=== hcf_share_ctrl ===
## config.mk

```make
export PLATFORM = sky130hd
export DESIGN_NAME = hcf_share_ctrl
export DESIGN_NICKNAME = d
export VERILOG_FILES = /design/src/rtl/hcf_pkg.sv /design/src/rtl/hcf_rr_pick.sv /design/src/rtl/hcf_share_ctrl.sv
export SDC_FILE = /design/constraint.sdc
export NUM_CORES = 1
export LEC_CHECK = 0
export CELL_PAD_IN_SITES_DETAIL_PLACEMENT = 1
export CELL_PAD_IN_SITES_GLOBAL_PLACEMENT = 1
export CORE_UTILIZATION = 32
export DETAILED_ROUTE_END_ITERATION = 10
export GPL_TIMING_DRIVEN = 1
export PLACE_DENSITY = 0.87
export SETUP_SLACK_MARGIN = 0.3
export SYNTH_ARGS = -nofsm -noshare
export SYNTH_HDL_FRONTEND = slang
export SYNTH_HIERARCHICAL = 1
export SYNTH_SLANG_ARGS = --single-unit
export TNS_END_PERCENT = 10
```

## constraint.sdc

```tcl
create_clock -name clk -period 7.4 [get_ports clk]
set_input_delay 0.74 -clock clk [delete_from_list [all_inputs] [get_ports clk]]
set_output_delay 0.74 -clock clk [all_outputs]
set_load 0.005 [all_outputs]
```

## src/rtl/hcf_pkg.sv

```systemverilog
// Shared types for the HCF engine share controller.
// Holds the FSM state enum, default width and id-width helper.
package hcf_pkg;

   typedef enum logic [1:0] {
      IDLE,
      LOAD,
      WAIT,
      RESP
   } state_t;

   localparam int HCF_W = 4;

   // Index width for n requesters, never below one bit.
   function automatic int id_w(input int n);
      return (n > 1) ? $clog2(n) : 1;
   endfunction

endpackage

```

## src/rtl/hcf_rr_pick.sv

```systemverilog
// Combinational round-robin picker.
// Ports: req (pending vector), last (previous grant index),
//        grant (one-hot), idx (grant index), any (some req set).
module hcf_rr_pick
   import hcf_pkg::*;
#(
   parameter int NREQ = 4,
   parameter int IDW  = id_w(NREQ)
) (
   input  logic [NREQ-1:0] req,
   input  logic [IDW-1:0]  last,
   output logic [NREQ-1:0] grant,
   output logic [IDW-1:0]  idx,
   output logic            any
);

   int             kk;
   logic [IDW-1:0] k;

   // Search starts one past the last winner and wraps, so
   // the last winner itself is checked last.
   always_comb begin
      grant = '0;
      idx   = '0;
      any   = 1'b0;
      kk    = 0;
      k     = '0;
      for (int i = 1; i <= NREQ; i++) begin
         kk = int'(last) + i;
         if (kk >= NREQ) kk = kk - NREQ;
         k = IDW'(kk);
         if (!any && req[k]) begin
            any      = 1'b1;
            grant[k] = 1'b1;
            idx      = k;
         end
      end
   end

endmodule

```

## src/rtl/hcf_share_ctrl.sv

```systemverilog
// Shares one HCF (GCD) engine among NREQ requesters, round-robin.
// Ports: clk/clear (sync reset), req_valid/ready/a/b (clients),
//        rsp_valid/ready/id/hcf/err (result), eng_* (engine), busy.
// Option: HCF_TIMEOUT_EN adds a WAIT watchdog of TIMEOUT cycles
//         that pulses eng_clear and returns rsp_err=1, rsp_hcf=0.
module hcf_share_ctrl
   import hcf_pkg::*;
#(
   parameter  int NREQ    = 4,
   parameter  int W       = HCF_W,
   parameter  int TIMEOUT = 64,
   localparam int IDW     = id_w(NREQ)
) (
   input  logic              clk,
   input  logic              clear,
   input  logic [NREQ-1:0]   req_valid,
   output logic [NREQ-1:0]   req_ready,
   input  logic [NREQ*W-1:0] req_a,
   input  logic [NREQ*W-1:0] req_b,
   output logic              rsp_valid,
   input  logic              rsp_ready,
   output logic [IDW-1:0]    rsp_id,
   output logic [W-1:0]      rsp_hcf,
   output logic              rsp_err,
   output logic [W-1:0]      eng_a,
   output logic [W-1:0]      eng_b,
   output logic              eng_start,
   input  logic              eng_done,
   input  logic [W-1:0]      eng_hcf,
   output logic              eng_clear,
   output logic              busy
);

   state_t          state, nstate;
   logic [IDW-1:0]  last_grant;
   logic [W-1:0]    a_q, b_q, hcf_q;
   logic [IDW-1:0]  id_q;
   logic [NREQ-1:0] pgrant;
   logic [IDW-1:0]  pidx;
   logic            pany;
   logic            tmo;

   hcf_rr_pick #(
      .NREQ (NREQ),
      .IDW  (IDW)
   ) u_pick (
      .req   (req_valid),
      .last  (last_grant),
      .grant (pgrant),
      .idx   (pidx),
      .any   (pany)
   );

`ifdef HCF_TIMEOUT_EN
   localparam int CW = $clog2(TIMEOUT + 1);
   logic [CW-1:0] wcnt;
   logic          err_q;

   // Fires on the TIMEOUT-th WAIT cycle without a done.
   assign tmo = (state == WAIT) && !eng_done &&
                (wcnt == CW'(TIMEOUT - 1));

   always_ff @(posedge clk) begin
      if (clear || state != WAIT) wcnt <= '0;
      else                        wcnt <= wcnt + 1'b1;
   end

   always_ff @(posedge clk) begin
      if (clear)                         err_q <= 1'b0;
      else if (state == WAIT && eng_done) err_q <= 1'b0;
      else if (tmo)                      err_q <= 1'b1;
   end

   assign rsp_err = err_q;
`else
   assign tmo     = 1'b0;
   assign rsp_err = 1'b0;
`endif

   always_ff @(posedge clk) begin
      if (clear) begin
         state      <= IDLE;
         last_grant <= IDW'(NREQ - 1);
         a_q        <= '0;
         b_q        <= '0;
         id_q       <= '0;
         hcf_q      <= '0;
      end else begin
         state <= nstate;
         case (state)
            IDLE: if (pany) begin
               a_q  <= req_a[int'(pidx)*W +: W];
               b_q  <= req_b[int'(pidx)*W +: W];
               id_q <= pidx;
            end
            WAIT: begin
               if (eng_done)  hcf_q <= eng_hcf;
               else if (tmo)  hcf_q <= '0;
            end
            RESP: if (rsp_ready) last_grant <= id_q;
            default: ;
         endcase
      end
   end

   always_comb begin
      nstate    = state;
      req_ready = '0;
      eng_start = 1'b0;
      eng_clear = 1'b0;
      rsp_valid = 1'b0;
      case (state)
         IDLE: begin
            req_ready = pgrant;
            if (pany) nstate = LOAD;
         end
         LOAD: begin
            eng_start = 1'b1;
            nstate    = WAIT;
         end
         WAIT: begin
            if (eng_done) begin
               nstate = RESP;
            end else if (tmo) begin
               eng_clear = 1'b1;
               nstate    = RESP;
            end
         end
         RESP: begin
            rsp_valid = 1'b1;
            if (rsp_ready) nstate = IDLE;
         end
         default: nstate = IDLE;
      endcase
   end

   assign eng_a   = a_q;
   assign eng_b   = b_q;
   assign rsp_id  = id_q;
   assign rsp_hcf = hcf_q;
   assign busy    = (state != IDLE);

endmodule

```

=== serial_tx_port_flat ===
`src/rtl/cpu_serial_pkg.sv`:
```
// Shared definitions for the CPU serial link (transmitter now, receiver later).
package cpu_serial_pkg;

  // Frame phase: start bit, eight data bits, stop bit, then idle.
  typedef enum logic [1:0] {
    IDLE  = 2'd0,
    START = 2'd1,
    DATA  = 2'd2,
    STOP  = 2'd3
  } serial_state_e;

  localparam int FRAME_BITS = 10;
  localparam int DATA_BITS  = 8;

  localparam logic START_LEVEL = 1'b0;
  localparam logic STOP_LEVEL  = 1'b1;
  localparam logic IDLE_LEVEL  = 1'b1;

endpackage

```
`src/rtl/serial_tx_port_if.sv`:
```
// Byte-load / serial-out bundle between the CPU output register and the
// transmitter.
//
// Handshake: the producer raises en with a byte on I for one cycle; the byte
// is taken on a rising clk edge where en=1 and busy=0. While busy=1, en is
// ignored and nothing is queued. done pulses for one cycle when the stop bit
// has completed, and busy falls in that same cycle. state is a debug view of
// the transmitter FSM.
interface serial_tx_port_if;
  import cpu_serial_pkg::*;

  logic          en;
  logic [7:0]    I;
  logic          tx;
  logic          busy;
  logic          done;
  serial_state_e state;

  modport master (output en, I, input tx, busy, done, state);
  modport slave  (input en, I, output tx, busy, done, state);
endinterface

```
`src/rtl/serial_tx_port_bit_timer.sv`:
```
// Bit-period timer: counts clk cycles within one serial bit and flags the
// last cycle of the period so the FSM can move to the next bit.
module bit_timer #(
  parameter int CLKS_PER_BIT = 4
) (
  input  logic clk,
  input  logic rst,
  input  logic clr,
  output logic tick
);

  localparam int CW = (CLKS_PER_BIT > 1) ? $clog2(CLKS_PER_BIT) : 1;
  localparam logic [CW-1:0] LAST = CW'(CLKS_PER_BIT - 1);

  logic [CW-1:0] cnt_q;

  // Count 0..CLKS_PER_BIT-1 and wrap; held at 0 while cleared.
  always_ff @(posedge clk) begin
    if (rst || clr) begin
      cnt_q <= '0;
    end else if (cnt_q == LAST) begin
      cnt_q <= '0;
    end else begin
      cnt_q <= cnt_q + 1'b1;
    end
  end

  assign tick = (cnt_q == LAST);

endmodule

```
`src/rtl/serial_tx_port.sv`:
```
// Parallel-to-serial transmitter: takes a byte on a load strobe and sends
// it as start(0), 8 data bits LSB first, stop(1). All outputs registered.
module serial_tx_port
  import cpu_serial_pkg::*;
#(
  parameter int CLKS_PER_BIT = 4
) (
  input  logic             clk,
  input  logic             rst,
  serial_tx_port_if.slave  bus
);

  localparam int BW = $clog2(DATA_BITS);
  localparam logic [BW-1:0] LAST_BIT = BW'(DATA_BITS - 1);

  serial_state_e state_q;
  logic [7:0]    shift_q;
  logic [BW-1:0] bit_q;
  logic          tx_q;
  logic          busy_q;
  logic          done_q;
  logic          tick;

  // The timer is held at zero while idle so the accept edge restarts it and
  // the first tick lands on the last cycle of the start bit.
  bit_timer #(.CLKS_PER_BIT(CLKS_PER_BIT)) u_timer (
    .clk  (clk),
    .rst  (rst),
    .clr  (state_q == IDLE),
    .tick (tick)
  );

  // Frame FSM: advances one bit per timer tick, driving tx from the shifter.
  always_ff @(posedge clk) begin
    if (rst) begin
      state_q <= IDLE;
      shift_q <= 8'h00;
      bit_q   <= '0;
      tx_q    <= IDLE_LEVEL;
      busy_q  <= 1'b0;
      done_q  <= 1'b0;
    end else begin
      done_q <= 1'b0;
      case (state_q)
        IDLE: begin
          if (bus.en && !busy_q) begin
            shift_q <= bus.I;
            tx_q    <= START_LEVEL;
            busy_q  <= 1'b1;
            state_q <= START;
          end
        end
        START: begin
          if (tick) begin
            tx_q    <= shift_q[0];
            shift_q <= {1'b0, shift_q[7:1]};
            bit_q   <= '0;
            state_q <= DATA;
          end
        end
        DATA: begin
          if (tick) begin
            if (bit_q == LAST_BIT) begin
              tx_q    <= STOP_LEVEL;
              state_q <= STOP;
            end else begin
              tx_q    <= shift_q[0];
              shift_q <= {1'b0, shift_q[7:1]};
              bit_q   <= bit_q + 1'b1;
            end
          end
        end
        STOP: begin
          // busy drops together with the done pulse so a new byte can be
          // accepted in the done cycle itself.
          if (tick) begin
            tx_q    <= IDLE_LEVEL;
            busy_q  <= 1'b0;
            done_q  <= 1'b1;
            state_q <= IDLE;
          end
        end
        default: state_q <= IDLE;
      endcase
    end
  end

  assign bus.tx    = tx_q;
  assign bus.busy  = busy_q;
  assign bus.done  = done_q;
  assign bus.state = state_q;

endmodule

```
`src/flat_wrapper.sv`:
```
// flat-port wrapper written by rule: the top's interface ports become plain ports
module serial_tx_port_flat import cpu_serial_pkg::*;
#(
  parameter int CLKS_PER_BIT = 4
)
  (clk, rst, bus_en, bus_I, bus_tx, bus_busy, bus_done, bus_state);
  serial_tx_port_if bus_i ();
  input  logic clk;
  input  logic rst;
  input wire logic [$bits(bus_i.en)-1:0] bus_en;
  input wire logic [$bits(bus_i.I)-1:0] bus_I;
  output wire logic [$bits(bus_i.tx)-1:0] bus_tx;
  output wire logic [$bits(bus_i.busy)-1:0] bus_busy;
  output wire logic [$bits(bus_i.done)-1:0] bus_done;
  output wire logic [$bits(bus_i.state)-1:0] bus_state;
  assign bus_i.en = bus_en;
  assign bus_i.I = bus_I;
  assign bus_tx = bus_i.tx;
  assign bus_busy = bus_i.busy;
  assign bus_done = bus_i.done;
  assign bus_state = bus_i.state;
  serial_tx_port #(.CLKS_PER_BIT(CLKS_PER_BIT)) u_core (.clk(clk), .rst(rst), .bus(bus_i));
endmodule
```
`config.mk`:
```
export PLATFORM = sky130hd
export DESIGN_NAME = serial_tx_port_flat
export DESIGN_NICKNAME = d
export VERILOG_FILES = /design/src/rtl/cpu_serial_pkg.sv /design/src/rtl/serial_tx_port_if.sv /design/src/rtl/serial_tx_port_bit_timer.sv /design/src/rtl/serial_tx_port.sv /design/src/flat_wrapper.sv
export SDC_FILE = /design/constraint.sdc
export NUM_CORES = 1
export LEC_CHECK = 0
export CAP_MARGIN = 20
export CORE_MARGIN = 2
export CORE_UTILIZATION = 38
export DETAILED_ROUTE_END_ITERATION = 8
export PLACE_DENSITY = 0.7
export SYNTH_ARGS = -nofsm -noshare
export SYNTH_HDL_FRONTEND = slang
export SYNTH_SLANG_ARGS = --single-unit
```
`constraint.sdc`:
```
create_clock -name clk -period 1.7 [get_ports clk]
set_input_delay 0.34 -clock clk [delete_from_list [all_inputs] [get_ports clk]]
set_output_delay 0.34 -clock clk [all_outputs]
set_load 0.01 [all_outputs]
```
=== matmul_tile_scheduler ===
<file path="src/rtl/matmul_tile_scheduler.sv">
// matmul_tile_scheduler: sequences one tiled C=A*B job, validating it first and then issuing one command per 4x4 tile step
module matmul_tile_scheduler #(
    parameter int TILE   = 4,
    parameter int DIM_W  = 4,
    parameter int ADDR_W = 10
) (
    input  logic              clk,
    input  logic              rst,
    input  logic              start_i,
    input  logic [DIM_W-1:0]  m_i,
    input  logic [DIM_W-1:0]  n_i,
    input  logic [DIM_W-1:0]  k_i,
    input  logic [ADDR_W-1:0] base_addr_in1_i,
    input  logic [ADDR_W-1:0] base_addr_in2_i,
    input  logic [ADDR_W-1:0] base_addr_out_i,
    output logic              err_cal_o,
    input  logic              err_found_i,
    output logic              tile_valid_o,
    input  logic              tile_ready_i,
    output logic [ADDR_W-1:0] tile_addr_a_o,
    output logic [ADDR_W-1:0] tile_addr_b_o,
    output logic [ADDR_W-1:0] tile_addr_c_o,
    output logic [DIM_W-1:0]  stride_a_o,
    output logic [DIM_W-1:0]  stride_bc_o,
    output logic              tile_acc_clr_o,
    output logic              tile_last_o,
    input  logic              tile_done_i,
    output logic              busy_o,
    output logic              done_o,
    output logic              error_o
);
    typedef enum logic [2:0] {IDLE, CHECK, EVAL, ISSUE, WAIT, ADV, DONE} state_t;
    state_t            state_q;
    logic [DIM_W-1:0]  mt_q, nt_q, kt_q, mi_q, ni_q, ki_q, mi_d, ni_d, ki_d;
    logic [DIM_W-1:0]  stride_a_q, stride_bc_q;
    logic [ADDR_W-1:0] in2_q, step_a_q, step_bc_q, a_row_q, c_row_q, col_q;
    logic [ADDR_W-1:0] a_row_d, c_row_d, col_d;
    logic [ADDR_W-1:0] addr_a_q, addr_b_q, addr_c_q, addr_a_d, addr_b_d, addr_c_d;
    logic              err_cal_q, tile_valid_q, acc_clr_q, last_q, busy_q, done_q, error_q;
    logic              ni_wrap, ki_wrap, mi_wrap, row_wrap;
    // Running offsets: A and B step by constant amounts along N, so only adders are needed.
    always_comb begin
        ni_wrap  = ni_q == nt_q - DIM_W'(1);
        ki_wrap  = ki_q == kt_q - DIM_W'(1);
        mi_wrap  = mi_q == mt_q - DIM_W'(1);
        row_wrap = ni_wrap && ki_wrap;
        ni_d     = ni_wrap ? '0 : ni_q + DIM_W'(1);
        ki_d     = ni_wrap ? (ki_wrap ? '0 : ki_q + DIM_W'(1)) : ki_q;
        mi_d     = row_wrap ? mi_q + DIM_W'(1) : mi_q;
        a_row_d  = row_wrap ? a_row_q + step_a_q : a_row_q;
        c_row_d  = row_wrap ? c_row_q + step_bc_q : c_row_q;
        col_d    = ni_wrap ? (ki_wrap ? '0 : col_q + ADDR_W'(TILE)) : col_q;
        addr_a_d = ni_wrap ? a_row_d : addr_a_q + ADDR_W'(TILE);
        addr_b_d = ni_wrap ? in2_q + col_d : addr_b_q + step_bc_q;
        addr_c_d = c_row_d + col_d;
    end
    always_ff @(posedge clk) begin
        if (rst) begin
            state_q      <= IDLE;
            mt_q         <= '0;
            nt_q         <= '0;
            kt_q         <= '0;
            mi_q         <= '0;
            ni_q         <= '0;
            ki_q         <= '0;
            stride_a_q   <= '0;
            stride_bc_q  <= '0;
            in2_q        <= '0;
            step_a_q     <= '0;
            step_bc_q    <= '0;
            a_row_q      <= '0;
            c_row_q      <= '0;
            col_q        <= '0;
            addr_a_q     <= '0;
            addr_b_q     <= '0;
            addr_c_q     <= '0;
            err_cal_q    <= 1'b0;
            tile_valid_q <= 1'b0;
            acc_clr_q    <= 1'b0;
            last_q       <= 1'b0;
            busy_q       <= 1'b0;
            done_q       <= 1'b0;
            error_q      <= 1'b0;
        end else begin
            err_cal_q <= 1'b0;
            done_q    <= 1'b0;
            case (state_q)
                IDLE: if (start_i) begin
                    mt_q        <= DIM_W'(m_i / TILE);
                    nt_q        <= DIM_W'(n_i / TILE);
                    kt_q        <= DIM_W'(k_i / TILE);
                    mi_q        <= '0;
                    ni_q        <= '0;
                    ki_q        <= '0;
                    stride_a_q  <= n_i;
                    stride_bc_q <= k_i;
                    in2_q       <= base_addr_in2_i;
                    step_a_q    <= ADDR_W'(TILE * n_i);
                    step_bc_q   <= ADDR_W'(TILE * k_i);
                    a_row_q     <= base_addr_in1_i;
                    c_row_q     <= base_addr_out_i;
                    col_q       <= '0;
                    addr_a_q    <= base_addr_in1_i;
                    addr_b_q    <= base_addr_in2_i;
                    addr_c_q    <= base_addr_out_i;
                    error_q     <= 1'b0;
                    busy_q      <= 1'b1;
                    err_cal_q   <= 1'b1;
                    state_q     <= CHECK;
                end
                CHECK: state_q <= EVAL;
                EVAL: if (err_found_i) begin
                    error_q <= 1'b1;
                    done_q  <= 1'b1;
                    state_q <= DONE;
                end else begin
                    tile_valid_q <= 1'b1;
                    acc_clr_q    <= 1'b1;
                    last_q       <= nt_q == DIM_W'(1);
                    state_q      <= ISSUE;
                end
                ISSUE: if (tile_ready_i) begin
                    tile_valid_q <= 1'b0;
                    state_q      <= WAIT;
                end
                WAIT: if (tile_done_i) state_q <= ADV;
                ADV: if (row_wrap && mi_wrap) begin
                    done_q  <= 1'b1;
                    state_q <= DONE;
                end else begin
                    mi_q         <= mi_d;
                    ni_q         <= ni_d;
                    ki_q         <= ki_d;
                    a_row_q      <= a_row_d;
                    c_row_q      <= c_row_d;
                    col_q        <= col_d;
                    addr_a_q     <= addr_a_d;
                    addr_b_q     <= addr_b_d;
                    addr_c_q     <= addr_c_d;
                    acc_clr_q    <= ni_d == '0;
                    last_q       <= ni_d == nt_q - DIM_W'(1);
                    tile_valid_q <= 1'b1;
                    state_q      <= ISSUE;
                end
                DONE: begin
                    busy_q  <= 1'b0;
                    state_q <= IDLE;
                end
                default: state_q <= IDLE;
            endcase
        end
    end
    assign err_cal_o      = err_cal_q;
    assign tile_valid_o   = tile_valid_q;
    assign tile_addr_a_o  = addr_a_q;
    assign tile_addr_b_o  = addr_b_q;
    assign tile_addr_c_o  = addr_c_q;
    assign stride_a_o     = stride_a_q;
    assign stride_bc_o    = stride_bc_q;
    assign tile_acc_clr_o = acc_clr_q;
    assign tile_last_o    = last_q;
    assign busy_o         = busy_q;
    assign done_o         = done_q;
    assign error_o        = error_q;
endmodule

</file>
<file path="config.mk">
export PLATFORM = sky130hd
export DESIGN_NAME = matmul_tile_scheduler
export DESIGN_NICKNAME = d
export VERILOG_FILES = /design/src/rtl/matmul_tile_scheduler.sv
export SDC_FILE = /design/constraint.sdc
export NUM_CORES = 1
export LEC_CHECK = 0
export CAP_MARGIN = 20
export CORE_ASPECT_RATIO = 1.25
export CORE_MARGIN = 5
export CORE_UTILIZATION = 50
export DETAILED_ROUTE_END_ITERATION = 7
export GPL_ROUTABILITY_DRIVEN = 0
export PLACE_DENSITY = 0.77
export RECOVER_POWER = 100
export SLEW_MARGIN = 0
export SYNTH_ARGS = -nofsm -noshare
export SYNTH_HDL_FRONTEND = slang
export SYNTH_SLANG_ARGS = --single-unit
</file>
<file path="constraint.sdc">
create_clock -name clk -period 4.15 [get_ports clk]
set_input_delay 1.245 -clock clk [delete_from_list [all_inputs] [get_ports clk]]
set_output_delay 1.245 -clock clk [all_outputs]
set_load 0.05 [all_outputs]
</file>
=== keccak_sponge_ctrl_flat ===
## src/rtl/keccak_sponge_ctrl_if.sv

```systemverilog
// keccak_sponge_ctrl_if
// Groups the controller's message-input stream, its connection to the single-cycle
// keccak sponge core, and the digest output handshake.
//   in_valid/in_ready/in_data/in_last/in_bytes : byte-packed message word stream
//   core_enable/core_clear/core_message        : absorb strobe, state clear, rate block
//   core_digest                                : core digest (valid during core_enable)
//   out_valid/out_ready/digest                 : registered digest handshake
// The "slave" modport is the controller. The "master" modport is its environment,
// which is the message source, the core and the digest consumer.
interface keccak_sponge_ctrl_if #(
  parameter int W = 64,
  parameter int R = 1088,
  parameter int D = 256
);
  localparam int BW = $clog2(W / 8) + 1;

  logic          in_valid;
  logic          in_ready;
  logic [W-1:0]  in_data;
  logic          in_last;
  logic [BW-1:0] in_bytes;
  logic          core_enable;
  logic          core_clear;
  logic [R-1:0]  core_message;
  logic [D-1:0]  core_digest;
  logic          out_valid;
  logic          out_ready;
  logic [D-1:0]  digest;

  modport slave (
    input  in_valid, in_data, in_last, in_bytes, core_digest, out_ready,
    output in_ready, core_enable, core_clear, core_message, out_valid, digest
  );

  modport master (
    output in_valid, in_data, in_last, in_bytes, core_digest, out_ready,
    input  in_ready, core_enable, core_clear, core_message, out_valid, digest
  );
endinterface

```

## src/rtl/keccak_sponge_ctrl.sv

```systemverilog
// keccak_sponge_ctrl
// Sequencer in front of a single-cycle keccak sponge core. It packs W-bit message words
// into R-bit rate blocks and applies pad10*1 with the domain-suffix byte DS. It strobes
// the core once per block, captures the final digest and holds it until the consumer
// accepts it. It then clears the core for the next message.
// Ports:
//   clk    : clock
//   reset  : asynchronous active-high reset (the core also resets on it)
//   bus    : keccak_sponge_ctrl_if.slave, which carries the input stream, the core
//            strobes and rate block, the core digest and the digest output handshake
module keccak_sponge_ctrl #(
  parameter int         D  = 256,
  parameter int         L  = 6,
  parameter int         B  = 25 * (2 ** L),
  parameter int         R  = B - 2 * D,
  parameter int         W  = 64,
  parameter logic [7:0] DS = 8'h06
) (
  input  logic                clk,
  input  logic                reset,
  keccak_sponge_ctrl_if.slave bus
);
  localparam int WORDS = R / W;              // words per rate block
  localparam int WB    = W / 8;              // bytes per word
  localparam int RB    = R / 8;              // bytes per rate block
  localparam int BW    = $clog2(WB) + 1;     // width of in_bytes
  localparam int IW    = $clog2(WORDS + 1);  // word index width
  localparam int PW    = $clog2(RB + 1);     // byte position width

  generate
    if ((R % W) != 0) begin : g_bad_rate
      $error("keccak_sponge_ctrl: rate R must be a multiple of W");
    end
    if ((W % 8) != 0) begin : g_bad_width
      $error("keccak_sponge_ctrl: W must be a multiple of 8");
    end
    if (L != 6) begin : g_bad_lane
      $error("keccak_sponge_ctrl: only L=6 is supported");
    end
  endgenerate

  typedef enum logic [2:0] {
    S_FILL, S_ABSORB, S_PAD, S_FINAL, S_OUT, S_CLEAR
  } state_t;

  state_t        state_reg;
  logic [IW-1:0] word_idx_reg;
  logic [R-1:0]  buf_reg;
  logic          pad_pending_reg;
  logic [PW-1:0] pad_pos_reg;
  logic [D-1:0]  digest_reg;
  logic          in_ready_reg;
  logic          core_enable_reg;
  logic          core_clear_reg;
  logic          out_valid_reg;

  // Valid byte count of the incoming word, clamped to a full word.
  logic [BW-1:0] nbytes;
  assign nbytes = (bus.in_bytes > BW'(WB)) ? BW'(WB) : bus.in_bytes;

  // Bytes beyond the valid count of a last word are zeroed before they reach the block.
  logic [W-1:0] word_masked;
  genvar gi;
  generate
    for (gi = 0; gi < WB; gi++) begin : g_mask
      assign word_masked[8*gi +: 8] =
        (!bus.in_last || (BW'(gi) < nbytes)) ? bus.in_data[8*gi +: 8] : 8'h00;
    end
  endgenerate

  logic          hs;
  logic          block_full;
  logic          last_full;
  logic [PW-1:0] fill_bytes;
  logic [R-1:0]  pad_mask;

  assign hs         = bus.in_valid & in_ready_reg;
  assign block_full = (word_idx_reg == IW'(WORDS - 1));
  assign last_full  = block_full && (nbytes == BW'(WB));
  assign fill_bytes = PW'(word_idx_reg) * PW'(WB) + PW'(nbytes);
  // The two pad bytes are XOR-merged. When the suffix lands on the final byte, the
  // result is DS^8'h80.
  assign pad_mask   = ({{(R-8){1'b0}}, DS} << {pad_pos_reg, 3'b000})
                    ^ {8'h80, {(R-8){1'b0}}};

  always_ff @(posedge clk or posedge reset) begin
    if (reset) begin
      state_reg       <= S_FILL;
      word_idx_reg    <= '0;
      buf_reg         <= '0;
      pad_pending_reg <= 1'b0;
      pad_pos_reg     <= '0;
      digest_reg      <= '0;
      in_ready_reg    <= 1'b1;
      core_enable_reg <= 1'b0;
      core_clear_reg  <= 1'b0;
      out_valid_reg   <= 1'b0;
    end else begin
      core_enable_reg <= 1'b0;
      core_clear_reg  <= 1'b0;
      case (state_reg)
        S_FILL: begin
          if (hs) begin
            buf_reg[word_idx_reg*W +: W] <= word_masked;
            word_idx_reg <= word_idx_reg + 1'b1;
            if (bus.in_last) begin
              in_ready_reg <= 1'b0;
              if (last_full) begin
                // The message filled the block exactly, so padding needs a block of its own.
                pad_pending_reg <= 1'b1;
                core_enable_reg <= 1'b1;
                state_reg       <= S_ABSORB;
              end else begin
                pad_pos_reg <= fill_bytes;
                state_reg   <= S_PAD;
              end
            end else if (block_full) begin
              in_ready_reg    <= 1'b0;
              core_enable_reg <= 1'b1;
              state_reg       <= S_ABSORB;
            end
          end
        end
        S_ABSORB: begin
          buf_reg      <= '0;
          word_idx_reg <= '0;
          if (pad_pending_reg) begin
            pad_pos_reg <= '0;
            state_reg   <= S_PAD;
          end else begin
            in_ready_reg <= 1'b1;
            state_reg    <= S_FILL;
          end
        end
        S_PAD: begin
          buf_reg         <= buf_reg ^ pad_mask;
          pad_pending_reg <= 1'b0;
          core_enable_reg <= 1'b1;
          state_reg       <= S_FINAL;
        end
        S_FINAL: begin
          digest_reg    <= bus.core_digest;
          out_valid_reg <= 1'b1;
          state_reg     <= S_OUT;
        end
        S_OUT: begin
          if (bus.out_ready) begin
            out_valid_reg  <= 1'b0;
            core_clear_reg <= 1'b1;
            state_reg      <= S_CLEAR;
          end
        end
        S_CLEAR: begin
          buf_reg      <= '0;
          word_idx_reg <= '0;
          in_ready_reg <= 1'b1;
          state_reg    <= S_FILL;
        end
        default: begin
          in_ready_reg <= 1'b1;
          state_reg    <= S_FILL;
        end
      endcase
    end
  end

  assign bus.in_ready     = in_ready_reg;
  assign bus.core_enable  = core_enable_reg;
  assign bus.core_clear   = core_clear_reg;
  assign bus.core_message = buf_reg;
  assign bus.out_valid    = out_valid_reg;
  assign bus.digest       = digest_reg;
endmodule
```

## src/flat_wrapper.sv

```systemverilog
// flat-port wrapper written by rule: the top's interface ports become plain ports
module keccak_sponge_ctrl_flat 
#(
  parameter int         D  = 256,
  parameter int         L  = 6,
  parameter int         B  = 25 * (2 ** L),
  parameter int         R  = B - 2 * D,
  parameter int         W  = 64,
  parameter logic [7:0] DS = 8'h06
)
  (clk, reset, bus_in_valid, bus_in_data, bus_in_last, bus_in_bytes, bus_core_digest, bus_out_ready, bus_in_ready, bus_core_enable, bus_core_clear, bus_core_message, bus_out_valid, bus_digest);
  keccak_sponge_ctrl_if #(.W(W), .R(R), .D(D)) bus_i ();
  input  logic clk;
  input  logic reset;
  input wire logic [$bits(bus_i.in_valid)-1:0] bus_in_valid;
  input wire logic [$bits(bus_i.in_data)-1:0] bus_in_data;
  input wire logic [$bits(bus_i.in_last)-1:0] bus_in_last;
  input wire logic [$bits(bus_i.in_bytes)-1:0] bus_in_bytes;
  input wire logic [$bits(bus_i.core_digest)-1:0] bus_core_digest;
  input wire logic [$bits(bus_i.out_ready)-1:0] bus_out_ready;
  output wire logic [$bits(bus_i.in_ready)-1:0] bus_in_ready;
  output wire logic [$bits(bus_i.core_enable)-1:0] bus_core_enable;
  output wire logic [$bits(bus_i.core_clear)-1:0] bus_core_clear;
  output wire logic [$bits(bus_i.core_message)-1:0] bus_core_message;
  output wire logic [$bits(bus_i.out_valid)-1:0] bus_out_valid;
  output wire logic [$bits(bus_i.digest)-1:0] bus_digest;
  assign bus_i.in_valid = bus_in_valid;
  assign bus_i.in_data = bus_in_data;
  assign bus_i.in_last = bus_in_last;
  assign bus_i.in_bytes = bus_in_bytes;
  assign bus_i.core_digest = bus_core_digest;
  assign bus_i.out_ready = bus_out_ready;
  assign bus_in_ready = bus_i.in_ready;
  assign bus_core_enable = bus_i.core_enable;
  assign bus_core_clear = bus_i.core_clear;
  assign bus_core_message = bus_i.core_message;
  assign bus_out_valid = bus_i.out_valid;
  assign bus_digest = bus_i.digest;
  keccak_sponge_ctrl #(.D(D), .L(L), .B(B), .R(R), .W(W), .DS(DS)) u_core (.clk(clk), .reset(reset), .bus(bus_i));
endmodule
```

## config.mk

```make
export PLATFORM = sky130hd
export DESIGN_NAME = keccak_sponge_ctrl_flat
export DESIGN_NICKNAME = d
export VERILOG_FILES = /design/src/rtl/keccak_sponge_ctrl_if.sv /design/src/rtl/keccak_sponge_ctrl.sv /design/src/flat_wrapper.sv
export SDC_FILE = /design/constraint.sdc
export NUM_CORES = 2
export LEC_CHECK = 0
export ABC_CLOCK_PERIOD_IN_PS = 38500
export CAP_MARGIN = 20
export CORE_AREA = 2 2 656 658
export CTS_CLUSTER_SIZE = 10
export DETAILED_ROUTE_END_ITERATION = 10
export DIE_AREA = 0 0 658 660
export GPL_TIMING_DRIVEN = 1
export HOLD_SLACK_MARGIN = 0.12
export PLACE_DENSITY_LB_ADDON = 0.05
export SETUP_SLACK_MARGIN = 0.4
export SYNTH_ARGS = -nofsm -noshare
export SYNTH_HDL_FRONTEND = slang
export SYNTH_SLANG_ARGS = --single-unit
```

## constraint.sdc

```tcl
create_clock -name clk -period 38.5 [get_ports clk]
set_input_delay 3.85 -clock clk [delete_from_list [all_inputs] [get_ports clk]]
set_output_delay 3.85 -clock clk [all_outputs]
set_load 0.01 [all_outputs]
```


==> screenshots <==
I/O nets highlighted.
panel A
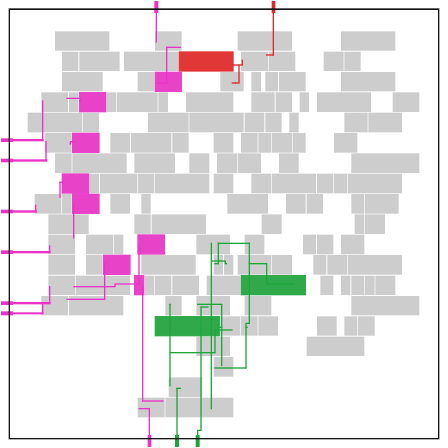
panel B
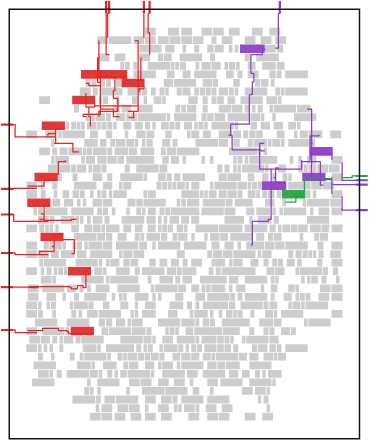
panel C
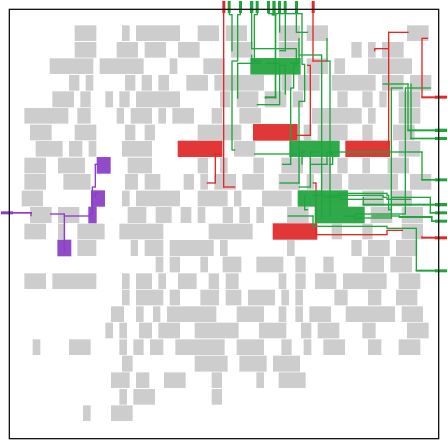
panel D
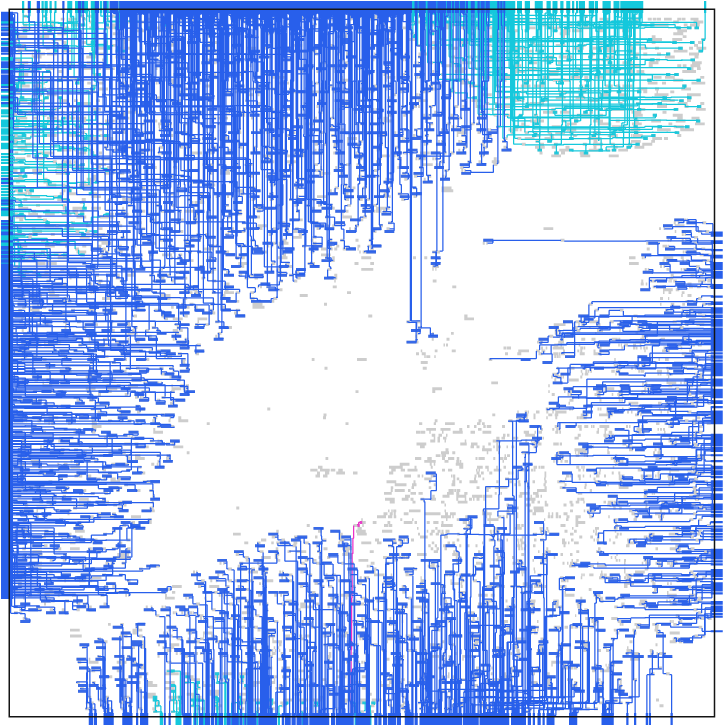
- most cells: panel D
Panel B is matmul_tile_scheduler.
Panel D is keccak_sponge_ctrl_flat.
Panel A is serial_tx_port_flat.
Panel C is hcf_share_ctrl.

Figure 1. Clock network drawn from the DEF (keccak_sponge_ctrl_flat).
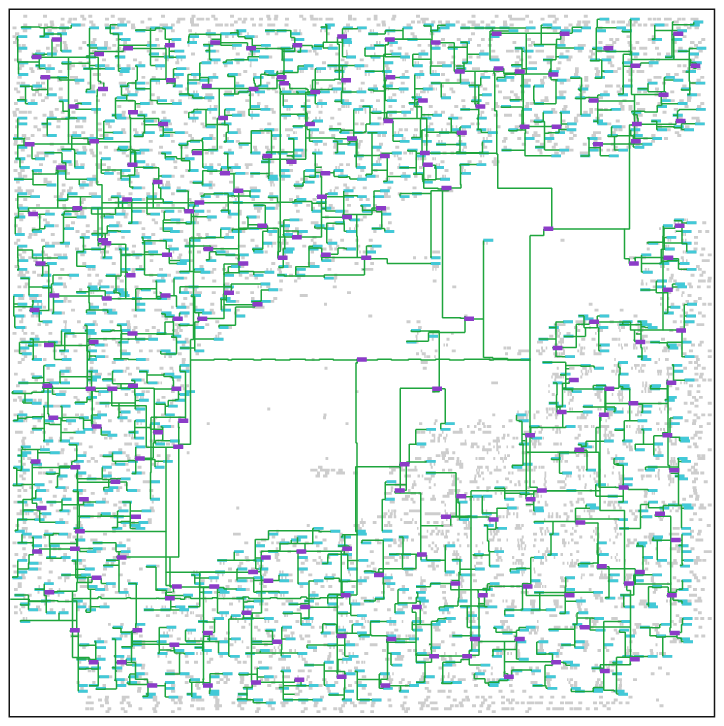
legend:
  purple:
    item: clock-net drivers
    count: 198
  green:
    item: clock wires
    length: 30.3 mm
  cyan:
    item: flip-flops
    count: 1,365
routed clock nets: 199

Figure 2. Metal layers overlaid (keccak_sponge_ctrl_flat).
Scale bar: 200 um.
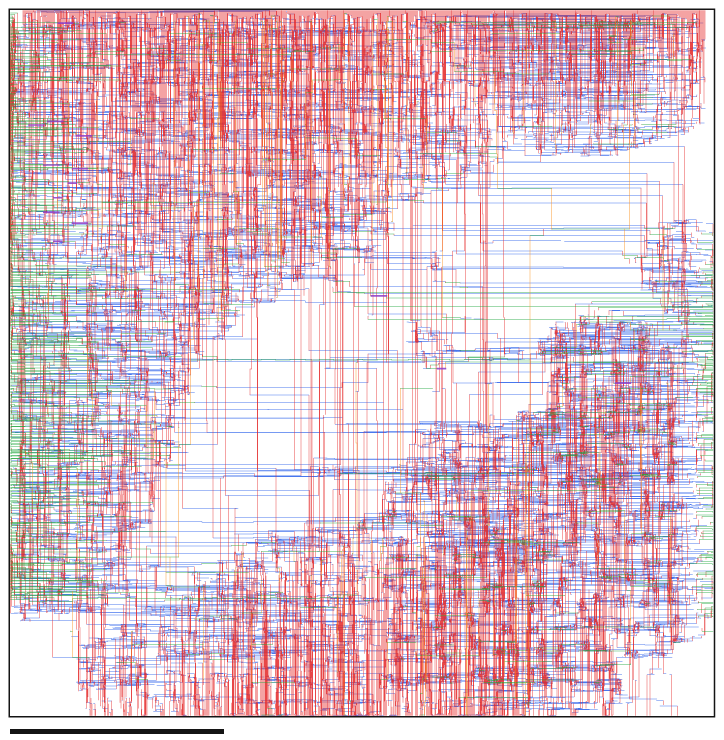
legend:
  blue:
    layer: M1
    wire_length: 171 mm
  red:
    layer: M2
    wire_length: 223 mm
  orange:
    layer: M4
    wire_length: 12,500 um
  purple:
    layer: M5
    wire_length: 167 um
  green:
    layer: M3
    wire_length: 30.9 mm

==> job_summary.md, keccak_sponge_ctrl_flat <==
## Implementation flow summary

| Metric | Value |
|---|---|
| Worst Path Required | 39,440 ps |
| Most instantiated logic cell after routing | clkdlybuf4s50_1 |
| Top FF cell, synth | dfrtp_1 |
| Initial antenna violation count | 104 |
| WHS | 476 ps |
| Initial detailed-routing violation count | 3,297 |
| Status | finished, final reports clean |
| Main logic family | AND-OR/OR-AND gates |
| Die Wd | ~660 um |
| Final critical-path setup slack | 30,340 ps |
| Number of global-route vias before repair | 49,500 |
| Via count | 48,400 |
| Latency at later pin | 960 ps |
| Global-route usage over all layers | slightly below 20% |
## keccak_sponge_ctrl_flat: report_power, final
| group | switching (uW) | leakage [uW] | internal, uW | total [uW] |
|---|---|---|---|---|
| Clock | 775 | 0.00303 | 1080 | 1850 |
| Sequential | 263 | 0.0184 | 1740 | 2010 |
| Combinational | 1740 | 0.0120 | 876 | 2610 |
## keccak_sponge_ctrl_flat: cell type report
type | instances | area (um^2) | share of cell area [%]
antenna | 34 | 85.1 | 0.101
clock buffer | 312 | 5840 | 6.90
clock inverter | 29 | 404 | 0.478
inverter | 6 | 26.3 | 0.0311
multi-input combinational | 3012 | 19100 | 22.6
sequential | 1365 | 34200 | 40.4
tap | 5687 | 7120 | 8.41
timing repair buffer | 1806 | 17900 | 21.1
Figure 3. Ports around the boundary (serial_tx_port_flat).
Pins as bars across the die edge, other pins in grey.
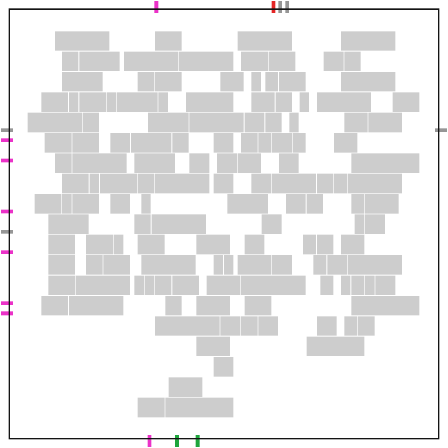
legend:
  red:
    port: `bus_tx`
    pins: 1
    direction: output
    edge: top
  green:
    port: `bus_state`
    pins: 2
    direction: output
    edge: bottom
  magenta:
    port: `bus_I`
    pins: 8
    direction: input
    edge: 6 left, 1 top, 1 bottom

==> job_summary.md, serial_tx_port_flat <==
## Implementation flow summary

| Metric | Value |
|---|---|
| Seq_cells | 18 |
| Inserted Diodes | 0 |
| Hold Path Origin | u_core.u_timer.cnt_q[0]$_SDFF_PP0_ |
| Synthesized netlist net count | 131 |
| Post-DP HPWL | around 1500 um |
| Hold Path Sink | u_core.u_timer.cnt_q[0]$_SDFF_PP0_ |
| Fp util | 39.7% |
| Combinational share of cell area | 48.4% |
| Inverters | 2 |
| TritonCTS clock tree | built |
| RePlAce Congestion | slightly above 0.8 |
| Post-CTS setup buffers | 0 |
| Maximum vdd ir drop | 0.00106 V |
| Status | finished, final reports clean |
| Headroom to the max-slew limit | 76.6% |
| Fin cells | 170 |
| Post-Synth Adder-Cell Area | 10.5% |
| TritonCTS buffer count | 3 |
| Setup crit end | u_core.shift_q[3]$_SDFFE_PP0P_ |
| Repair and plain buffers | 32 |
| Largest regs | u_core.shift_q (8), u_core.bit_q (3) |
| Distinct lib cells used | 27 |
| Initial antenna violation count | 0 |
| Row cnt | 19 |
[serial_tx_port_flat: kinds of logic (layout without fill, tap and decap cells)]
family / after synthesis / after routing
buffers and inverters: 10 / 38
and+or+nand+nor: 40 / 40
DFF: 18 / 18
muxes: 17 / 17
adders and majority gates: 9 / 9
AOI/OAI and AO/OA: 17 / 17
[serial_tx_port_flat: where the power goes]
part,internal (uW),switching (uW),total [uW]
sequential,545,71.2,616
clock,131,147,278
combinational,661,423,1080
[serial_tx_port_flat: layer usage]
metal / GRT usage (%) / wire (um)
met5: 0 / 0
met4: 0.332 / 0
met3: 4.31 / 63
met2: 24.3 / 1140
met1: 15.0 / 894
[serial_tx_port_flat: cells in the final DEF, fill, tap and decap left out, types with 2 or more instances in the layout]
master	n
buf_4	15
dfxtp_1	15
clkdlybuf4s50_1	13
nor2_1	10
mux2i_1	10
nor2b_1	9
mux2_4	7
nand2b_1	6
ha_1	6
nand2_1	5
o21ai_0	4
a21oi_1	4
and2_1	3
ha_4	3
clkbuf_4	3
and3b_1	2
a211o_1	2
nor3_1	2
dlymetal6s2s_1	2
buf_12	2
dfxtp_4	2
Figure 4. Metal layers overlaid (matmul_tile_scheduler).
Scale bar: 20 um.
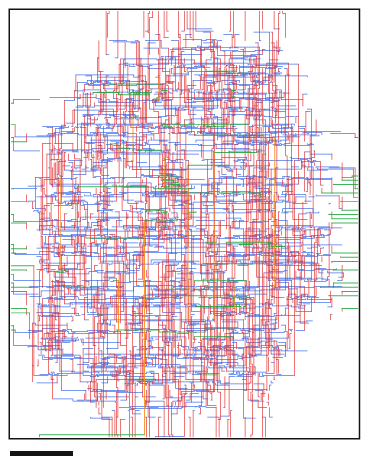
legend:
  red:
    layer: M2
    wire_length: 8,880 um
  orange:
    layer: M4
    wire_length: 349 um
  green:
    layer: M3
    wire_length: 859 um
  blue:
    layer: M1
    wire_length: 7,590 um

==> job_summary.md, matmul_tile_scheduler <==
## Implementation flow summary

| Metric | Value |
|---|---|
| Die Wd | 111 um |
| Inserted Diodes | 0 |
| Synthesized netlist net count | 893 |
| Layout fillers | 1,137 |
| Comb gates | 623 |
| Repair and plain buffers | roughly 110 |
| Status | complete, but fails checks |
| Die Y | around 140 um |
| Comb area | 4010 um^2 |
| Hold-fix buffers, CTS | 0 |
| Asr flop ratio synth | 0% |
| Clock Tree Root | clkbuf_16 |
| Final hold vios | 0 |
| Failing checks | max-capacitance violations, max-slew violations |
| Clock Path Buffers | 2 |
| Hold Path Sink | mt_q[1]$_SDFFE_PP0P_ |
| Post-synthesis compound-gate area fraction | approximately 26% |
| Crit Path Category | flip-flop to flip-flop |
| Layout cell share with drive strength beyond 1 | between 6 and 7% |
| Synth Warn # | 0 |
| Headroom to the max-slew limit | -34.5% |
| Slew Viols, Final | 66 |
| Clock power share | roughly 26% |
| Max Freq | about 250 MHz |
| Clock Skew | 7.01 ps |
| First-pass GRT wire length | 29,100 um |
| Inverters | 29 |
| Mapped Cells | ~800 |
| Max-Cap Viols | 2 |
| Row cnt | 46 |
matmul_tile_scheduler: metrics by stage:
| step | TNS (ps) | hold WS [ps] | cell area, um^2 | setup slack [ps] | util [%] |
|---|---|---|---|---|---|
| after floorplan | 0 | 436 | 6360 | 46.0 | - |
| after global placement | 0 | 444 | 7480 | 153 | 59.4 |
| after detailed placement | 0 | 451 | 7480 | 102 | 59.4 |
| after CTS | 0 | 460 | 7790 | 143 | 61.8 |
| after global routing | -12.7 | 483 | 7760 | -12.7 | 61.6 |
| final | 0 | 458 | 7760 | 199 | 61.6 |
matmul_tile_scheduler: critical path, cell delays in order (launching register included):
cell	delay, ps
dfxtp_2	370
inv_1	80
ha_1	350
xor2_2	250
o211ai_4	140
nor2_1	160
nand2_1	70
o21ai_0	350
ha_1	360
nand3_1	100
o211ai_1	130
o41ai_2	300
buf_4	180
and4bb_2	250
a311oi_2	240
a2111oi_0	150
or3b_1	360
matmul_tile_scheduler: power by group through the flow:
stage	logic, uW	registers (uW)	clock network (uW)
global placement	1300	1290	0
finish	1280	1270	877
detailed placement	1320	1290	0
CTS	1330	1270	885
global route	1390	1290	924
floorplan	650	1530	0
Figure 5. Placement view (hcf_share_ctrl).
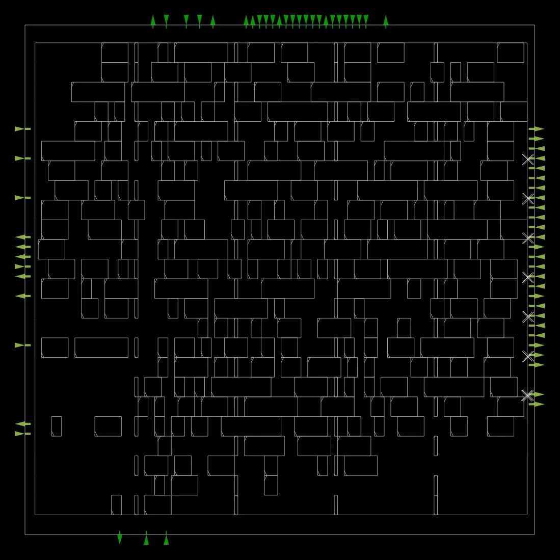
fin cells: 280
final core occ: 48.8%
seq_cells: 18

Figure 6. Ports around the boundary (hcf_share_ctrl).
Pins as bars across the die edge, other pins in grey.
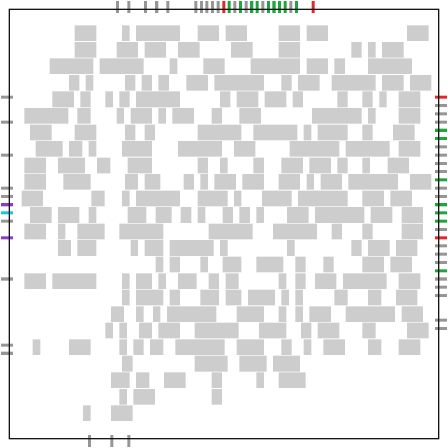
legend:
  green:
    port: `req_b`
    pins: 16
    direction: input
    edge: 9 top, 7 right
  red:
    port: `eng_b`
    pins: 4
    direction: output
    edge: 2 right, 2 top
  cyan:
    port: `rsp_ready`
    pins: 1
    direction: input
    edge: left
  purple:
    port: `rsp_id`
    pins: 2
    direction: output
    edge: left
all pins by edge: 27 right, 25 top, 12 left, 3 bottom

==> job_summary.md, hcf_share_ctrl <==
## Implementation flow summary

| Metric | Value |
|---|---|
| CP Capture Type | output port |
| Status | complete, but fails checks |
| Comb pwr share | 53.9% |
| TritonCTS buffer count | 3 |
| Sequential fraction of design power | 29.0% |
| GRT Residual Overflow | 0 |
| Failing checks | design-rule violations |
| Worst min path class | flip-flop to flip-flop |
| Drt drc | 15 |
| Register Area | 360 um^2 |
| Initial antenna violation count | 0 |
| Top cell area share | 24.0% |
| Endpoints failing setup | 0 |
| Layout fillers | 517 |
| Antenna Nets Post-Route | 0 |
| Crit Path Category | flip-flop to output port |
| Max Freq | 257 MHz |
[hcf_share_ctrl: Yosys cell counts, drive strengths merged, types with 2 or more instances]
cell    number
a221o        4
nand3       15
clkbuf       4
nand2       29
a31oi        2
mux2i        4
nor2         6
inv          8
a21oi       17
a211oi       2
a221oi       2
nand2b       4
o21ai        7
mux4         9
a21boi       2
a211o        2
ha          12
and3         2
and2         4
buf          9
dfxtp       18
[hcf_share_ctrl: area by class of cell]
type                    instances  area share [%]
inverters                       8            1.38
clock buffers                   4            2.54
repair buffers                 64            29.5
flip-flops and latches         18            16.6
multi-input cells             134            47.0
well taps                      52            3.00
[hcf_share_ctrl: sequential cells by signal, summed over array words and instances, names as in the netlist]
signal      count
eng_a           4
state           2
rsp_hcf         4
rsp_id          2
last_grant      2
eng_b           4
[hcf_share_ctrl: stage by stage]
| step | worst slack [ps] | instance area, um^2 | total power [uW] | cells |
|---|---|---|---|---|
| finish | 3500 | 2170 | 485 | 280 |
| detailed placement | 3530 | 2120 | 407 | 276 |
| global placement | 3590 | 2120 | 395 | 276 |
| CTS | 3510 | 2170 | 491 | 280 |
| floorplan | 4680 | 1500 | 292 | 173 |
| global route | 3280 | 2170 | 524 | 280 |

=== ks_sub_pipe ===
Figure 7. Clock network drawn from the DEF (ks_sub_pipe).
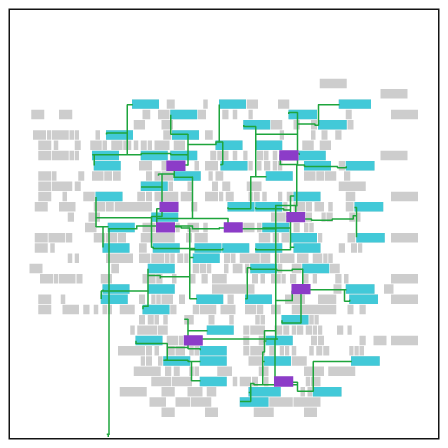

===== src/rtl/ks_sub_pipe.sv =====
// Three-stage pipelined 8-bit Kogge-Stone subtractor (diff = a - b - bin) with
// borrow-out, signed overflow and a valid/ready handshake on both sides.
module ks_sub_pipe (
    input  logic       clk,
    input  logic       rst_n,
    input  logic [7:0] a,
    input  logic [7:0] b,
    input  logic       bin,
    input  logic       in_valid,
    output logic       in_ready,
    output logic [7:0] diff,
    output logic       bout,
    output logic       ovf,
    output logic       out_valid,
    input  logic       out_ready
);

    logic       en1_s, en2_s, en3_s;
    logic       v1_r, v2_r, v3_r;

    // Prefix vectors are 9 wide: index 0 carries cin, index i+1 is operand bit i.
    logic [7:0] pre_p_s;
    logic [8:0] g0_s, p0_s, g1_s, p1_s, g2_s, g3_s;
    logic [8:4] p2_s;
    logic       p3_top_s, cout_s, ovf_s;
    logic [7:0] diff_s;

    logic [7:0] p1_r, p2_r;
    logic [8:0] gg1_r, gp1_r, gg2_r;
    logic [8:4] gp2_r;
    logic       a7_1_r, b7_1_r, a7_2_r, b7_2_r;
    logic [7:0] diff_r;
    logic       bout_r, ovf_r;

    // Backpressure chain: a stage may advance when empty or when its successor advances.
    always_comb begin
        en3_s = ~v3_r | out_ready;
        en2_s = ~v2_r | en3_s;
        en1_s = ~v1_r | en2_s;
    end

    assign in_ready  = en1_s;
    assign out_valid = v3_r;
    assign diff      = diff_r;
    assign bout      = bout_r;
    assign ovf       = ovf_r;

    // Pre-processing on a + ~b + ~bin, then prefix row 1 (distance 1).
    always_comb begin
        pre_p_s = a ^ ~b;
        g0_s    = {a & ~b, ~bin};
        p0_s    = {pre_p_s, 1'b0};
        g1_s    = g0_s;
        p1_s    = p0_s;
        for (int j = 1; j < 9; j++) begin
            g1_s[j] = g0_s[j] | (p0_s[j] & g0_s[j-1]);
            p1_s[j] = p0_s[j] & p0_s[j-1];
        end
    end

    // Prefix row 2 (distance 2); only group-propagate of unresolved spans is kept.
    always_comb begin
        g2_s = gg1_r;
        p2_s = gp1_r[8:4];
        for (int j = 2; j < 9; j++) begin
            g2_s[j] = gg1_r[j] | (gp1_r[j] & gg1_r[j-2]);
        end
        for (int j = 4; j < 9; j++) begin
            p2_s[j] = gp1_r[j] & gp1_r[j-2];
        end
    end

    // Prefix row 3 (distance 4), post XOR, final grey cell for cout, and flags.
    always_comb begin
        g3_s = gg2_r;
        for (int j = 4; j < 9; j++) begin
            g3_s[j] = gg2_r[j] | (gp2_r[j] & gg2_r[j-4]);
        end
        p3_top_s = gp2_r[8] & gp2_r[4];
        diff_s   = p2_r ^ g3_s[7:0];
        cout_s   = g3_s[8] | (p3_top_s & g3_s[0]);
        ovf_s    = (a7_2_r ^ b7_2_r) & (a7_2_r ^ diff_s[7]);
    end

    // Stage 1 register: row-1 prefix state and operand sign bits.
    always_ff @(posedge clk) begin
        if (!rst_n) begin
            v1_r   <= 1'b0;
            p1_r   <= 8'h00;
            gg1_r  <= 9'h000;
            gp1_r  <= 9'h000;
            a7_1_r <= 1'b0;
            b7_1_r <= 1'b0;
        end else if (en1_s) begin
            v1_r   <= in_valid;
            p1_r   <= pre_p_s;
            gg1_r  <= g1_s;
            gp1_r  <= p1_s;
            a7_1_r <= a[7];
            b7_1_r <= b[7];
        end
    end

    // Stage 2 register: row-2 prefix state, bit propagates and sign bits.
    always_ff @(posedge clk) begin
        if (!rst_n) begin
            v2_r   <= 1'b0;
            p2_r   <= 8'h00;
            gg2_r  <= 9'h000;
            gp2_r  <= 5'h00;
            a7_2_r <= 1'b0;
            b7_2_r <= 1'b0;
        end else if (en2_s) begin
            v2_r   <= v1_r;
            p2_r   <= p1_r;
            gg2_r  <= g2_s;
            gp2_r  <= p2_s;
            a7_2_r <= a7_1_r;
            b7_2_r <= b7_1_r;
        end
    end

    // Stage 3 output register; holds while the consumer stalls.
    always_ff @(posedge clk) begin
        if (!rst_n) begin
            v3_r   <= 1'b0;
            diff_r <= 8'h00;
            bout_r <= 1'b0;
            ovf_r  <= 1'b0;
        end else if (en3_s) begin
            v3_r   <= v2_r;
            diff_r <= diff_s;
            bout_r <= ~cout_s;
            ovf_r  <= ovf_s;
        end
    end

endmodule


===== config.mk =====
export PLATFORM = sky130hd
export DESIGN_NAME = ks_sub_pipe
export DESIGN_NICKNAME = d
export VERILOG_FILES = /design/src/rtl/ks_sub_pipe.sv
export SDC_FILE = /design/constraint.sdc
export NUM_CORES = 1
export LEC_CHECK = 0
export ABC_AREA = 1
export CAP_MARGIN = 20
export CORE_MARGIN = 5
export CORE_UTILIZATION = 25
export DETAILED_ROUTE_END_ITERATION = 6
export GPL_TIMING_DRIVEN = 0
export PLACE_DENSITY = 0.47
export SKIP_LAST_GASP = 1
export SYNTH_ARGS = -nofsm -noshare
export SYNTH_HDL_FRONTEND = slang
export SYNTH_SLANG_ARGS = --single-unit
export TNS_END_PERCENT = 100

===== constraint.sdc =====
create_clock -name clk -period 1 [get_ports clk]
set_clock_uncertainty 0.05 [all_clocks]
set_input_delay 0.1 -clock clk [delete_from_list [all_inputs] [get_ports clk]]
set_output_delay 0.1 -clock clk [all_outputs]
set_load 0.1 [all_outputs]

=== mem_sp_sync_flat ===
==> src/rtl/mem_sp_sync_if.sv <==
// mem_sp_sync_if: access bus for the single-port synchronous RAM.
//   i_w_cs     chip select (driven by master)
//   i_w_we     write enable, 1 = write, 0 = read (driven by master)
//   i_w_addr   word address (driven by master)
//   i_w_wdata  write data (driven by master)
//   o_w_rdata  registered read data (driven by the RAM)
interface mem_sp_sync_if #(
  parameter int ADDR_WIDTH = 8,
  parameter int DATA_WIDTH = 8
);
  logic                  i_w_cs;
  logic                  i_w_we;
  logic [ADDR_WIDTH-1:0] i_w_addr;
  logic [DATA_WIDTH-1:0] i_w_wdata;
  logic [DATA_WIDTH-1:0] o_w_rdata;

  modport master (
    output i_w_cs, i_w_we, i_w_addr, i_w_wdata,
    input  o_w_rdata
  );

  modport slave (
    input  i_w_cs, i_w_we, i_w_addr, i_w_wdata,
    output o_w_rdata
  );
endinterface

==> src/rtl/mem_sp_sync.sv <==
// mem_sp_sync: single-port synchronous RAM, 2^ADDR_WIDTH words of
// DATA_WIDTH bits, one shared address, registered read (1-cycle latency).
//   i_w_clk    clock, rising edge
//   i_w_rst_n  asynchronous active-low reset; clears the read register only
//   bus        mem_sp_sync_if.slave: cs, we, addr, wdata in; rdata out
module mem_sp_sync #(
  parameter int ADDR_WIDTH = 8,
  parameter int DATA_WIDTH = 8
) (
  input logic           i_w_clk,
  input logic           i_w_rst_n,
  mem_sp_sync_if.slave  bus
);

  localparam int DEPTH = 1 << ADDR_WIDTH;

  logic [DATA_WIDTH-1:0] r_mem [DEPTH];
  logic [DATA_WIDTH-1:0] r_rdata;
  logic                  w_wr_en;
  logic                  w_rd_en;

  assign w_wr_en = bus.i_w_cs &  bus.i_w_we;
  assign w_rd_en = bus.i_w_cs & ~bus.i_w_we;

  // The array has no reset so it keeps its contents through reset; the
  // reset level is still checked here so edges during reset never write.
  always_ff @(posedge i_w_clk) begin
    if (i_w_rst_n && w_wr_en) begin
      r_mem[bus.i_w_addr] <= bus.i_w_wdata;
    end
  end

  // Writes and idle cycles hold the output; there is no write-through.
  always_ff @(posedge i_w_clk or negedge i_w_rst_n) begin
    if (!i_w_rst_n) begin
      r_rdata <= '0;
    end else if (w_rd_en) begin
      r_rdata <= r_mem[bus.i_w_addr];
    end
  end

  assign bus.o_w_rdata = r_rdata;

endmodule

==> src/flat_wrapper.sv <==
// flat-port wrapper written by rule: the top's interface ports become plain ports
module mem_sp_sync_flat 
#(
  parameter int ADDR_WIDTH = 8,
  parameter int DATA_WIDTH = 8
)
  (i_w_clk, i_w_rst_n, bus_i_w_cs, bus_i_w_we, bus_i_w_addr, bus_i_w_wdata, bus_o_w_rdata);
  mem_sp_sync_if #(.ADDR_WIDTH(ADDR_WIDTH), .DATA_WIDTH(DATA_WIDTH)) bus_i ();
  input logic i_w_clk;
  input logic i_w_rst_n;
  input wire logic [$bits(bus_i.i_w_cs)-1:0] bus_i_w_cs;
  input wire logic [$bits(bus_i.i_w_we)-1:0] bus_i_w_we;
  input wire logic [$bits(bus_i.i_w_addr)-1:0] bus_i_w_addr;
  input wire logic [$bits(bus_i.i_w_wdata)-1:0] bus_i_w_wdata;
  output wire logic [$bits(bus_i.o_w_rdata)-1:0] bus_o_w_rdata;
  assign bus_i.i_w_cs = bus_i_w_cs;
  assign bus_i.i_w_we = bus_i_w_we;
  assign bus_i.i_w_addr = bus_i_w_addr;
  assign bus_i.i_w_wdata = bus_i_w_wdata;
  assign bus_o_w_rdata = bus_i.o_w_rdata;
  mem_sp_sync #(.ADDR_WIDTH(ADDR_WIDTH), .DATA_WIDTH(DATA_WIDTH)) u_core (.i_w_clk(i_w_clk), .i_w_rst_n(i_w_rst_n), .bus(bus_i));
endmodule
==> config.mk <==
export PLATFORM = sky130hd
export DESIGN_NAME = mem_sp_sync_flat
export DESIGN_NICKNAME = d
export VERILOG_FILES = /design/src/rtl/mem_sp_sync_if.sv /design/src/rtl/mem_sp_sync.sv /design/src/flat_wrapper.sv
export SDC_FILE = /design/constraint.sdc
export NUM_CORES = 2
export LEC_CHECK = 0
export ABC_AREA = 0
export CAP_MARGIN = 20
export CORE_MARGIN = 2
export CORE_UTILIZATION = 40
export CTS_BUF_LIST = sky130_fd_sc_hd__clkbuf_8
export CTS_CLUSTER_DIAMETER = 120
export DETAILED_ROUTE_END_ITERATION = 10
export HOLD_SLACK_MARGIN = 0.08
export PLACE_DENSITY = 0.65
export SYNTH_ARGS = -nofsm -noshare
export SYNTH_HDL_FRONTEND = slang
export SYNTH_SLANG_ARGS = --single-unit
==> constraint.sdc <==
create_clock -name i_w_clk -period 2.65 [get_ports i_w_clk]
set_input_delay 0.53 -clock i_w_clk [delete_from_list [all_inputs] [get_ports i_w_clk]]
set_output_delay 0.53 -clock i_w_clk [all_outputs]
set_load 0.01 [all_outputs]
=== noc_traffic_injector_flat ===
File: config.mk
export PLATFORM = sky130hd
export DESIGN_NAME = noc_traffic_injector_flat
export DESIGN_NICKNAME = d
export VERILOG_FILES = /design/src/rtl/noc_pkg.sv /design/src/rtl/noc_traffic_injector_if.sv /design/src/rtl/noc_flit_builder.sv /design/src/rtl/noc_traffic_injector.sv /design/src/flat_wrapper.sv
export SDC_FILE = /design/constraint.sdc
export NUM_CORES = 1
export LEC_CHECK = 0
export CORE_MARGIN = 8
export CORE_UTILIZATION = 40
export CTS_CLUSTER_DIAMETER = 100
export DETAILED_ROUTE_END_ITERATION = 12
export GPL_ROUTABILITY_DRIVEN = 0
export PLACE_DENSITY_LB_ADDON = 0.2
export SYNTH_ARGS = -nofsm -noshare
export SYNTH_HDL_FRONTEND = slang
export SYNTH_SLANG_ARGS = --single-unit
File: constraint.sdc
create_clock -name noc_clk -period 4.54 [get_ports noc_clk]
set_input_delay 0.908 -clock noc_clk [delete_from_list [all_inputs] [get_ports noc_clk]]
set_output_delay 0.908 -clock noc_clk [all_outputs]
set_load 0.01 [all_outputs]
File: src/rtl/noc_pkg.sv
// noc_pkg: FSM encoding and header field geometry shared by the traffic injector and its flit builder.
package noc_pkg;
    typedef enum logic [2:0] {
        IDLE,
        HEAD,
        BODY,
        PKT_END,
        GAP
    } inj_state_e;
    localparam int SEQ_W = 16;
    localparam int BODY_IDX_W = 16;
    function automatic int hdr_fixed_w(input int coord_w, input int len_w);
        return 4 * coord_w + len_w;
    endfunction
    // Whatever is left of the flit below the fixed fields carries the low bits of seq.
    function automatic int hdr_seq_w(input int data_w, input int coord_w, input int len_w);
        return data_w - hdr_fixed_w(coord_w, len_w);
    endfunction
endpackage

File: src/rtl/noc_traffic_injector_if.sv
// noc_traffic_injector_if: valid/ready flit channel into one mesh node's router receive port.
interface noc_traffic_injector_if #(
    parameter int DATA_W = 32
);
    logic              valid;
    logic              ready;
    logic              is_header;
    logic              is_tail;
    logic [DATA_W-1:0] flit;
    modport master(output valid, flit, is_header, is_tail, input ready);
    modport slave(input valid, flit, is_header, is_tail, output ready);
endinterface

File: src/rtl/noc_flit_builder.sv
// noc_flit_builder: combinational header/body flit formatter; the injector registers its output.
module noc_flit_builder
    import noc_pkg::*;
#(
    parameter int DATA_W  = 32,
    parameter int COORD_W = 4,
    parameter int LEN_W   = 8,
    parameter int SRC_X   = 0,
    parameter int SRC_Y   = 0
) (
    input  logic               header,
    input  logic [COORD_W-1:0] dst_x,
    input  logic [COORD_W-1:0] dst_y,
    input  logic [LEN_W-1:0]   len,
    input  logic [LEN_W-1:0]   idx,
    input  logic [SEQ_W-1:0]   seq,
    output logic [DATA_W-1:0]  flit
);
    localparam int HSEQ_W = hdr_seq_w(DATA_W, COORD_W, LEN_W);
    logic [DATA_W-1:0]           head;
    logic [SEQ_W+BODY_IDX_W-1:0] body;
    assign head = {dst_x, dst_y, COORD_W'(SRC_X), COORD_W'(SRC_Y), len, HSEQ_W'(seq)};
    assign body = {seq, BODY_IDX_W'(idx)};
    assign flit = header ? head : DATA_W'(body);
endmodule

File: src/rtl/noc_traffic_injector.sv
// noc_traffic_injector: programmable packet source feeding one node's receive port.
// Every output is registered from next-state values so valid never looks at ready combinationally.
module noc_traffic_injector
    import noc_pkg::*;
#(
    parameter int DATA_W  = 32,
    parameter int COORD_W = 4,
    parameter int SRC_X   = 0,
    parameter int SRC_Y   = 0,
    parameter int LEN_W   = 8
) (
    input  logic                   noc_clk,
    input  logic                   noc_rst,
    input  logic                   cfg_start,
    input  logic [COORD_W-1:0]     cfg_dst_x,
    input  logic [COORD_W-1:0]     cfg_dst_y,
    input  logic [LEN_W-1:0]       cfg_pkt_len,
    input  logic [15:0]            cfg_num_pkts,
    input  logic [7:0]             cfg_gap,
    noc_traffic_injector_if.master sender,
    output logic                   busy,
    output logic                   done,
    output logic [15:0]            pkts_sent
);
    inj_state_e         state, state_n;
    logic [COORD_W-1:0] dst_x, dst_x_n, dst_y, dst_y_n;
    logic [LEN_W-1:0]   len, len_n, idx, idx_n;
    logic [15:0]        num, num_n, seq, seq_n, pkts_n;
    logic [7:0]         gap, gap_n, gap_cnt, gap_cnt_n;
    logic               xfer, last_body, last_pkt, done_n, valid_n, head_n, tail_n;
    logic [DATA_W-1:0]  built;
    assign xfer      = sender.valid & sender.ready;
    assign last_body = idx == len - LEN_W'(1);
    assign last_pkt  = seq + 16'd1 == num;
    always_comb begin
        state_n   = state;
        dst_x_n   = dst_x;
        dst_y_n   = dst_y;
        len_n     = len;
        num_n     = num;
        gap_n     = gap;
        seq_n     = seq;
        idx_n     = idx;
        gap_cnt_n = gap_cnt;
        pkts_n    = pkts_sent;
        done_n    = 1'b0;
        case (state)
            IDLE: if (cfg_start) begin
                dst_x_n = cfg_dst_x;
                dst_y_n = cfg_dst_y;
                len_n   = (cfg_pkt_len == '0) ? LEN_W'(1) : cfg_pkt_len;
                num_n   = cfg_num_pkts;
                gap_n   = cfg_gap;
                seq_n   = '0;
                idx_n   = '0;
                state_n = (cfg_num_pkts == '0) ? IDLE : HEAD;
                done_n  = cfg_num_pkts == '0;
            end
            HEAD: if (xfer) begin
                state_n = (len == LEN_W'(1)) ? PKT_END : BODY;
                idx_n   = LEN_W'(1);
            end
            BODY: if (xfer) begin
                state_n = last_body ? PKT_END : BODY;
                idx_n   = last_body ? idx : idx + LEN_W'(1);
            end
            PKT_END: begin
                pkts_n    = pkts_sent + 16'd1;
                seq_n     = seq + 16'd1;
                gap_cnt_n = gap;
                state_n   = last_pkt ? IDLE : (gap == '0) ? HEAD : GAP;
                done_n    = last_pkt;
            end
            GAP: begin
                gap_cnt_n = gap_cnt - 8'd1;
                state_n   = (gap_cnt == 8'd1) ? HEAD : GAP;
            end
            default: state_n = IDLE;
        endcase
    end
    // Flags and flit are derived from the next state so they land in the same cycle as valid.
    assign valid_n = state_n == HEAD || state_n == BODY;
    assign head_n  = state_n == HEAD;
    assign tail_n  = (state_n == HEAD && len_n == LEN_W'(1)) ||
                     (state_n == BODY && idx_n == len_n - LEN_W'(1));
    noc_flit_builder #(
        .DATA_W (DATA_W),
        .COORD_W(COORD_W),
        .LEN_W  (LEN_W),
        .SRC_X  (SRC_X),
        .SRC_Y  (SRC_Y)
    ) u_builder (
        .header(head_n),
        .dst_x (dst_x_n),
        .dst_y (dst_y_n),
        .len   (len_n),
        .idx   (idx_n),
        .seq   (seq_n),
        .flit  (built)
    );
    always_ff @(posedge noc_clk or posedge noc_rst) begin
        if (noc_rst) begin
            state            <= IDLE;
            dst_x            <= '0;
            dst_y            <= '0;
            len              <= '0;
            num              <= '0;
            gap              <= '0;
            seq              <= '0;
            idx              <= '0;
            gap_cnt          <= '0;
            pkts_sent        <= '0;
            done             <= 1'b0;
            busy             <= 1'b0;
            sender.valid     <= 1'b0;
            sender.is_header <= 1'b0;
            sender.is_tail   <= 1'b0;
            sender.flit      <= '0;
        end else begin
            state            <= state_n;
            dst_x            <= dst_x_n;
            dst_y            <= dst_y_n;
            len              <= len_n;
            num              <= num_n;
            gap              <= gap_n;
            seq              <= seq_n;
            idx              <= idx_n;
            gap_cnt          <= gap_cnt_n;
            pkts_sent        <= pkts_n;
            done             <= done_n;
            busy             <= state_n != IDLE;
            sender.valid     <= valid_n;
            sender.is_header <= head_n;
            sender.is_tail   <= tail_n;
            sender.flit      <= valid_n ? built : '0;
        end
    end
endmodule

File: src/flat_wrapper.sv
// flat-port wrapper written by rule: the top's interface ports become plain ports
module noc_traffic_injector_flat import noc_pkg::*;
#(
    parameter int DATA_W  = 32,
    parameter int COORD_W = 4,
    parameter int SRC_X   = 0,
    parameter int SRC_Y   = 0,
    parameter int LEN_W   = 8
)
  (noc_clk, noc_rst, cfg_start, cfg_dst_x, cfg_dst_y, cfg_pkt_len, cfg_num_pkts, cfg_gap, busy, done, pkts_sent, sender_valid, sender_flit, sender_is_header, sender_is_tail, sender_ready);
  noc_traffic_injector_if #(.DATA_W(DATA_W)) sender_i ();
  input  logic noc_clk;
  input  logic noc_rst;
  input  logic cfg_start;
  input  logic [COORD_W-1:0] cfg_dst_x;
  input  logic [COORD_W-1:0] cfg_dst_y;
  input  logic [LEN_W-1:0] cfg_pkt_len;
  input  logic [15:0] cfg_num_pkts;
  input  logic [7:0] cfg_gap;
  output logic busy;
  output logic done;
  output logic [15:0] pkts_sent;
  output wire logic [$bits(sender_i.valid)-1:0] sender_valid;
  output wire logic [$bits(sender_i.flit)-1:0] sender_flit;
  output wire logic [$bits(sender_i.is_header)-1:0] sender_is_header;
  output wire logic [$bits(sender_i.is_tail)-1:0] sender_is_tail;
  input wire logic [$bits(sender_i.ready)-1:0] sender_ready;
  assign sender_valid = sender_i.valid;
  assign sender_flit = sender_i.flit;
  assign sender_is_header = sender_i.is_header;
  assign sender_is_tail = sender_i.is_tail;
  assign sender_i.ready = sender_ready;
  noc_traffic_injector #(.DATA_W(DATA_W), .COORD_W(COORD_W), .SRC_X(SRC_X), .SRC_Y(SRC_Y), .LEN_W(LEN_W)) u_core (.noc_clk(noc_clk), .noc_rst(noc_rst), .cfg_start(cfg_start), .cfg_dst_x(cfg_dst_x), .cfg_dst_y(cfg_dst_y), .cfg_pkt_len(cfg_pkt_len), .cfg_num_pkts(cfg_num_pkts), .cfg_gap(cfg_gap), .sender(sender_i), .busy(busy), .done(done), .pkts_sent(pkts_sent));
endmodule
=== mux4x1_rr_merge_flat ===
--- src/rtl/mux4x1_rr_merge_if.sv ---
// Valid/ready bundle for the 4-to-1 round-robin merge: four input channels, one tagged output.
interface mux4x1_rr_merge_if #(
    parameter int unsigned WIDTH = 8
);
    localparam int unsigned N_CH = 4;

    logic [N_CH-1:0]       in_valid;
    logic [N_CH-1:0]       in_ready;
    logic [N_CH*WIDTH-1:0] in_data;
    logic [N_CH-1:0]       in_last;
    logic                  out_valid;
    logic                  out_ready;
    logic [WIDTH-1:0]      out_data;
    logic [1:0]            out_sel;
    logic                  out_last;

    // Traffic source / sink side
    modport master (
        output in_valid, in_data, in_last, out_ready,
        input  in_ready, out_valid, out_data, out_sel, out_last
    );

    // Merge block side
    modport slave (
        input  in_valid, in_data, in_last, out_ready,
        output in_ready, out_valid, out_data, out_sel, out_last
    );
endinterface

--- src/rtl/mux4x1_rr_merge.sv ---
// Packet-aware 4:1 round-robin merge with a single registered output stage.
// A winning channel holds the output until its last beat; the pointer moves on packet end.
module mux4x1_rr_merge #(
    parameter int unsigned WIDTH = 8
) (
    input  logic             clk,
    input  logic             rst,
    mux4x1_rr_merge_if.slave bus
);
    localparam int unsigned N_CH = 4;

    typedef enum logic {IDLE, LOCK} state_t;

    state_t          state;
    state_t          state_nxt;
    logic [1:0]      ptr;
    logic [1:0]      ptr_nxt;
    logic [1:0]      cur;
    logic [1:0]      cur_nxt;
    logic [1:0]      grant;
    logic            grant_vld;
    logic            load;
    logic            accept;
    logic [N_CH-1:0] ready_c;

    logic             vld_q;
    logic [WIDTH-1:0] data_q;
    logic [1:0]       sel_q;
    logic             last_q;

    // Output stage can take a new beat when empty or draining this cycle
    assign load   = !vld_q || bus.out_ready;
    assign accept = load && grant_vld;

    // Grant: locked channel only, otherwise first valid channel starting at ptr
    always_comb begin
        logic [1:0] idx;
        grant     = 2'd0;
        grant_vld = 1'b0;
        idx       = 2'd0;
        if (state == LOCK) begin
            grant     = cur;
            grant_vld = bus.in_valid[cur];
        end else begin
            for (int k = N_CH - 1; k >= 0; k--) begin
                idx = ptr + 2'(k);
                if (bus.in_valid[idx]) begin
                    grant     = idx;
                    grant_vld = 1'b1;
                end
            end
        end
    end

    // Next state, pointer/lock update and one-hot accept
    always_comb begin
        state_nxt = state;
        ptr_nxt   = ptr;
        cur_nxt   = cur;
        ready_c   = '0;
        if (!rst) begin
            ready_c[grant] = accept;
        end
        if (accept) begin
            if (bus.in_last[grant]) begin
                state_nxt = IDLE;
                ptr_nxt   = grant + 2'd1;
            end else begin
                state_nxt = LOCK;
                cur_nxt   = grant;
            end
        end
    end

    // Arbitration state register
    always_ff @(posedge clk or posedge rst) begin
        if (rst) begin
            state <= IDLE;
            ptr   <= 2'd0;
            cur   <= 2'd0;
        end else begin
            state <= state_nxt;
            ptr   <= ptr_nxt;
            cur   <= cur_nxt;
        end
    end

    // Output register: load on accept, drop valid when drained with nothing new
    always_ff @(posedge clk or posedge rst) begin
        if (rst) begin
            vld_q  <= 1'b0;
            data_q <= '0;
            sel_q  <= 2'd0;
            last_q <= 1'b0;
        end else if (accept) begin
            vld_q  <= 1'b1;
            data_q <= bus.in_data[grant*WIDTH +: WIDTH];
            sel_q  <= grant;
            last_q <= bus.in_last[grant];
        end else if (load) begin
            vld_q  <= 1'b0;
        end
    end

    assign bus.in_ready  = ready_c;
    assign bus.out_valid = vld_q;
    assign bus.out_data  = data_q;
    assign bus.out_sel   = sel_q;
    assign bus.out_last  = last_q;
endmodule

--- src/flat_wrapper.sv ---
// flat-port wrapper written by rule: the top's interface ports become plain ports
module mux4x1_rr_merge_flat 
#(
    parameter int unsigned WIDTH = 8
)
  (clk, rst, bus_in_valid, bus_in_data, bus_in_last, bus_out_ready, bus_in_ready, bus_out_valid, bus_out_data, bus_out_sel, bus_out_last);
  mux4x1_rr_merge_if #(.WIDTH(WIDTH)) bus_i ();
  input  logic clk;
  input  logic rst;
  input wire logic [$bits(bus_i.in_valid)-1:0] bus_in_valid;
  input wire logic [$bits(bus_i.in_data)-1:0] bus_in_data;
  input wire logic [$bits(bus_i.in_last)-1:0] bus_in_last;
  input wire logic [$bits(bus_i.out_ready)-1:0] bus_out_ready;
  output wire logic [$bits(bus_i.in_ready)-1:0] bus_in_ready;
  output wire logic [$bits(bus_i.out_valid)-1:0] bus_out_valid;
  output wire logic [$bits(bus_i.out_data)-1:0] bus_out_data;
  output wire logic [$bits(bus_i.out_sel)-1:0] bus_out_sel;
  output wire logic [$bits(bus_i.out_last)-1:0] bus_out_last;
  assign bus_i.in_valid = bus_in_valid;
  assign bus_i.in_data = bus_in_data;
  assign bus_i.in_last = bus_in_last;
  assign bus_i.out_ready = bus_out_ready;
  assign bus_in_ready = bus_i.in_ready;
  assign bus_out_valid = bus_i.out_valid;
  assign bus_out_data = bus_i.out_data;
  assign bus_out_sel = bus_i.out_sel;
  assign bus_out_last = bus_i.out_last;
  mux4x1_rr_merge #(.WIDTH(WIDTH)) u_core (.clk(clk), .rst(rst), .bus(bus_i));
endmodule
--- config.mk ---
export PLATFORM = sky130hd
export DESIGN_NAME = mux4x1_rr_merge_flat
export DESIGN_NICKNAME = d
export VERILOG_FILES = /design/src/rtl/mux4x1_rr_merge_if.sv /design/src/rtl/mux4x1_rr_merge.sv /design/src/flat_wrapper.sv
export SDC_FILE = /design/constraint.sdc
export NUM_CORES = 1
export LEC_CHECK = 0
export ABC_AREA = 1
export ABC_CLOCK_PERIOD_IN_PS = 3200
export CORE_MARGIN = 3
export CORE_UTILIZATION = 47
export DETAILED_ROUTE_END_ITERATION = 10
export GPL_TIMING_DRIVEN = 0
export HOLD_SLACK_MARGIN = 0.05
export PLACE_DENSITY = 0.86
export SKIP_LAST_GASP = 1
export SYNTH_ARGS = -nofsm -noshare
export SYNTH_HDL_FRONTEND = slang
export SYNTH_SLANG_ARGS = --single-unit
--- constraint.sdc ---
create_clock -name clk -period 3.2 [get_ports clk]
set_input_delay 0.64 -clock clk [delete_from_list [all_inputs] [get_ports clk]]
set_output_delay 0.64 -clock clk [all_outputs]
set_load 0.02 [all_outputs]

==> screenshots <==
I/O nets highlighted.
picture 1
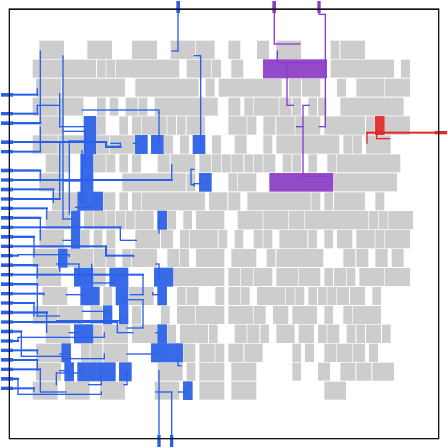
picture 2
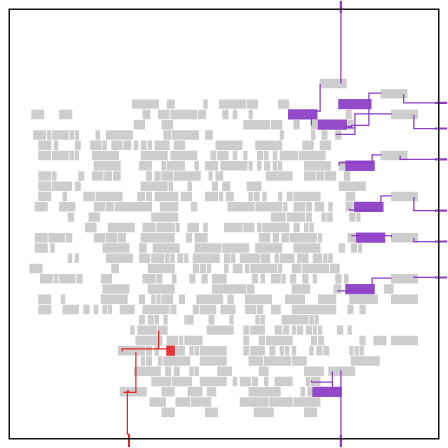
picture 3
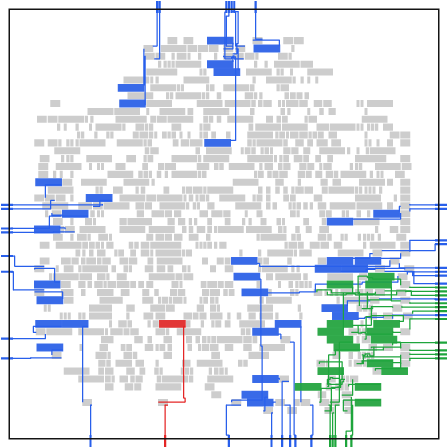
picture 4
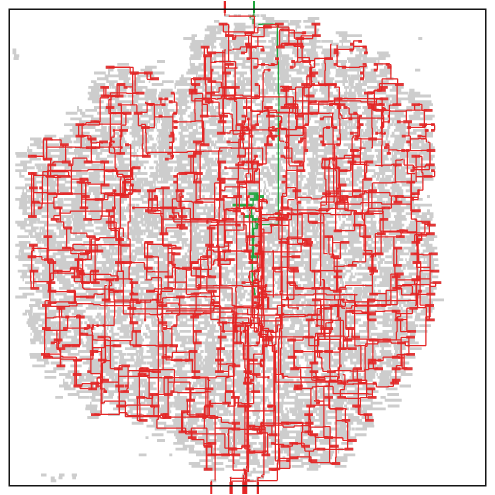
- mux4x1_rr_merge_flat = picture 1
- mem_sp_sync_flat = picture 4
- ks_sub_pipe = picture 2
- noc_traffic_injector_flat = picture 3
The one with the fewest cells is picture 1.
The one with the most cells is picture 4.

Key to picture 3:
legend:
  red:
    port: `sender_is_tail`
    bits: 1
    direction: output
    end_cells: 1
    buffers: 1
    wire: 48.3 um
  green:
    port: `pkts_sent`
    bits: 16
    direction: output
    end_cells: 16
    buffers: 16
    wire: 607 um
  blue:
    port: `sender_flit`
    bits: 32
    direction: output
    end_cells: 32
    buffers: 32
    wire: 1,020 um

Figure 8. Ports around the boundary (mem_sp_sync_flat).
Pins as bars across the die edge, other pins in grey.
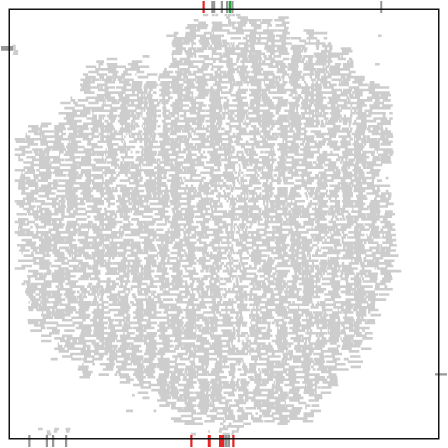
legend:
  red:
    port: `bus_i_w_addr`
    pins: 8
    direction: input
    edge: 7 bottom, 1 top
  green:
    port: `i_w_rst_n`
    pins: 1
    direction: input
    edge: top
all pins by edge: 15 bottom, 9 top, 3 left, 1 right

==> job_summary.md, mem_sp_sync_flat <==
## Implementation flow summary

| Metric | Value |
|---|---|
| Cell area leaders | edfxtp_1, mux4_2, mux2i_1 |
| Final core occ | 50.5% |
| Place WS | -1020 ps |
| Max FFs per register | 2,048 |
| Cell with the most instances after synthesis | edfxtp_1 |
| Pwr dens | 648 nW/um^2 |
| Worst Path Max Fanout | 19 |
| Number of global-route vias before repair | 43,400 |
| Synthesized registers | 2,056 |
| Clock Sinks | 2,056 |
| Distinct lib cells used | 52 |
| YS chip area | a little under 80,000 um^2 |
| WHS | 148 ps |
| GR Layer Usage met1 | between 20 and 30% |
| Top cell type by total area after synthesis | edfxtp_1 |
| Die area | 203,000 um^2 |
| CP Capture Type | flip-flop |
| Largest net degree at the start of global routing | approximately 93 |
| Most instantiated logic cell after routing | edfxtp_1 |
| Synth Seq Share | 77.5% |
| Post-DP HPWL | between 100,000 and 150,000 um |
| Post-DP Area | ~94,000 um^2 |
| Antenna Nets Post-Route | 0 |
| Status | finished, final reports clean |
| Headroom to the max-slew limit | 16.9% |
| GR Util met2 | 34.4% |
| Clk pin slew, worst setup/hold paths | 60 ps |
-- mem_sp_sync_flat: critical path, delay by kind of cell --
family | cells | cell delay [ps]
AND-OR/OR-AND | 3 | 510
buffers and inverters | 6 | 1210
AND/OR/NAND/NOR | 3 | 1260
-- mem_sp_sync_flat: cell families after synthesis --
group	Yosys count	synth area share [%]
muxes	649	15.7
DFF	2056	77.5
AOI/OAI and AO/OA	299	2.67
buffers and inverters	230	1.47
and+or+nand+nor	479	2.63
-- mem_sp_sync_flat: where the power goes --
part	internal, uW	total, uW	switching (uW)
clock	12700	24700	12000
combinational	1680	4060	2380
sequential	35800	35900	78.2
total	50200	64700	14500
-- mem_sp_sync_flat: layer usage --
metal / share of wire [%] / vias to the layer above
met1: 39 / 22400
met5: 0.0060 / -
li1: - / 17600
met4: 3.9 / 2
met2: 49 / 1945
met3: 7.6 / 391
-- mem_sp_sync_flat: layout make-up --
type	count	area (um^2)	share of cell area (%)
well taps	2640	3300	3.31
repair buffers	855	10300	10.3
multi-input cells	1427	18600	18.6
flip-flops and latches	2056	61700	61.9
inverters	1	3.75	0.00376
clock inverters	218	1080	1.09
clock buffers	344	4730	4.75
diodes	2	5.00	0.00502
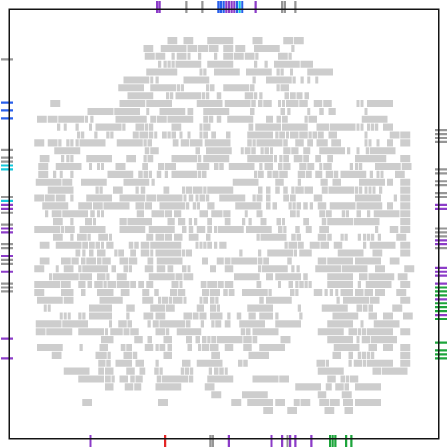
Figure 9: noc_traffic_injector_flat, ports around the boundary.
Pins as bars across the die edge, other pins in grey.
legend:
  cyan:
    port: `cfg_dst_y`
    pins: 4
    direction: input
    edge: 3 left, 1 top
  green:
    port: `pkts_sent`
    pins: 16
    direction: output
    edge: 11 right, 5 bottom
  red:
    port: `sender_is_tail`
    pins: 1
    direction: output
    edge: bottom
  blue:
    port: `cfg_gap`
    pins: 8
    direction: input
    edge: 5 top, 3 left
  purple:
    port: `sender_flit`
    pins: 32
    direction: output
    edge: 10 right, 8 left, 7 bottom, 7 top
all pins by edge: 35 right, 28 left, 18 top, 16 bottom

==> job_summary.md, noc_traffic_injector_flat <==
## Implementation flow summary

| Metric | Value |
|---|---|
| Crit Path Category | input pin to flip-flop |
| Antenna Nets Post-Route | 0 |
| Asr flop ratio synth | 100% |
| Top cells by count | nand2_1, dfrtp_1, nor2_1 |
| Hold Path Origin | u_core.dst_y[3]$_DFF_PP0_ |
| Measured slew at the worst slew-check pin | 939 ps |
| Period utilization | 84.2% |
| Most instantiated logic cells after routing | nand2_1, dfrtp_1, clkdlybuf4s50_1 |
| Hold Crit Depth | 2 |
| Synthesized registers | between 100 and 150 |
| Hold Path Sink | u_core.dst_y[3]$_DFF_PP0_ |
| Wire per inst | ~17 um |
| Synthesized netlist net count | between 800 and 900 |
| And+or+nand+nor area frac | 25.1% |
| Top cell area share | 46.0% |
| Fp util | 40.5% |
| YS chip area | between 6000 and 7000 um^2 |
| Headroom to the max-slew limit | 37.2% |
| Post-synthesis compound-gate area fraction | about an eighth |
| Status | finished, final reports clean |
| Post-CTS setup buffers | 0 |
| Layout area overhead | 25.9% |
| Post-Route WL | approximately 19,000 um |
| Clock Skew | approximately 5.8 ps |
| Top FF cell, synth | dfrtp_1 |
| Layout fillers | 1,633 |
| Die Y | 148 um |
==> noc_traffic_injector_flat: routing by layer <==
metal	up-vias	global-route usage [%]	part of all wire (%)	wire (um)
li1	2877	-	-	-
met1	2757	24.1	49	9150
met2	141	26.5	44	8280
met3	17	4.80	5.6	1050
met4	0	4.79	1.3	236
met5	-	0	0	0
==> noc_traffic_injector_flat: through the flow <==
stage | power [uW] | hold slack, ps | instance area, um^2 | util, % | instances
6_report | 5490 | 473 | 8770 | 51.0 | 1099
5_1_grt | 5870 | 495 | 8770 | 51.0 | 1099
4_1_cts | 5530 | 476 | 8770 | 51.0 | 1099
3_5_place_dp | 4060 | 462 | 8150 | 47.4 | 1068
3_3_place_gp | 4040 | 460 | 8150 | 47.4 | 1068
2_1_floorplan | 3310 | 441 | 6960 | - | 776
==> noc_traffic_injector_flat: cell type report <==
type	count	share of cell area, %
clock buffers	21	5.25
clock inverters	10	1.83
inverters	28	1.23
multi-input cells	576	39.6
flip-flops and latches	128	36.5
well taps	225	3.21
repair buffers	111	12.4
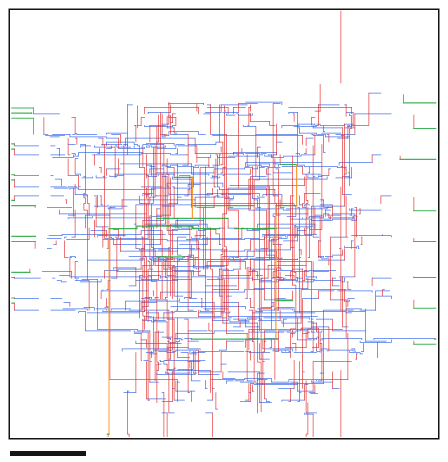
Figure 10: ks_sub_pipe, metal layers overlaid.
Scale bar: 20 um.
legend:
  blue:
    layer: M1
    wire_length: 3,470 um
  orange:
    layer: M4
    wire_length: 112 um
  green:
    layer: M3
    wire_length: 262 um
  red:
    layer: M2
    wire_length: 3,250 um

Figure 11. Ports around the boundary (ks_sub_pipe).
Pins as bars across the die edge, other pins in grey.
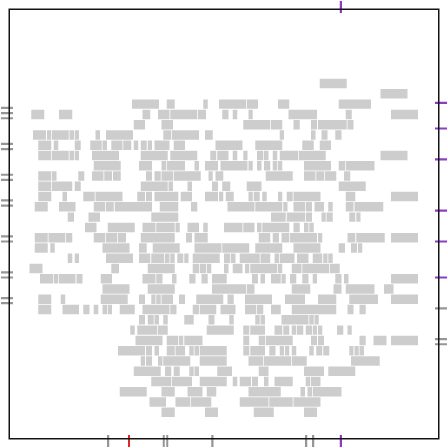
legend:
  purple:
    port: `diff`
    pins: 8
    direction: output
    edge: 6 right, 1 top, 1 bottom
  red:
    port: `in_ready`
    pins: 1
    direction: output
    edge: bottom

About Figure 7:
legend:
  green:
    item: clock wires
    length: 852 um
  cyan:
    item: flip-flops
    count: 63
  purple:
    item: clock-net drivers
    count: 9
routed clock nets: 10

==> job_summary.md, ks_sub_pipe <==
## Implementation flow summary

| Metric | Value |
|---|---|
| Largest net degree at the start of global routing | 12 |
| Failing checks | negative setup slack |
| Post-DP HPWL | 4880 um |
| Cell with the most instances after synthesis | nand2_1 |
| Synth Warn # | 0 |
| Row cnt | 37 |
| Power, Total | 5640 uW |
| Log Warnings | 29 |
| Post-CTS setup buffers | 12 |
| Avg Cell Area, Syn | 7.92 um^2 |
| Final-layout clock buffer total | 10 |
| RSZ-0062 raised after global routing | true |
| Global-route usage over all layers | around 12% |
| Asr flop ratio synth | 0% |
| Measured slew at the worst slew-check pin | ~640 ps |
| Status | complete, but fails checks |
| Clock group power | 1900 uW |
| Highest Signal Layer | met4 |
| Seq_cells | 63 |
| Final critical-path setup slack | -381 ps |
| Max Freq | ~720 MHz |
| Layout cell share with drive strength beyond 1 | 35.9% |
| Clock Sinks | 63 |
| Endpoints failing setup | between 70 and 80 |
| Buffering overhead | 23.5% |
| Largest regs | gg1_r (9), gg2_r (9) |
| Flop share of the area | 31.6% |
| Synthesized registers | around 63 |
[ks_sub_pipe: metrics by stage]
stage | setup TNS, ps | std cells | cell area, um^2 | setup slack (ps) | hold WS [ps]
finish | -16860 | 543 | 4060 | -381 | 305
global route | -20950 | 543 | 4060 | -429 | 325
CTS | -16480 | 538 | 3870 | -420 | 300
detailed placement | -38200 | 505 | 3220 | -1350 | 409
global placement | -38070 | 505 | 3220 | -1350 | 408
floorplan | -16210 | 337 | 2730 | -345 | 174
[ks_sub_pipe: worst max-delay path: stages (launching register included)]
cell     delay (ps)
dfxtp_2         350
nand3_4          90
nor2_4          120
inv_4            50
buf_12          120
buf_12          150
[ks_sub_pipe: per-layer routing]
metal | vias to the layer above | track usage, %
li1 | 1239 | -
met1 | 1083 | 15.3
met2 | 46 | 18.7
met3 | 10 | 2.30
met4 | 0 | 4.57
met5 | - | 0
[ks_sub_pipe: cell usage in the layout, fill, tap and decap left out, types with 16 or more instances in the layout]
cell type	synthesis	routed
a21oi_1	49	32
dfxtp_1	63	51
nand2_2	10	17
clkdlybuf4s50_1	0	20
inv_1	32	29
buf_12	0	16
nand2_1	64	56
nand3_1	26	18
a21oi_2	10	27
Figure 12. Metal layers overlaid (mux4x1_rr_merge_flat).
Scale bar: 20 um.
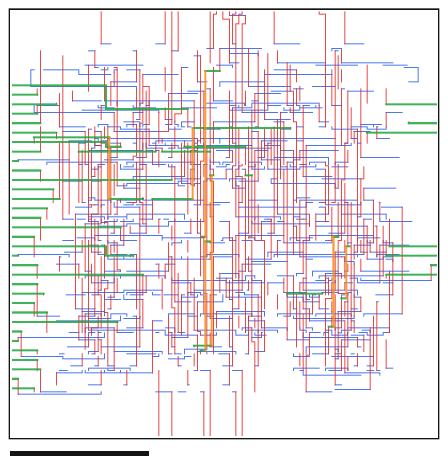
legend:
  blue:
    layer: M1
    wire_length: 1,640 um
  green:
    layer: M3
    wire_length: 346 um
  red:
    layer: M2
    wire_length: 2,040 um
  orange:
    layer: M4
    wire_length: 103 um

==> job_summary.md, mux4x1_rr_merge_flat <==
## Implementation flow summary

| Metric | Value |
|---|---|
| XORs/XNORs by Area | 0.606% |
| Slew Viols, Final | 0 |
| Mux area share | 0% |
| GR Layer Usage met1 | around a quarter |
| GR Layer Usage met3 | 7.55% |
| Die Y | 61.5 um |
| Crit Path Category | input pin to output port |
| Mapped Cells | between 200 and 250 |
| Clock power share | 4.6% |
| GR Util met2 | 40.3% |
| Highest Signal Layer | met4 |
| Status | finished, final reports clean |
| Hold Path Sink | u_core.bus.out_data[0]$_DFFE_PP0N_ |
| Num ports | 59 |
| Synthesized registers | 17 |
| Measured slew at the worst slew-check pin | about 670 ps |
| YS chip area | 1450 um^2 |
| CP Capture Type | output port |
| Max FFs per register | 8 |
| Startpoint Class | input pin |
| Final hold vios | 0 |
| Layout fillers | around 230 |
| Final core occ | 76.3% |
| Post-synthesis compound-gate area fraction | approximately 7% |
| Die area | between 3000 and 4000 um^2 |
| Global-route usage over all layers | 22.7% |
| Via-per-instance ratio | 5.30 |
[mux4x1_rr_merge_flat: through the flow]
stage | setup slack, ps | instance area (um^2) | setup TNS (ps)
finish | 130 | 2180 | 0
floorplan | 613 | 1450 | 0
CTS | 18.1 | 2100 | 0
global placement | -376 | 2070 | -1430
detailed placement | -418 | 2070 | -1510
global route | -29.3 | 2180 | -49.3
[mux4x1_rr_merge_flat: worst max-delay path, stage by stage]
cell	delay, ps
clkdlybuf4s50_1	480
inv_1	80
nand2_2	90
nand3_1	110
nand2_2	100
nand3_2	80
a21oi_2	190
nand2_4	110
nand2_8	100
buf_6	100
nand2_1	70
nor2_1	120
buf_4	160
[mux4x1_rr_merge_flat: power groups by stage]
stage	clock, uW	sequential [uW]	combinational [uW]
after CTS	116	409	1770
after detailed placement	0	409	1750
after floorplan	0	481	1170
final	115	411	1940
after global routing	125	421	2140
after global placement	0	409	1710
[mux4x1_rr_merge_flat: area by class of cell]
cell class,count,area share (%)
flip-flops and latches,17,19.5
multi-input cells,174,41.4
inverters,23,4.43
well taps,31,1.78
clock inverters,1,0.230
clock buffers,3,1.03
plain buffers,9,3.56
repair buffers,64,28.0


==> screenshots <==
Ports around the boundary.
Pins as bars across the die edge, other pins in grey.
image #1
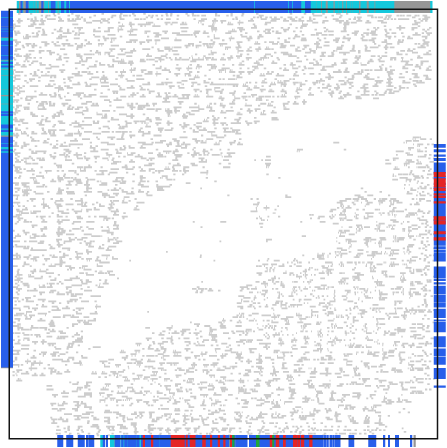
image #2
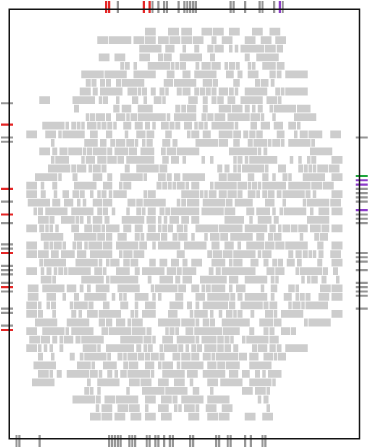
image #3
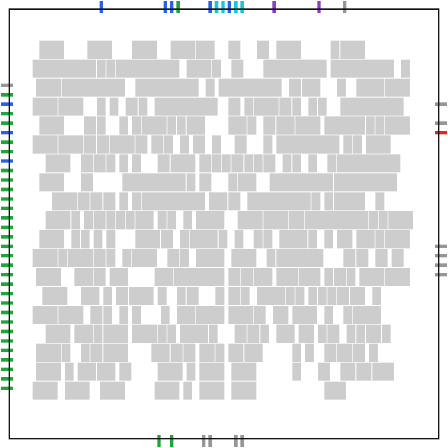
- most pins: image #1
- fewest pins: image #3
image #2: matmul_tile_scheduler
image #1: keccak_sponge_ctrl_flat
image #3: mux4x1_rr_merge_flat


==> layout pictures side by side <==
Placement view.
(a)
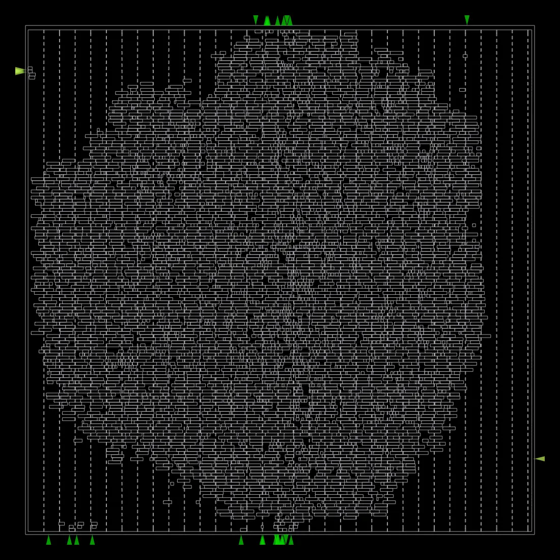
(b)
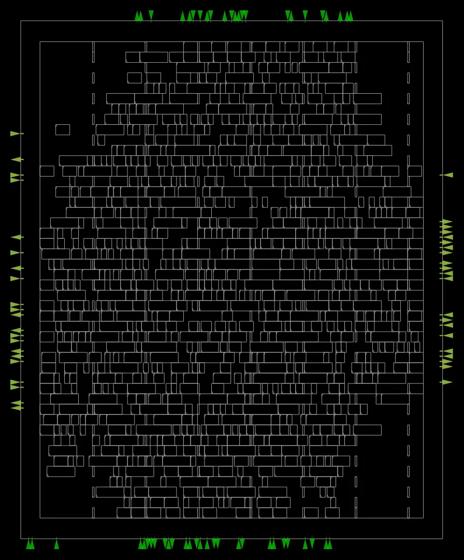
(c)
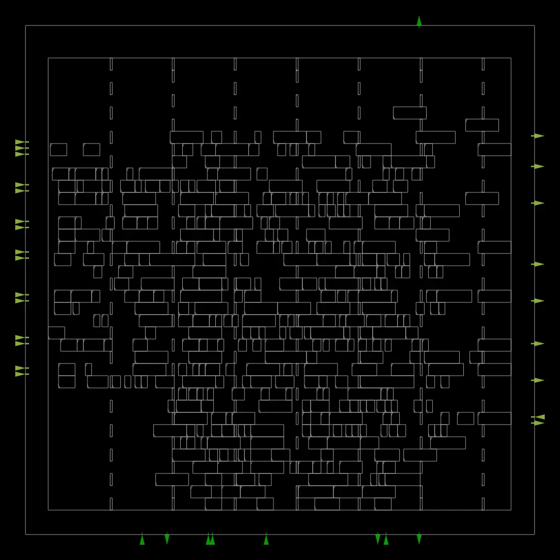
(d)
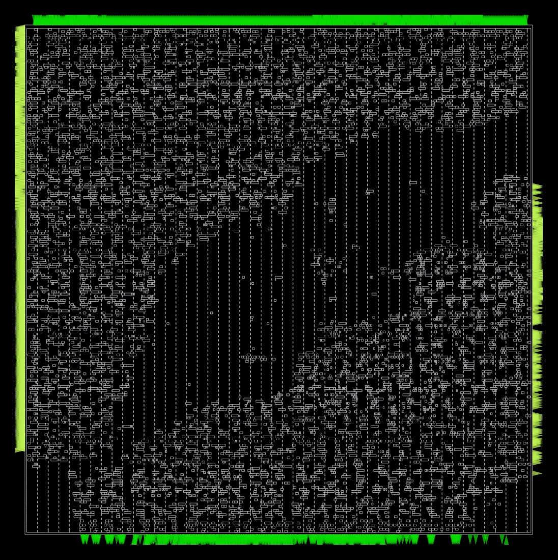
(e)
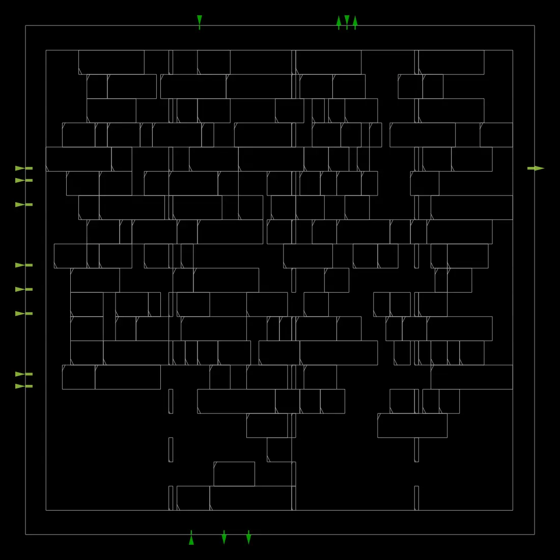
(f)
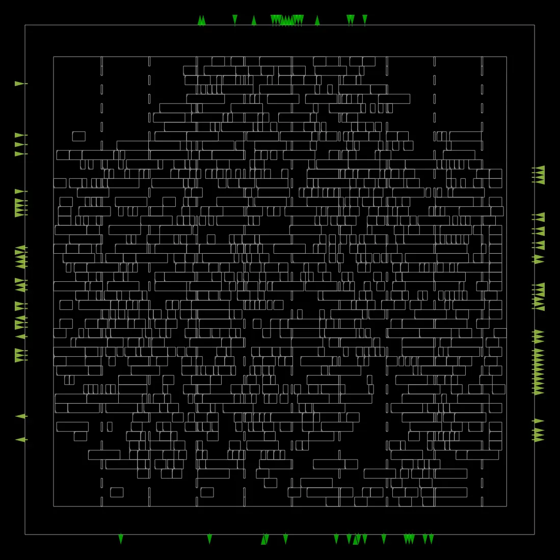
The one with the lowest utilization is (d).
ks_sub_pipe -> (c)
serial_tx_port_flat -> (e)
mem_sp_sync_flat -> (a)
keccak_sponge_ctrl_flat -> (d)
matmul_tile_scheduler -> (b)
noc_traffic_injector_flat -> (f)

Power and IR drop assume default switching activity.
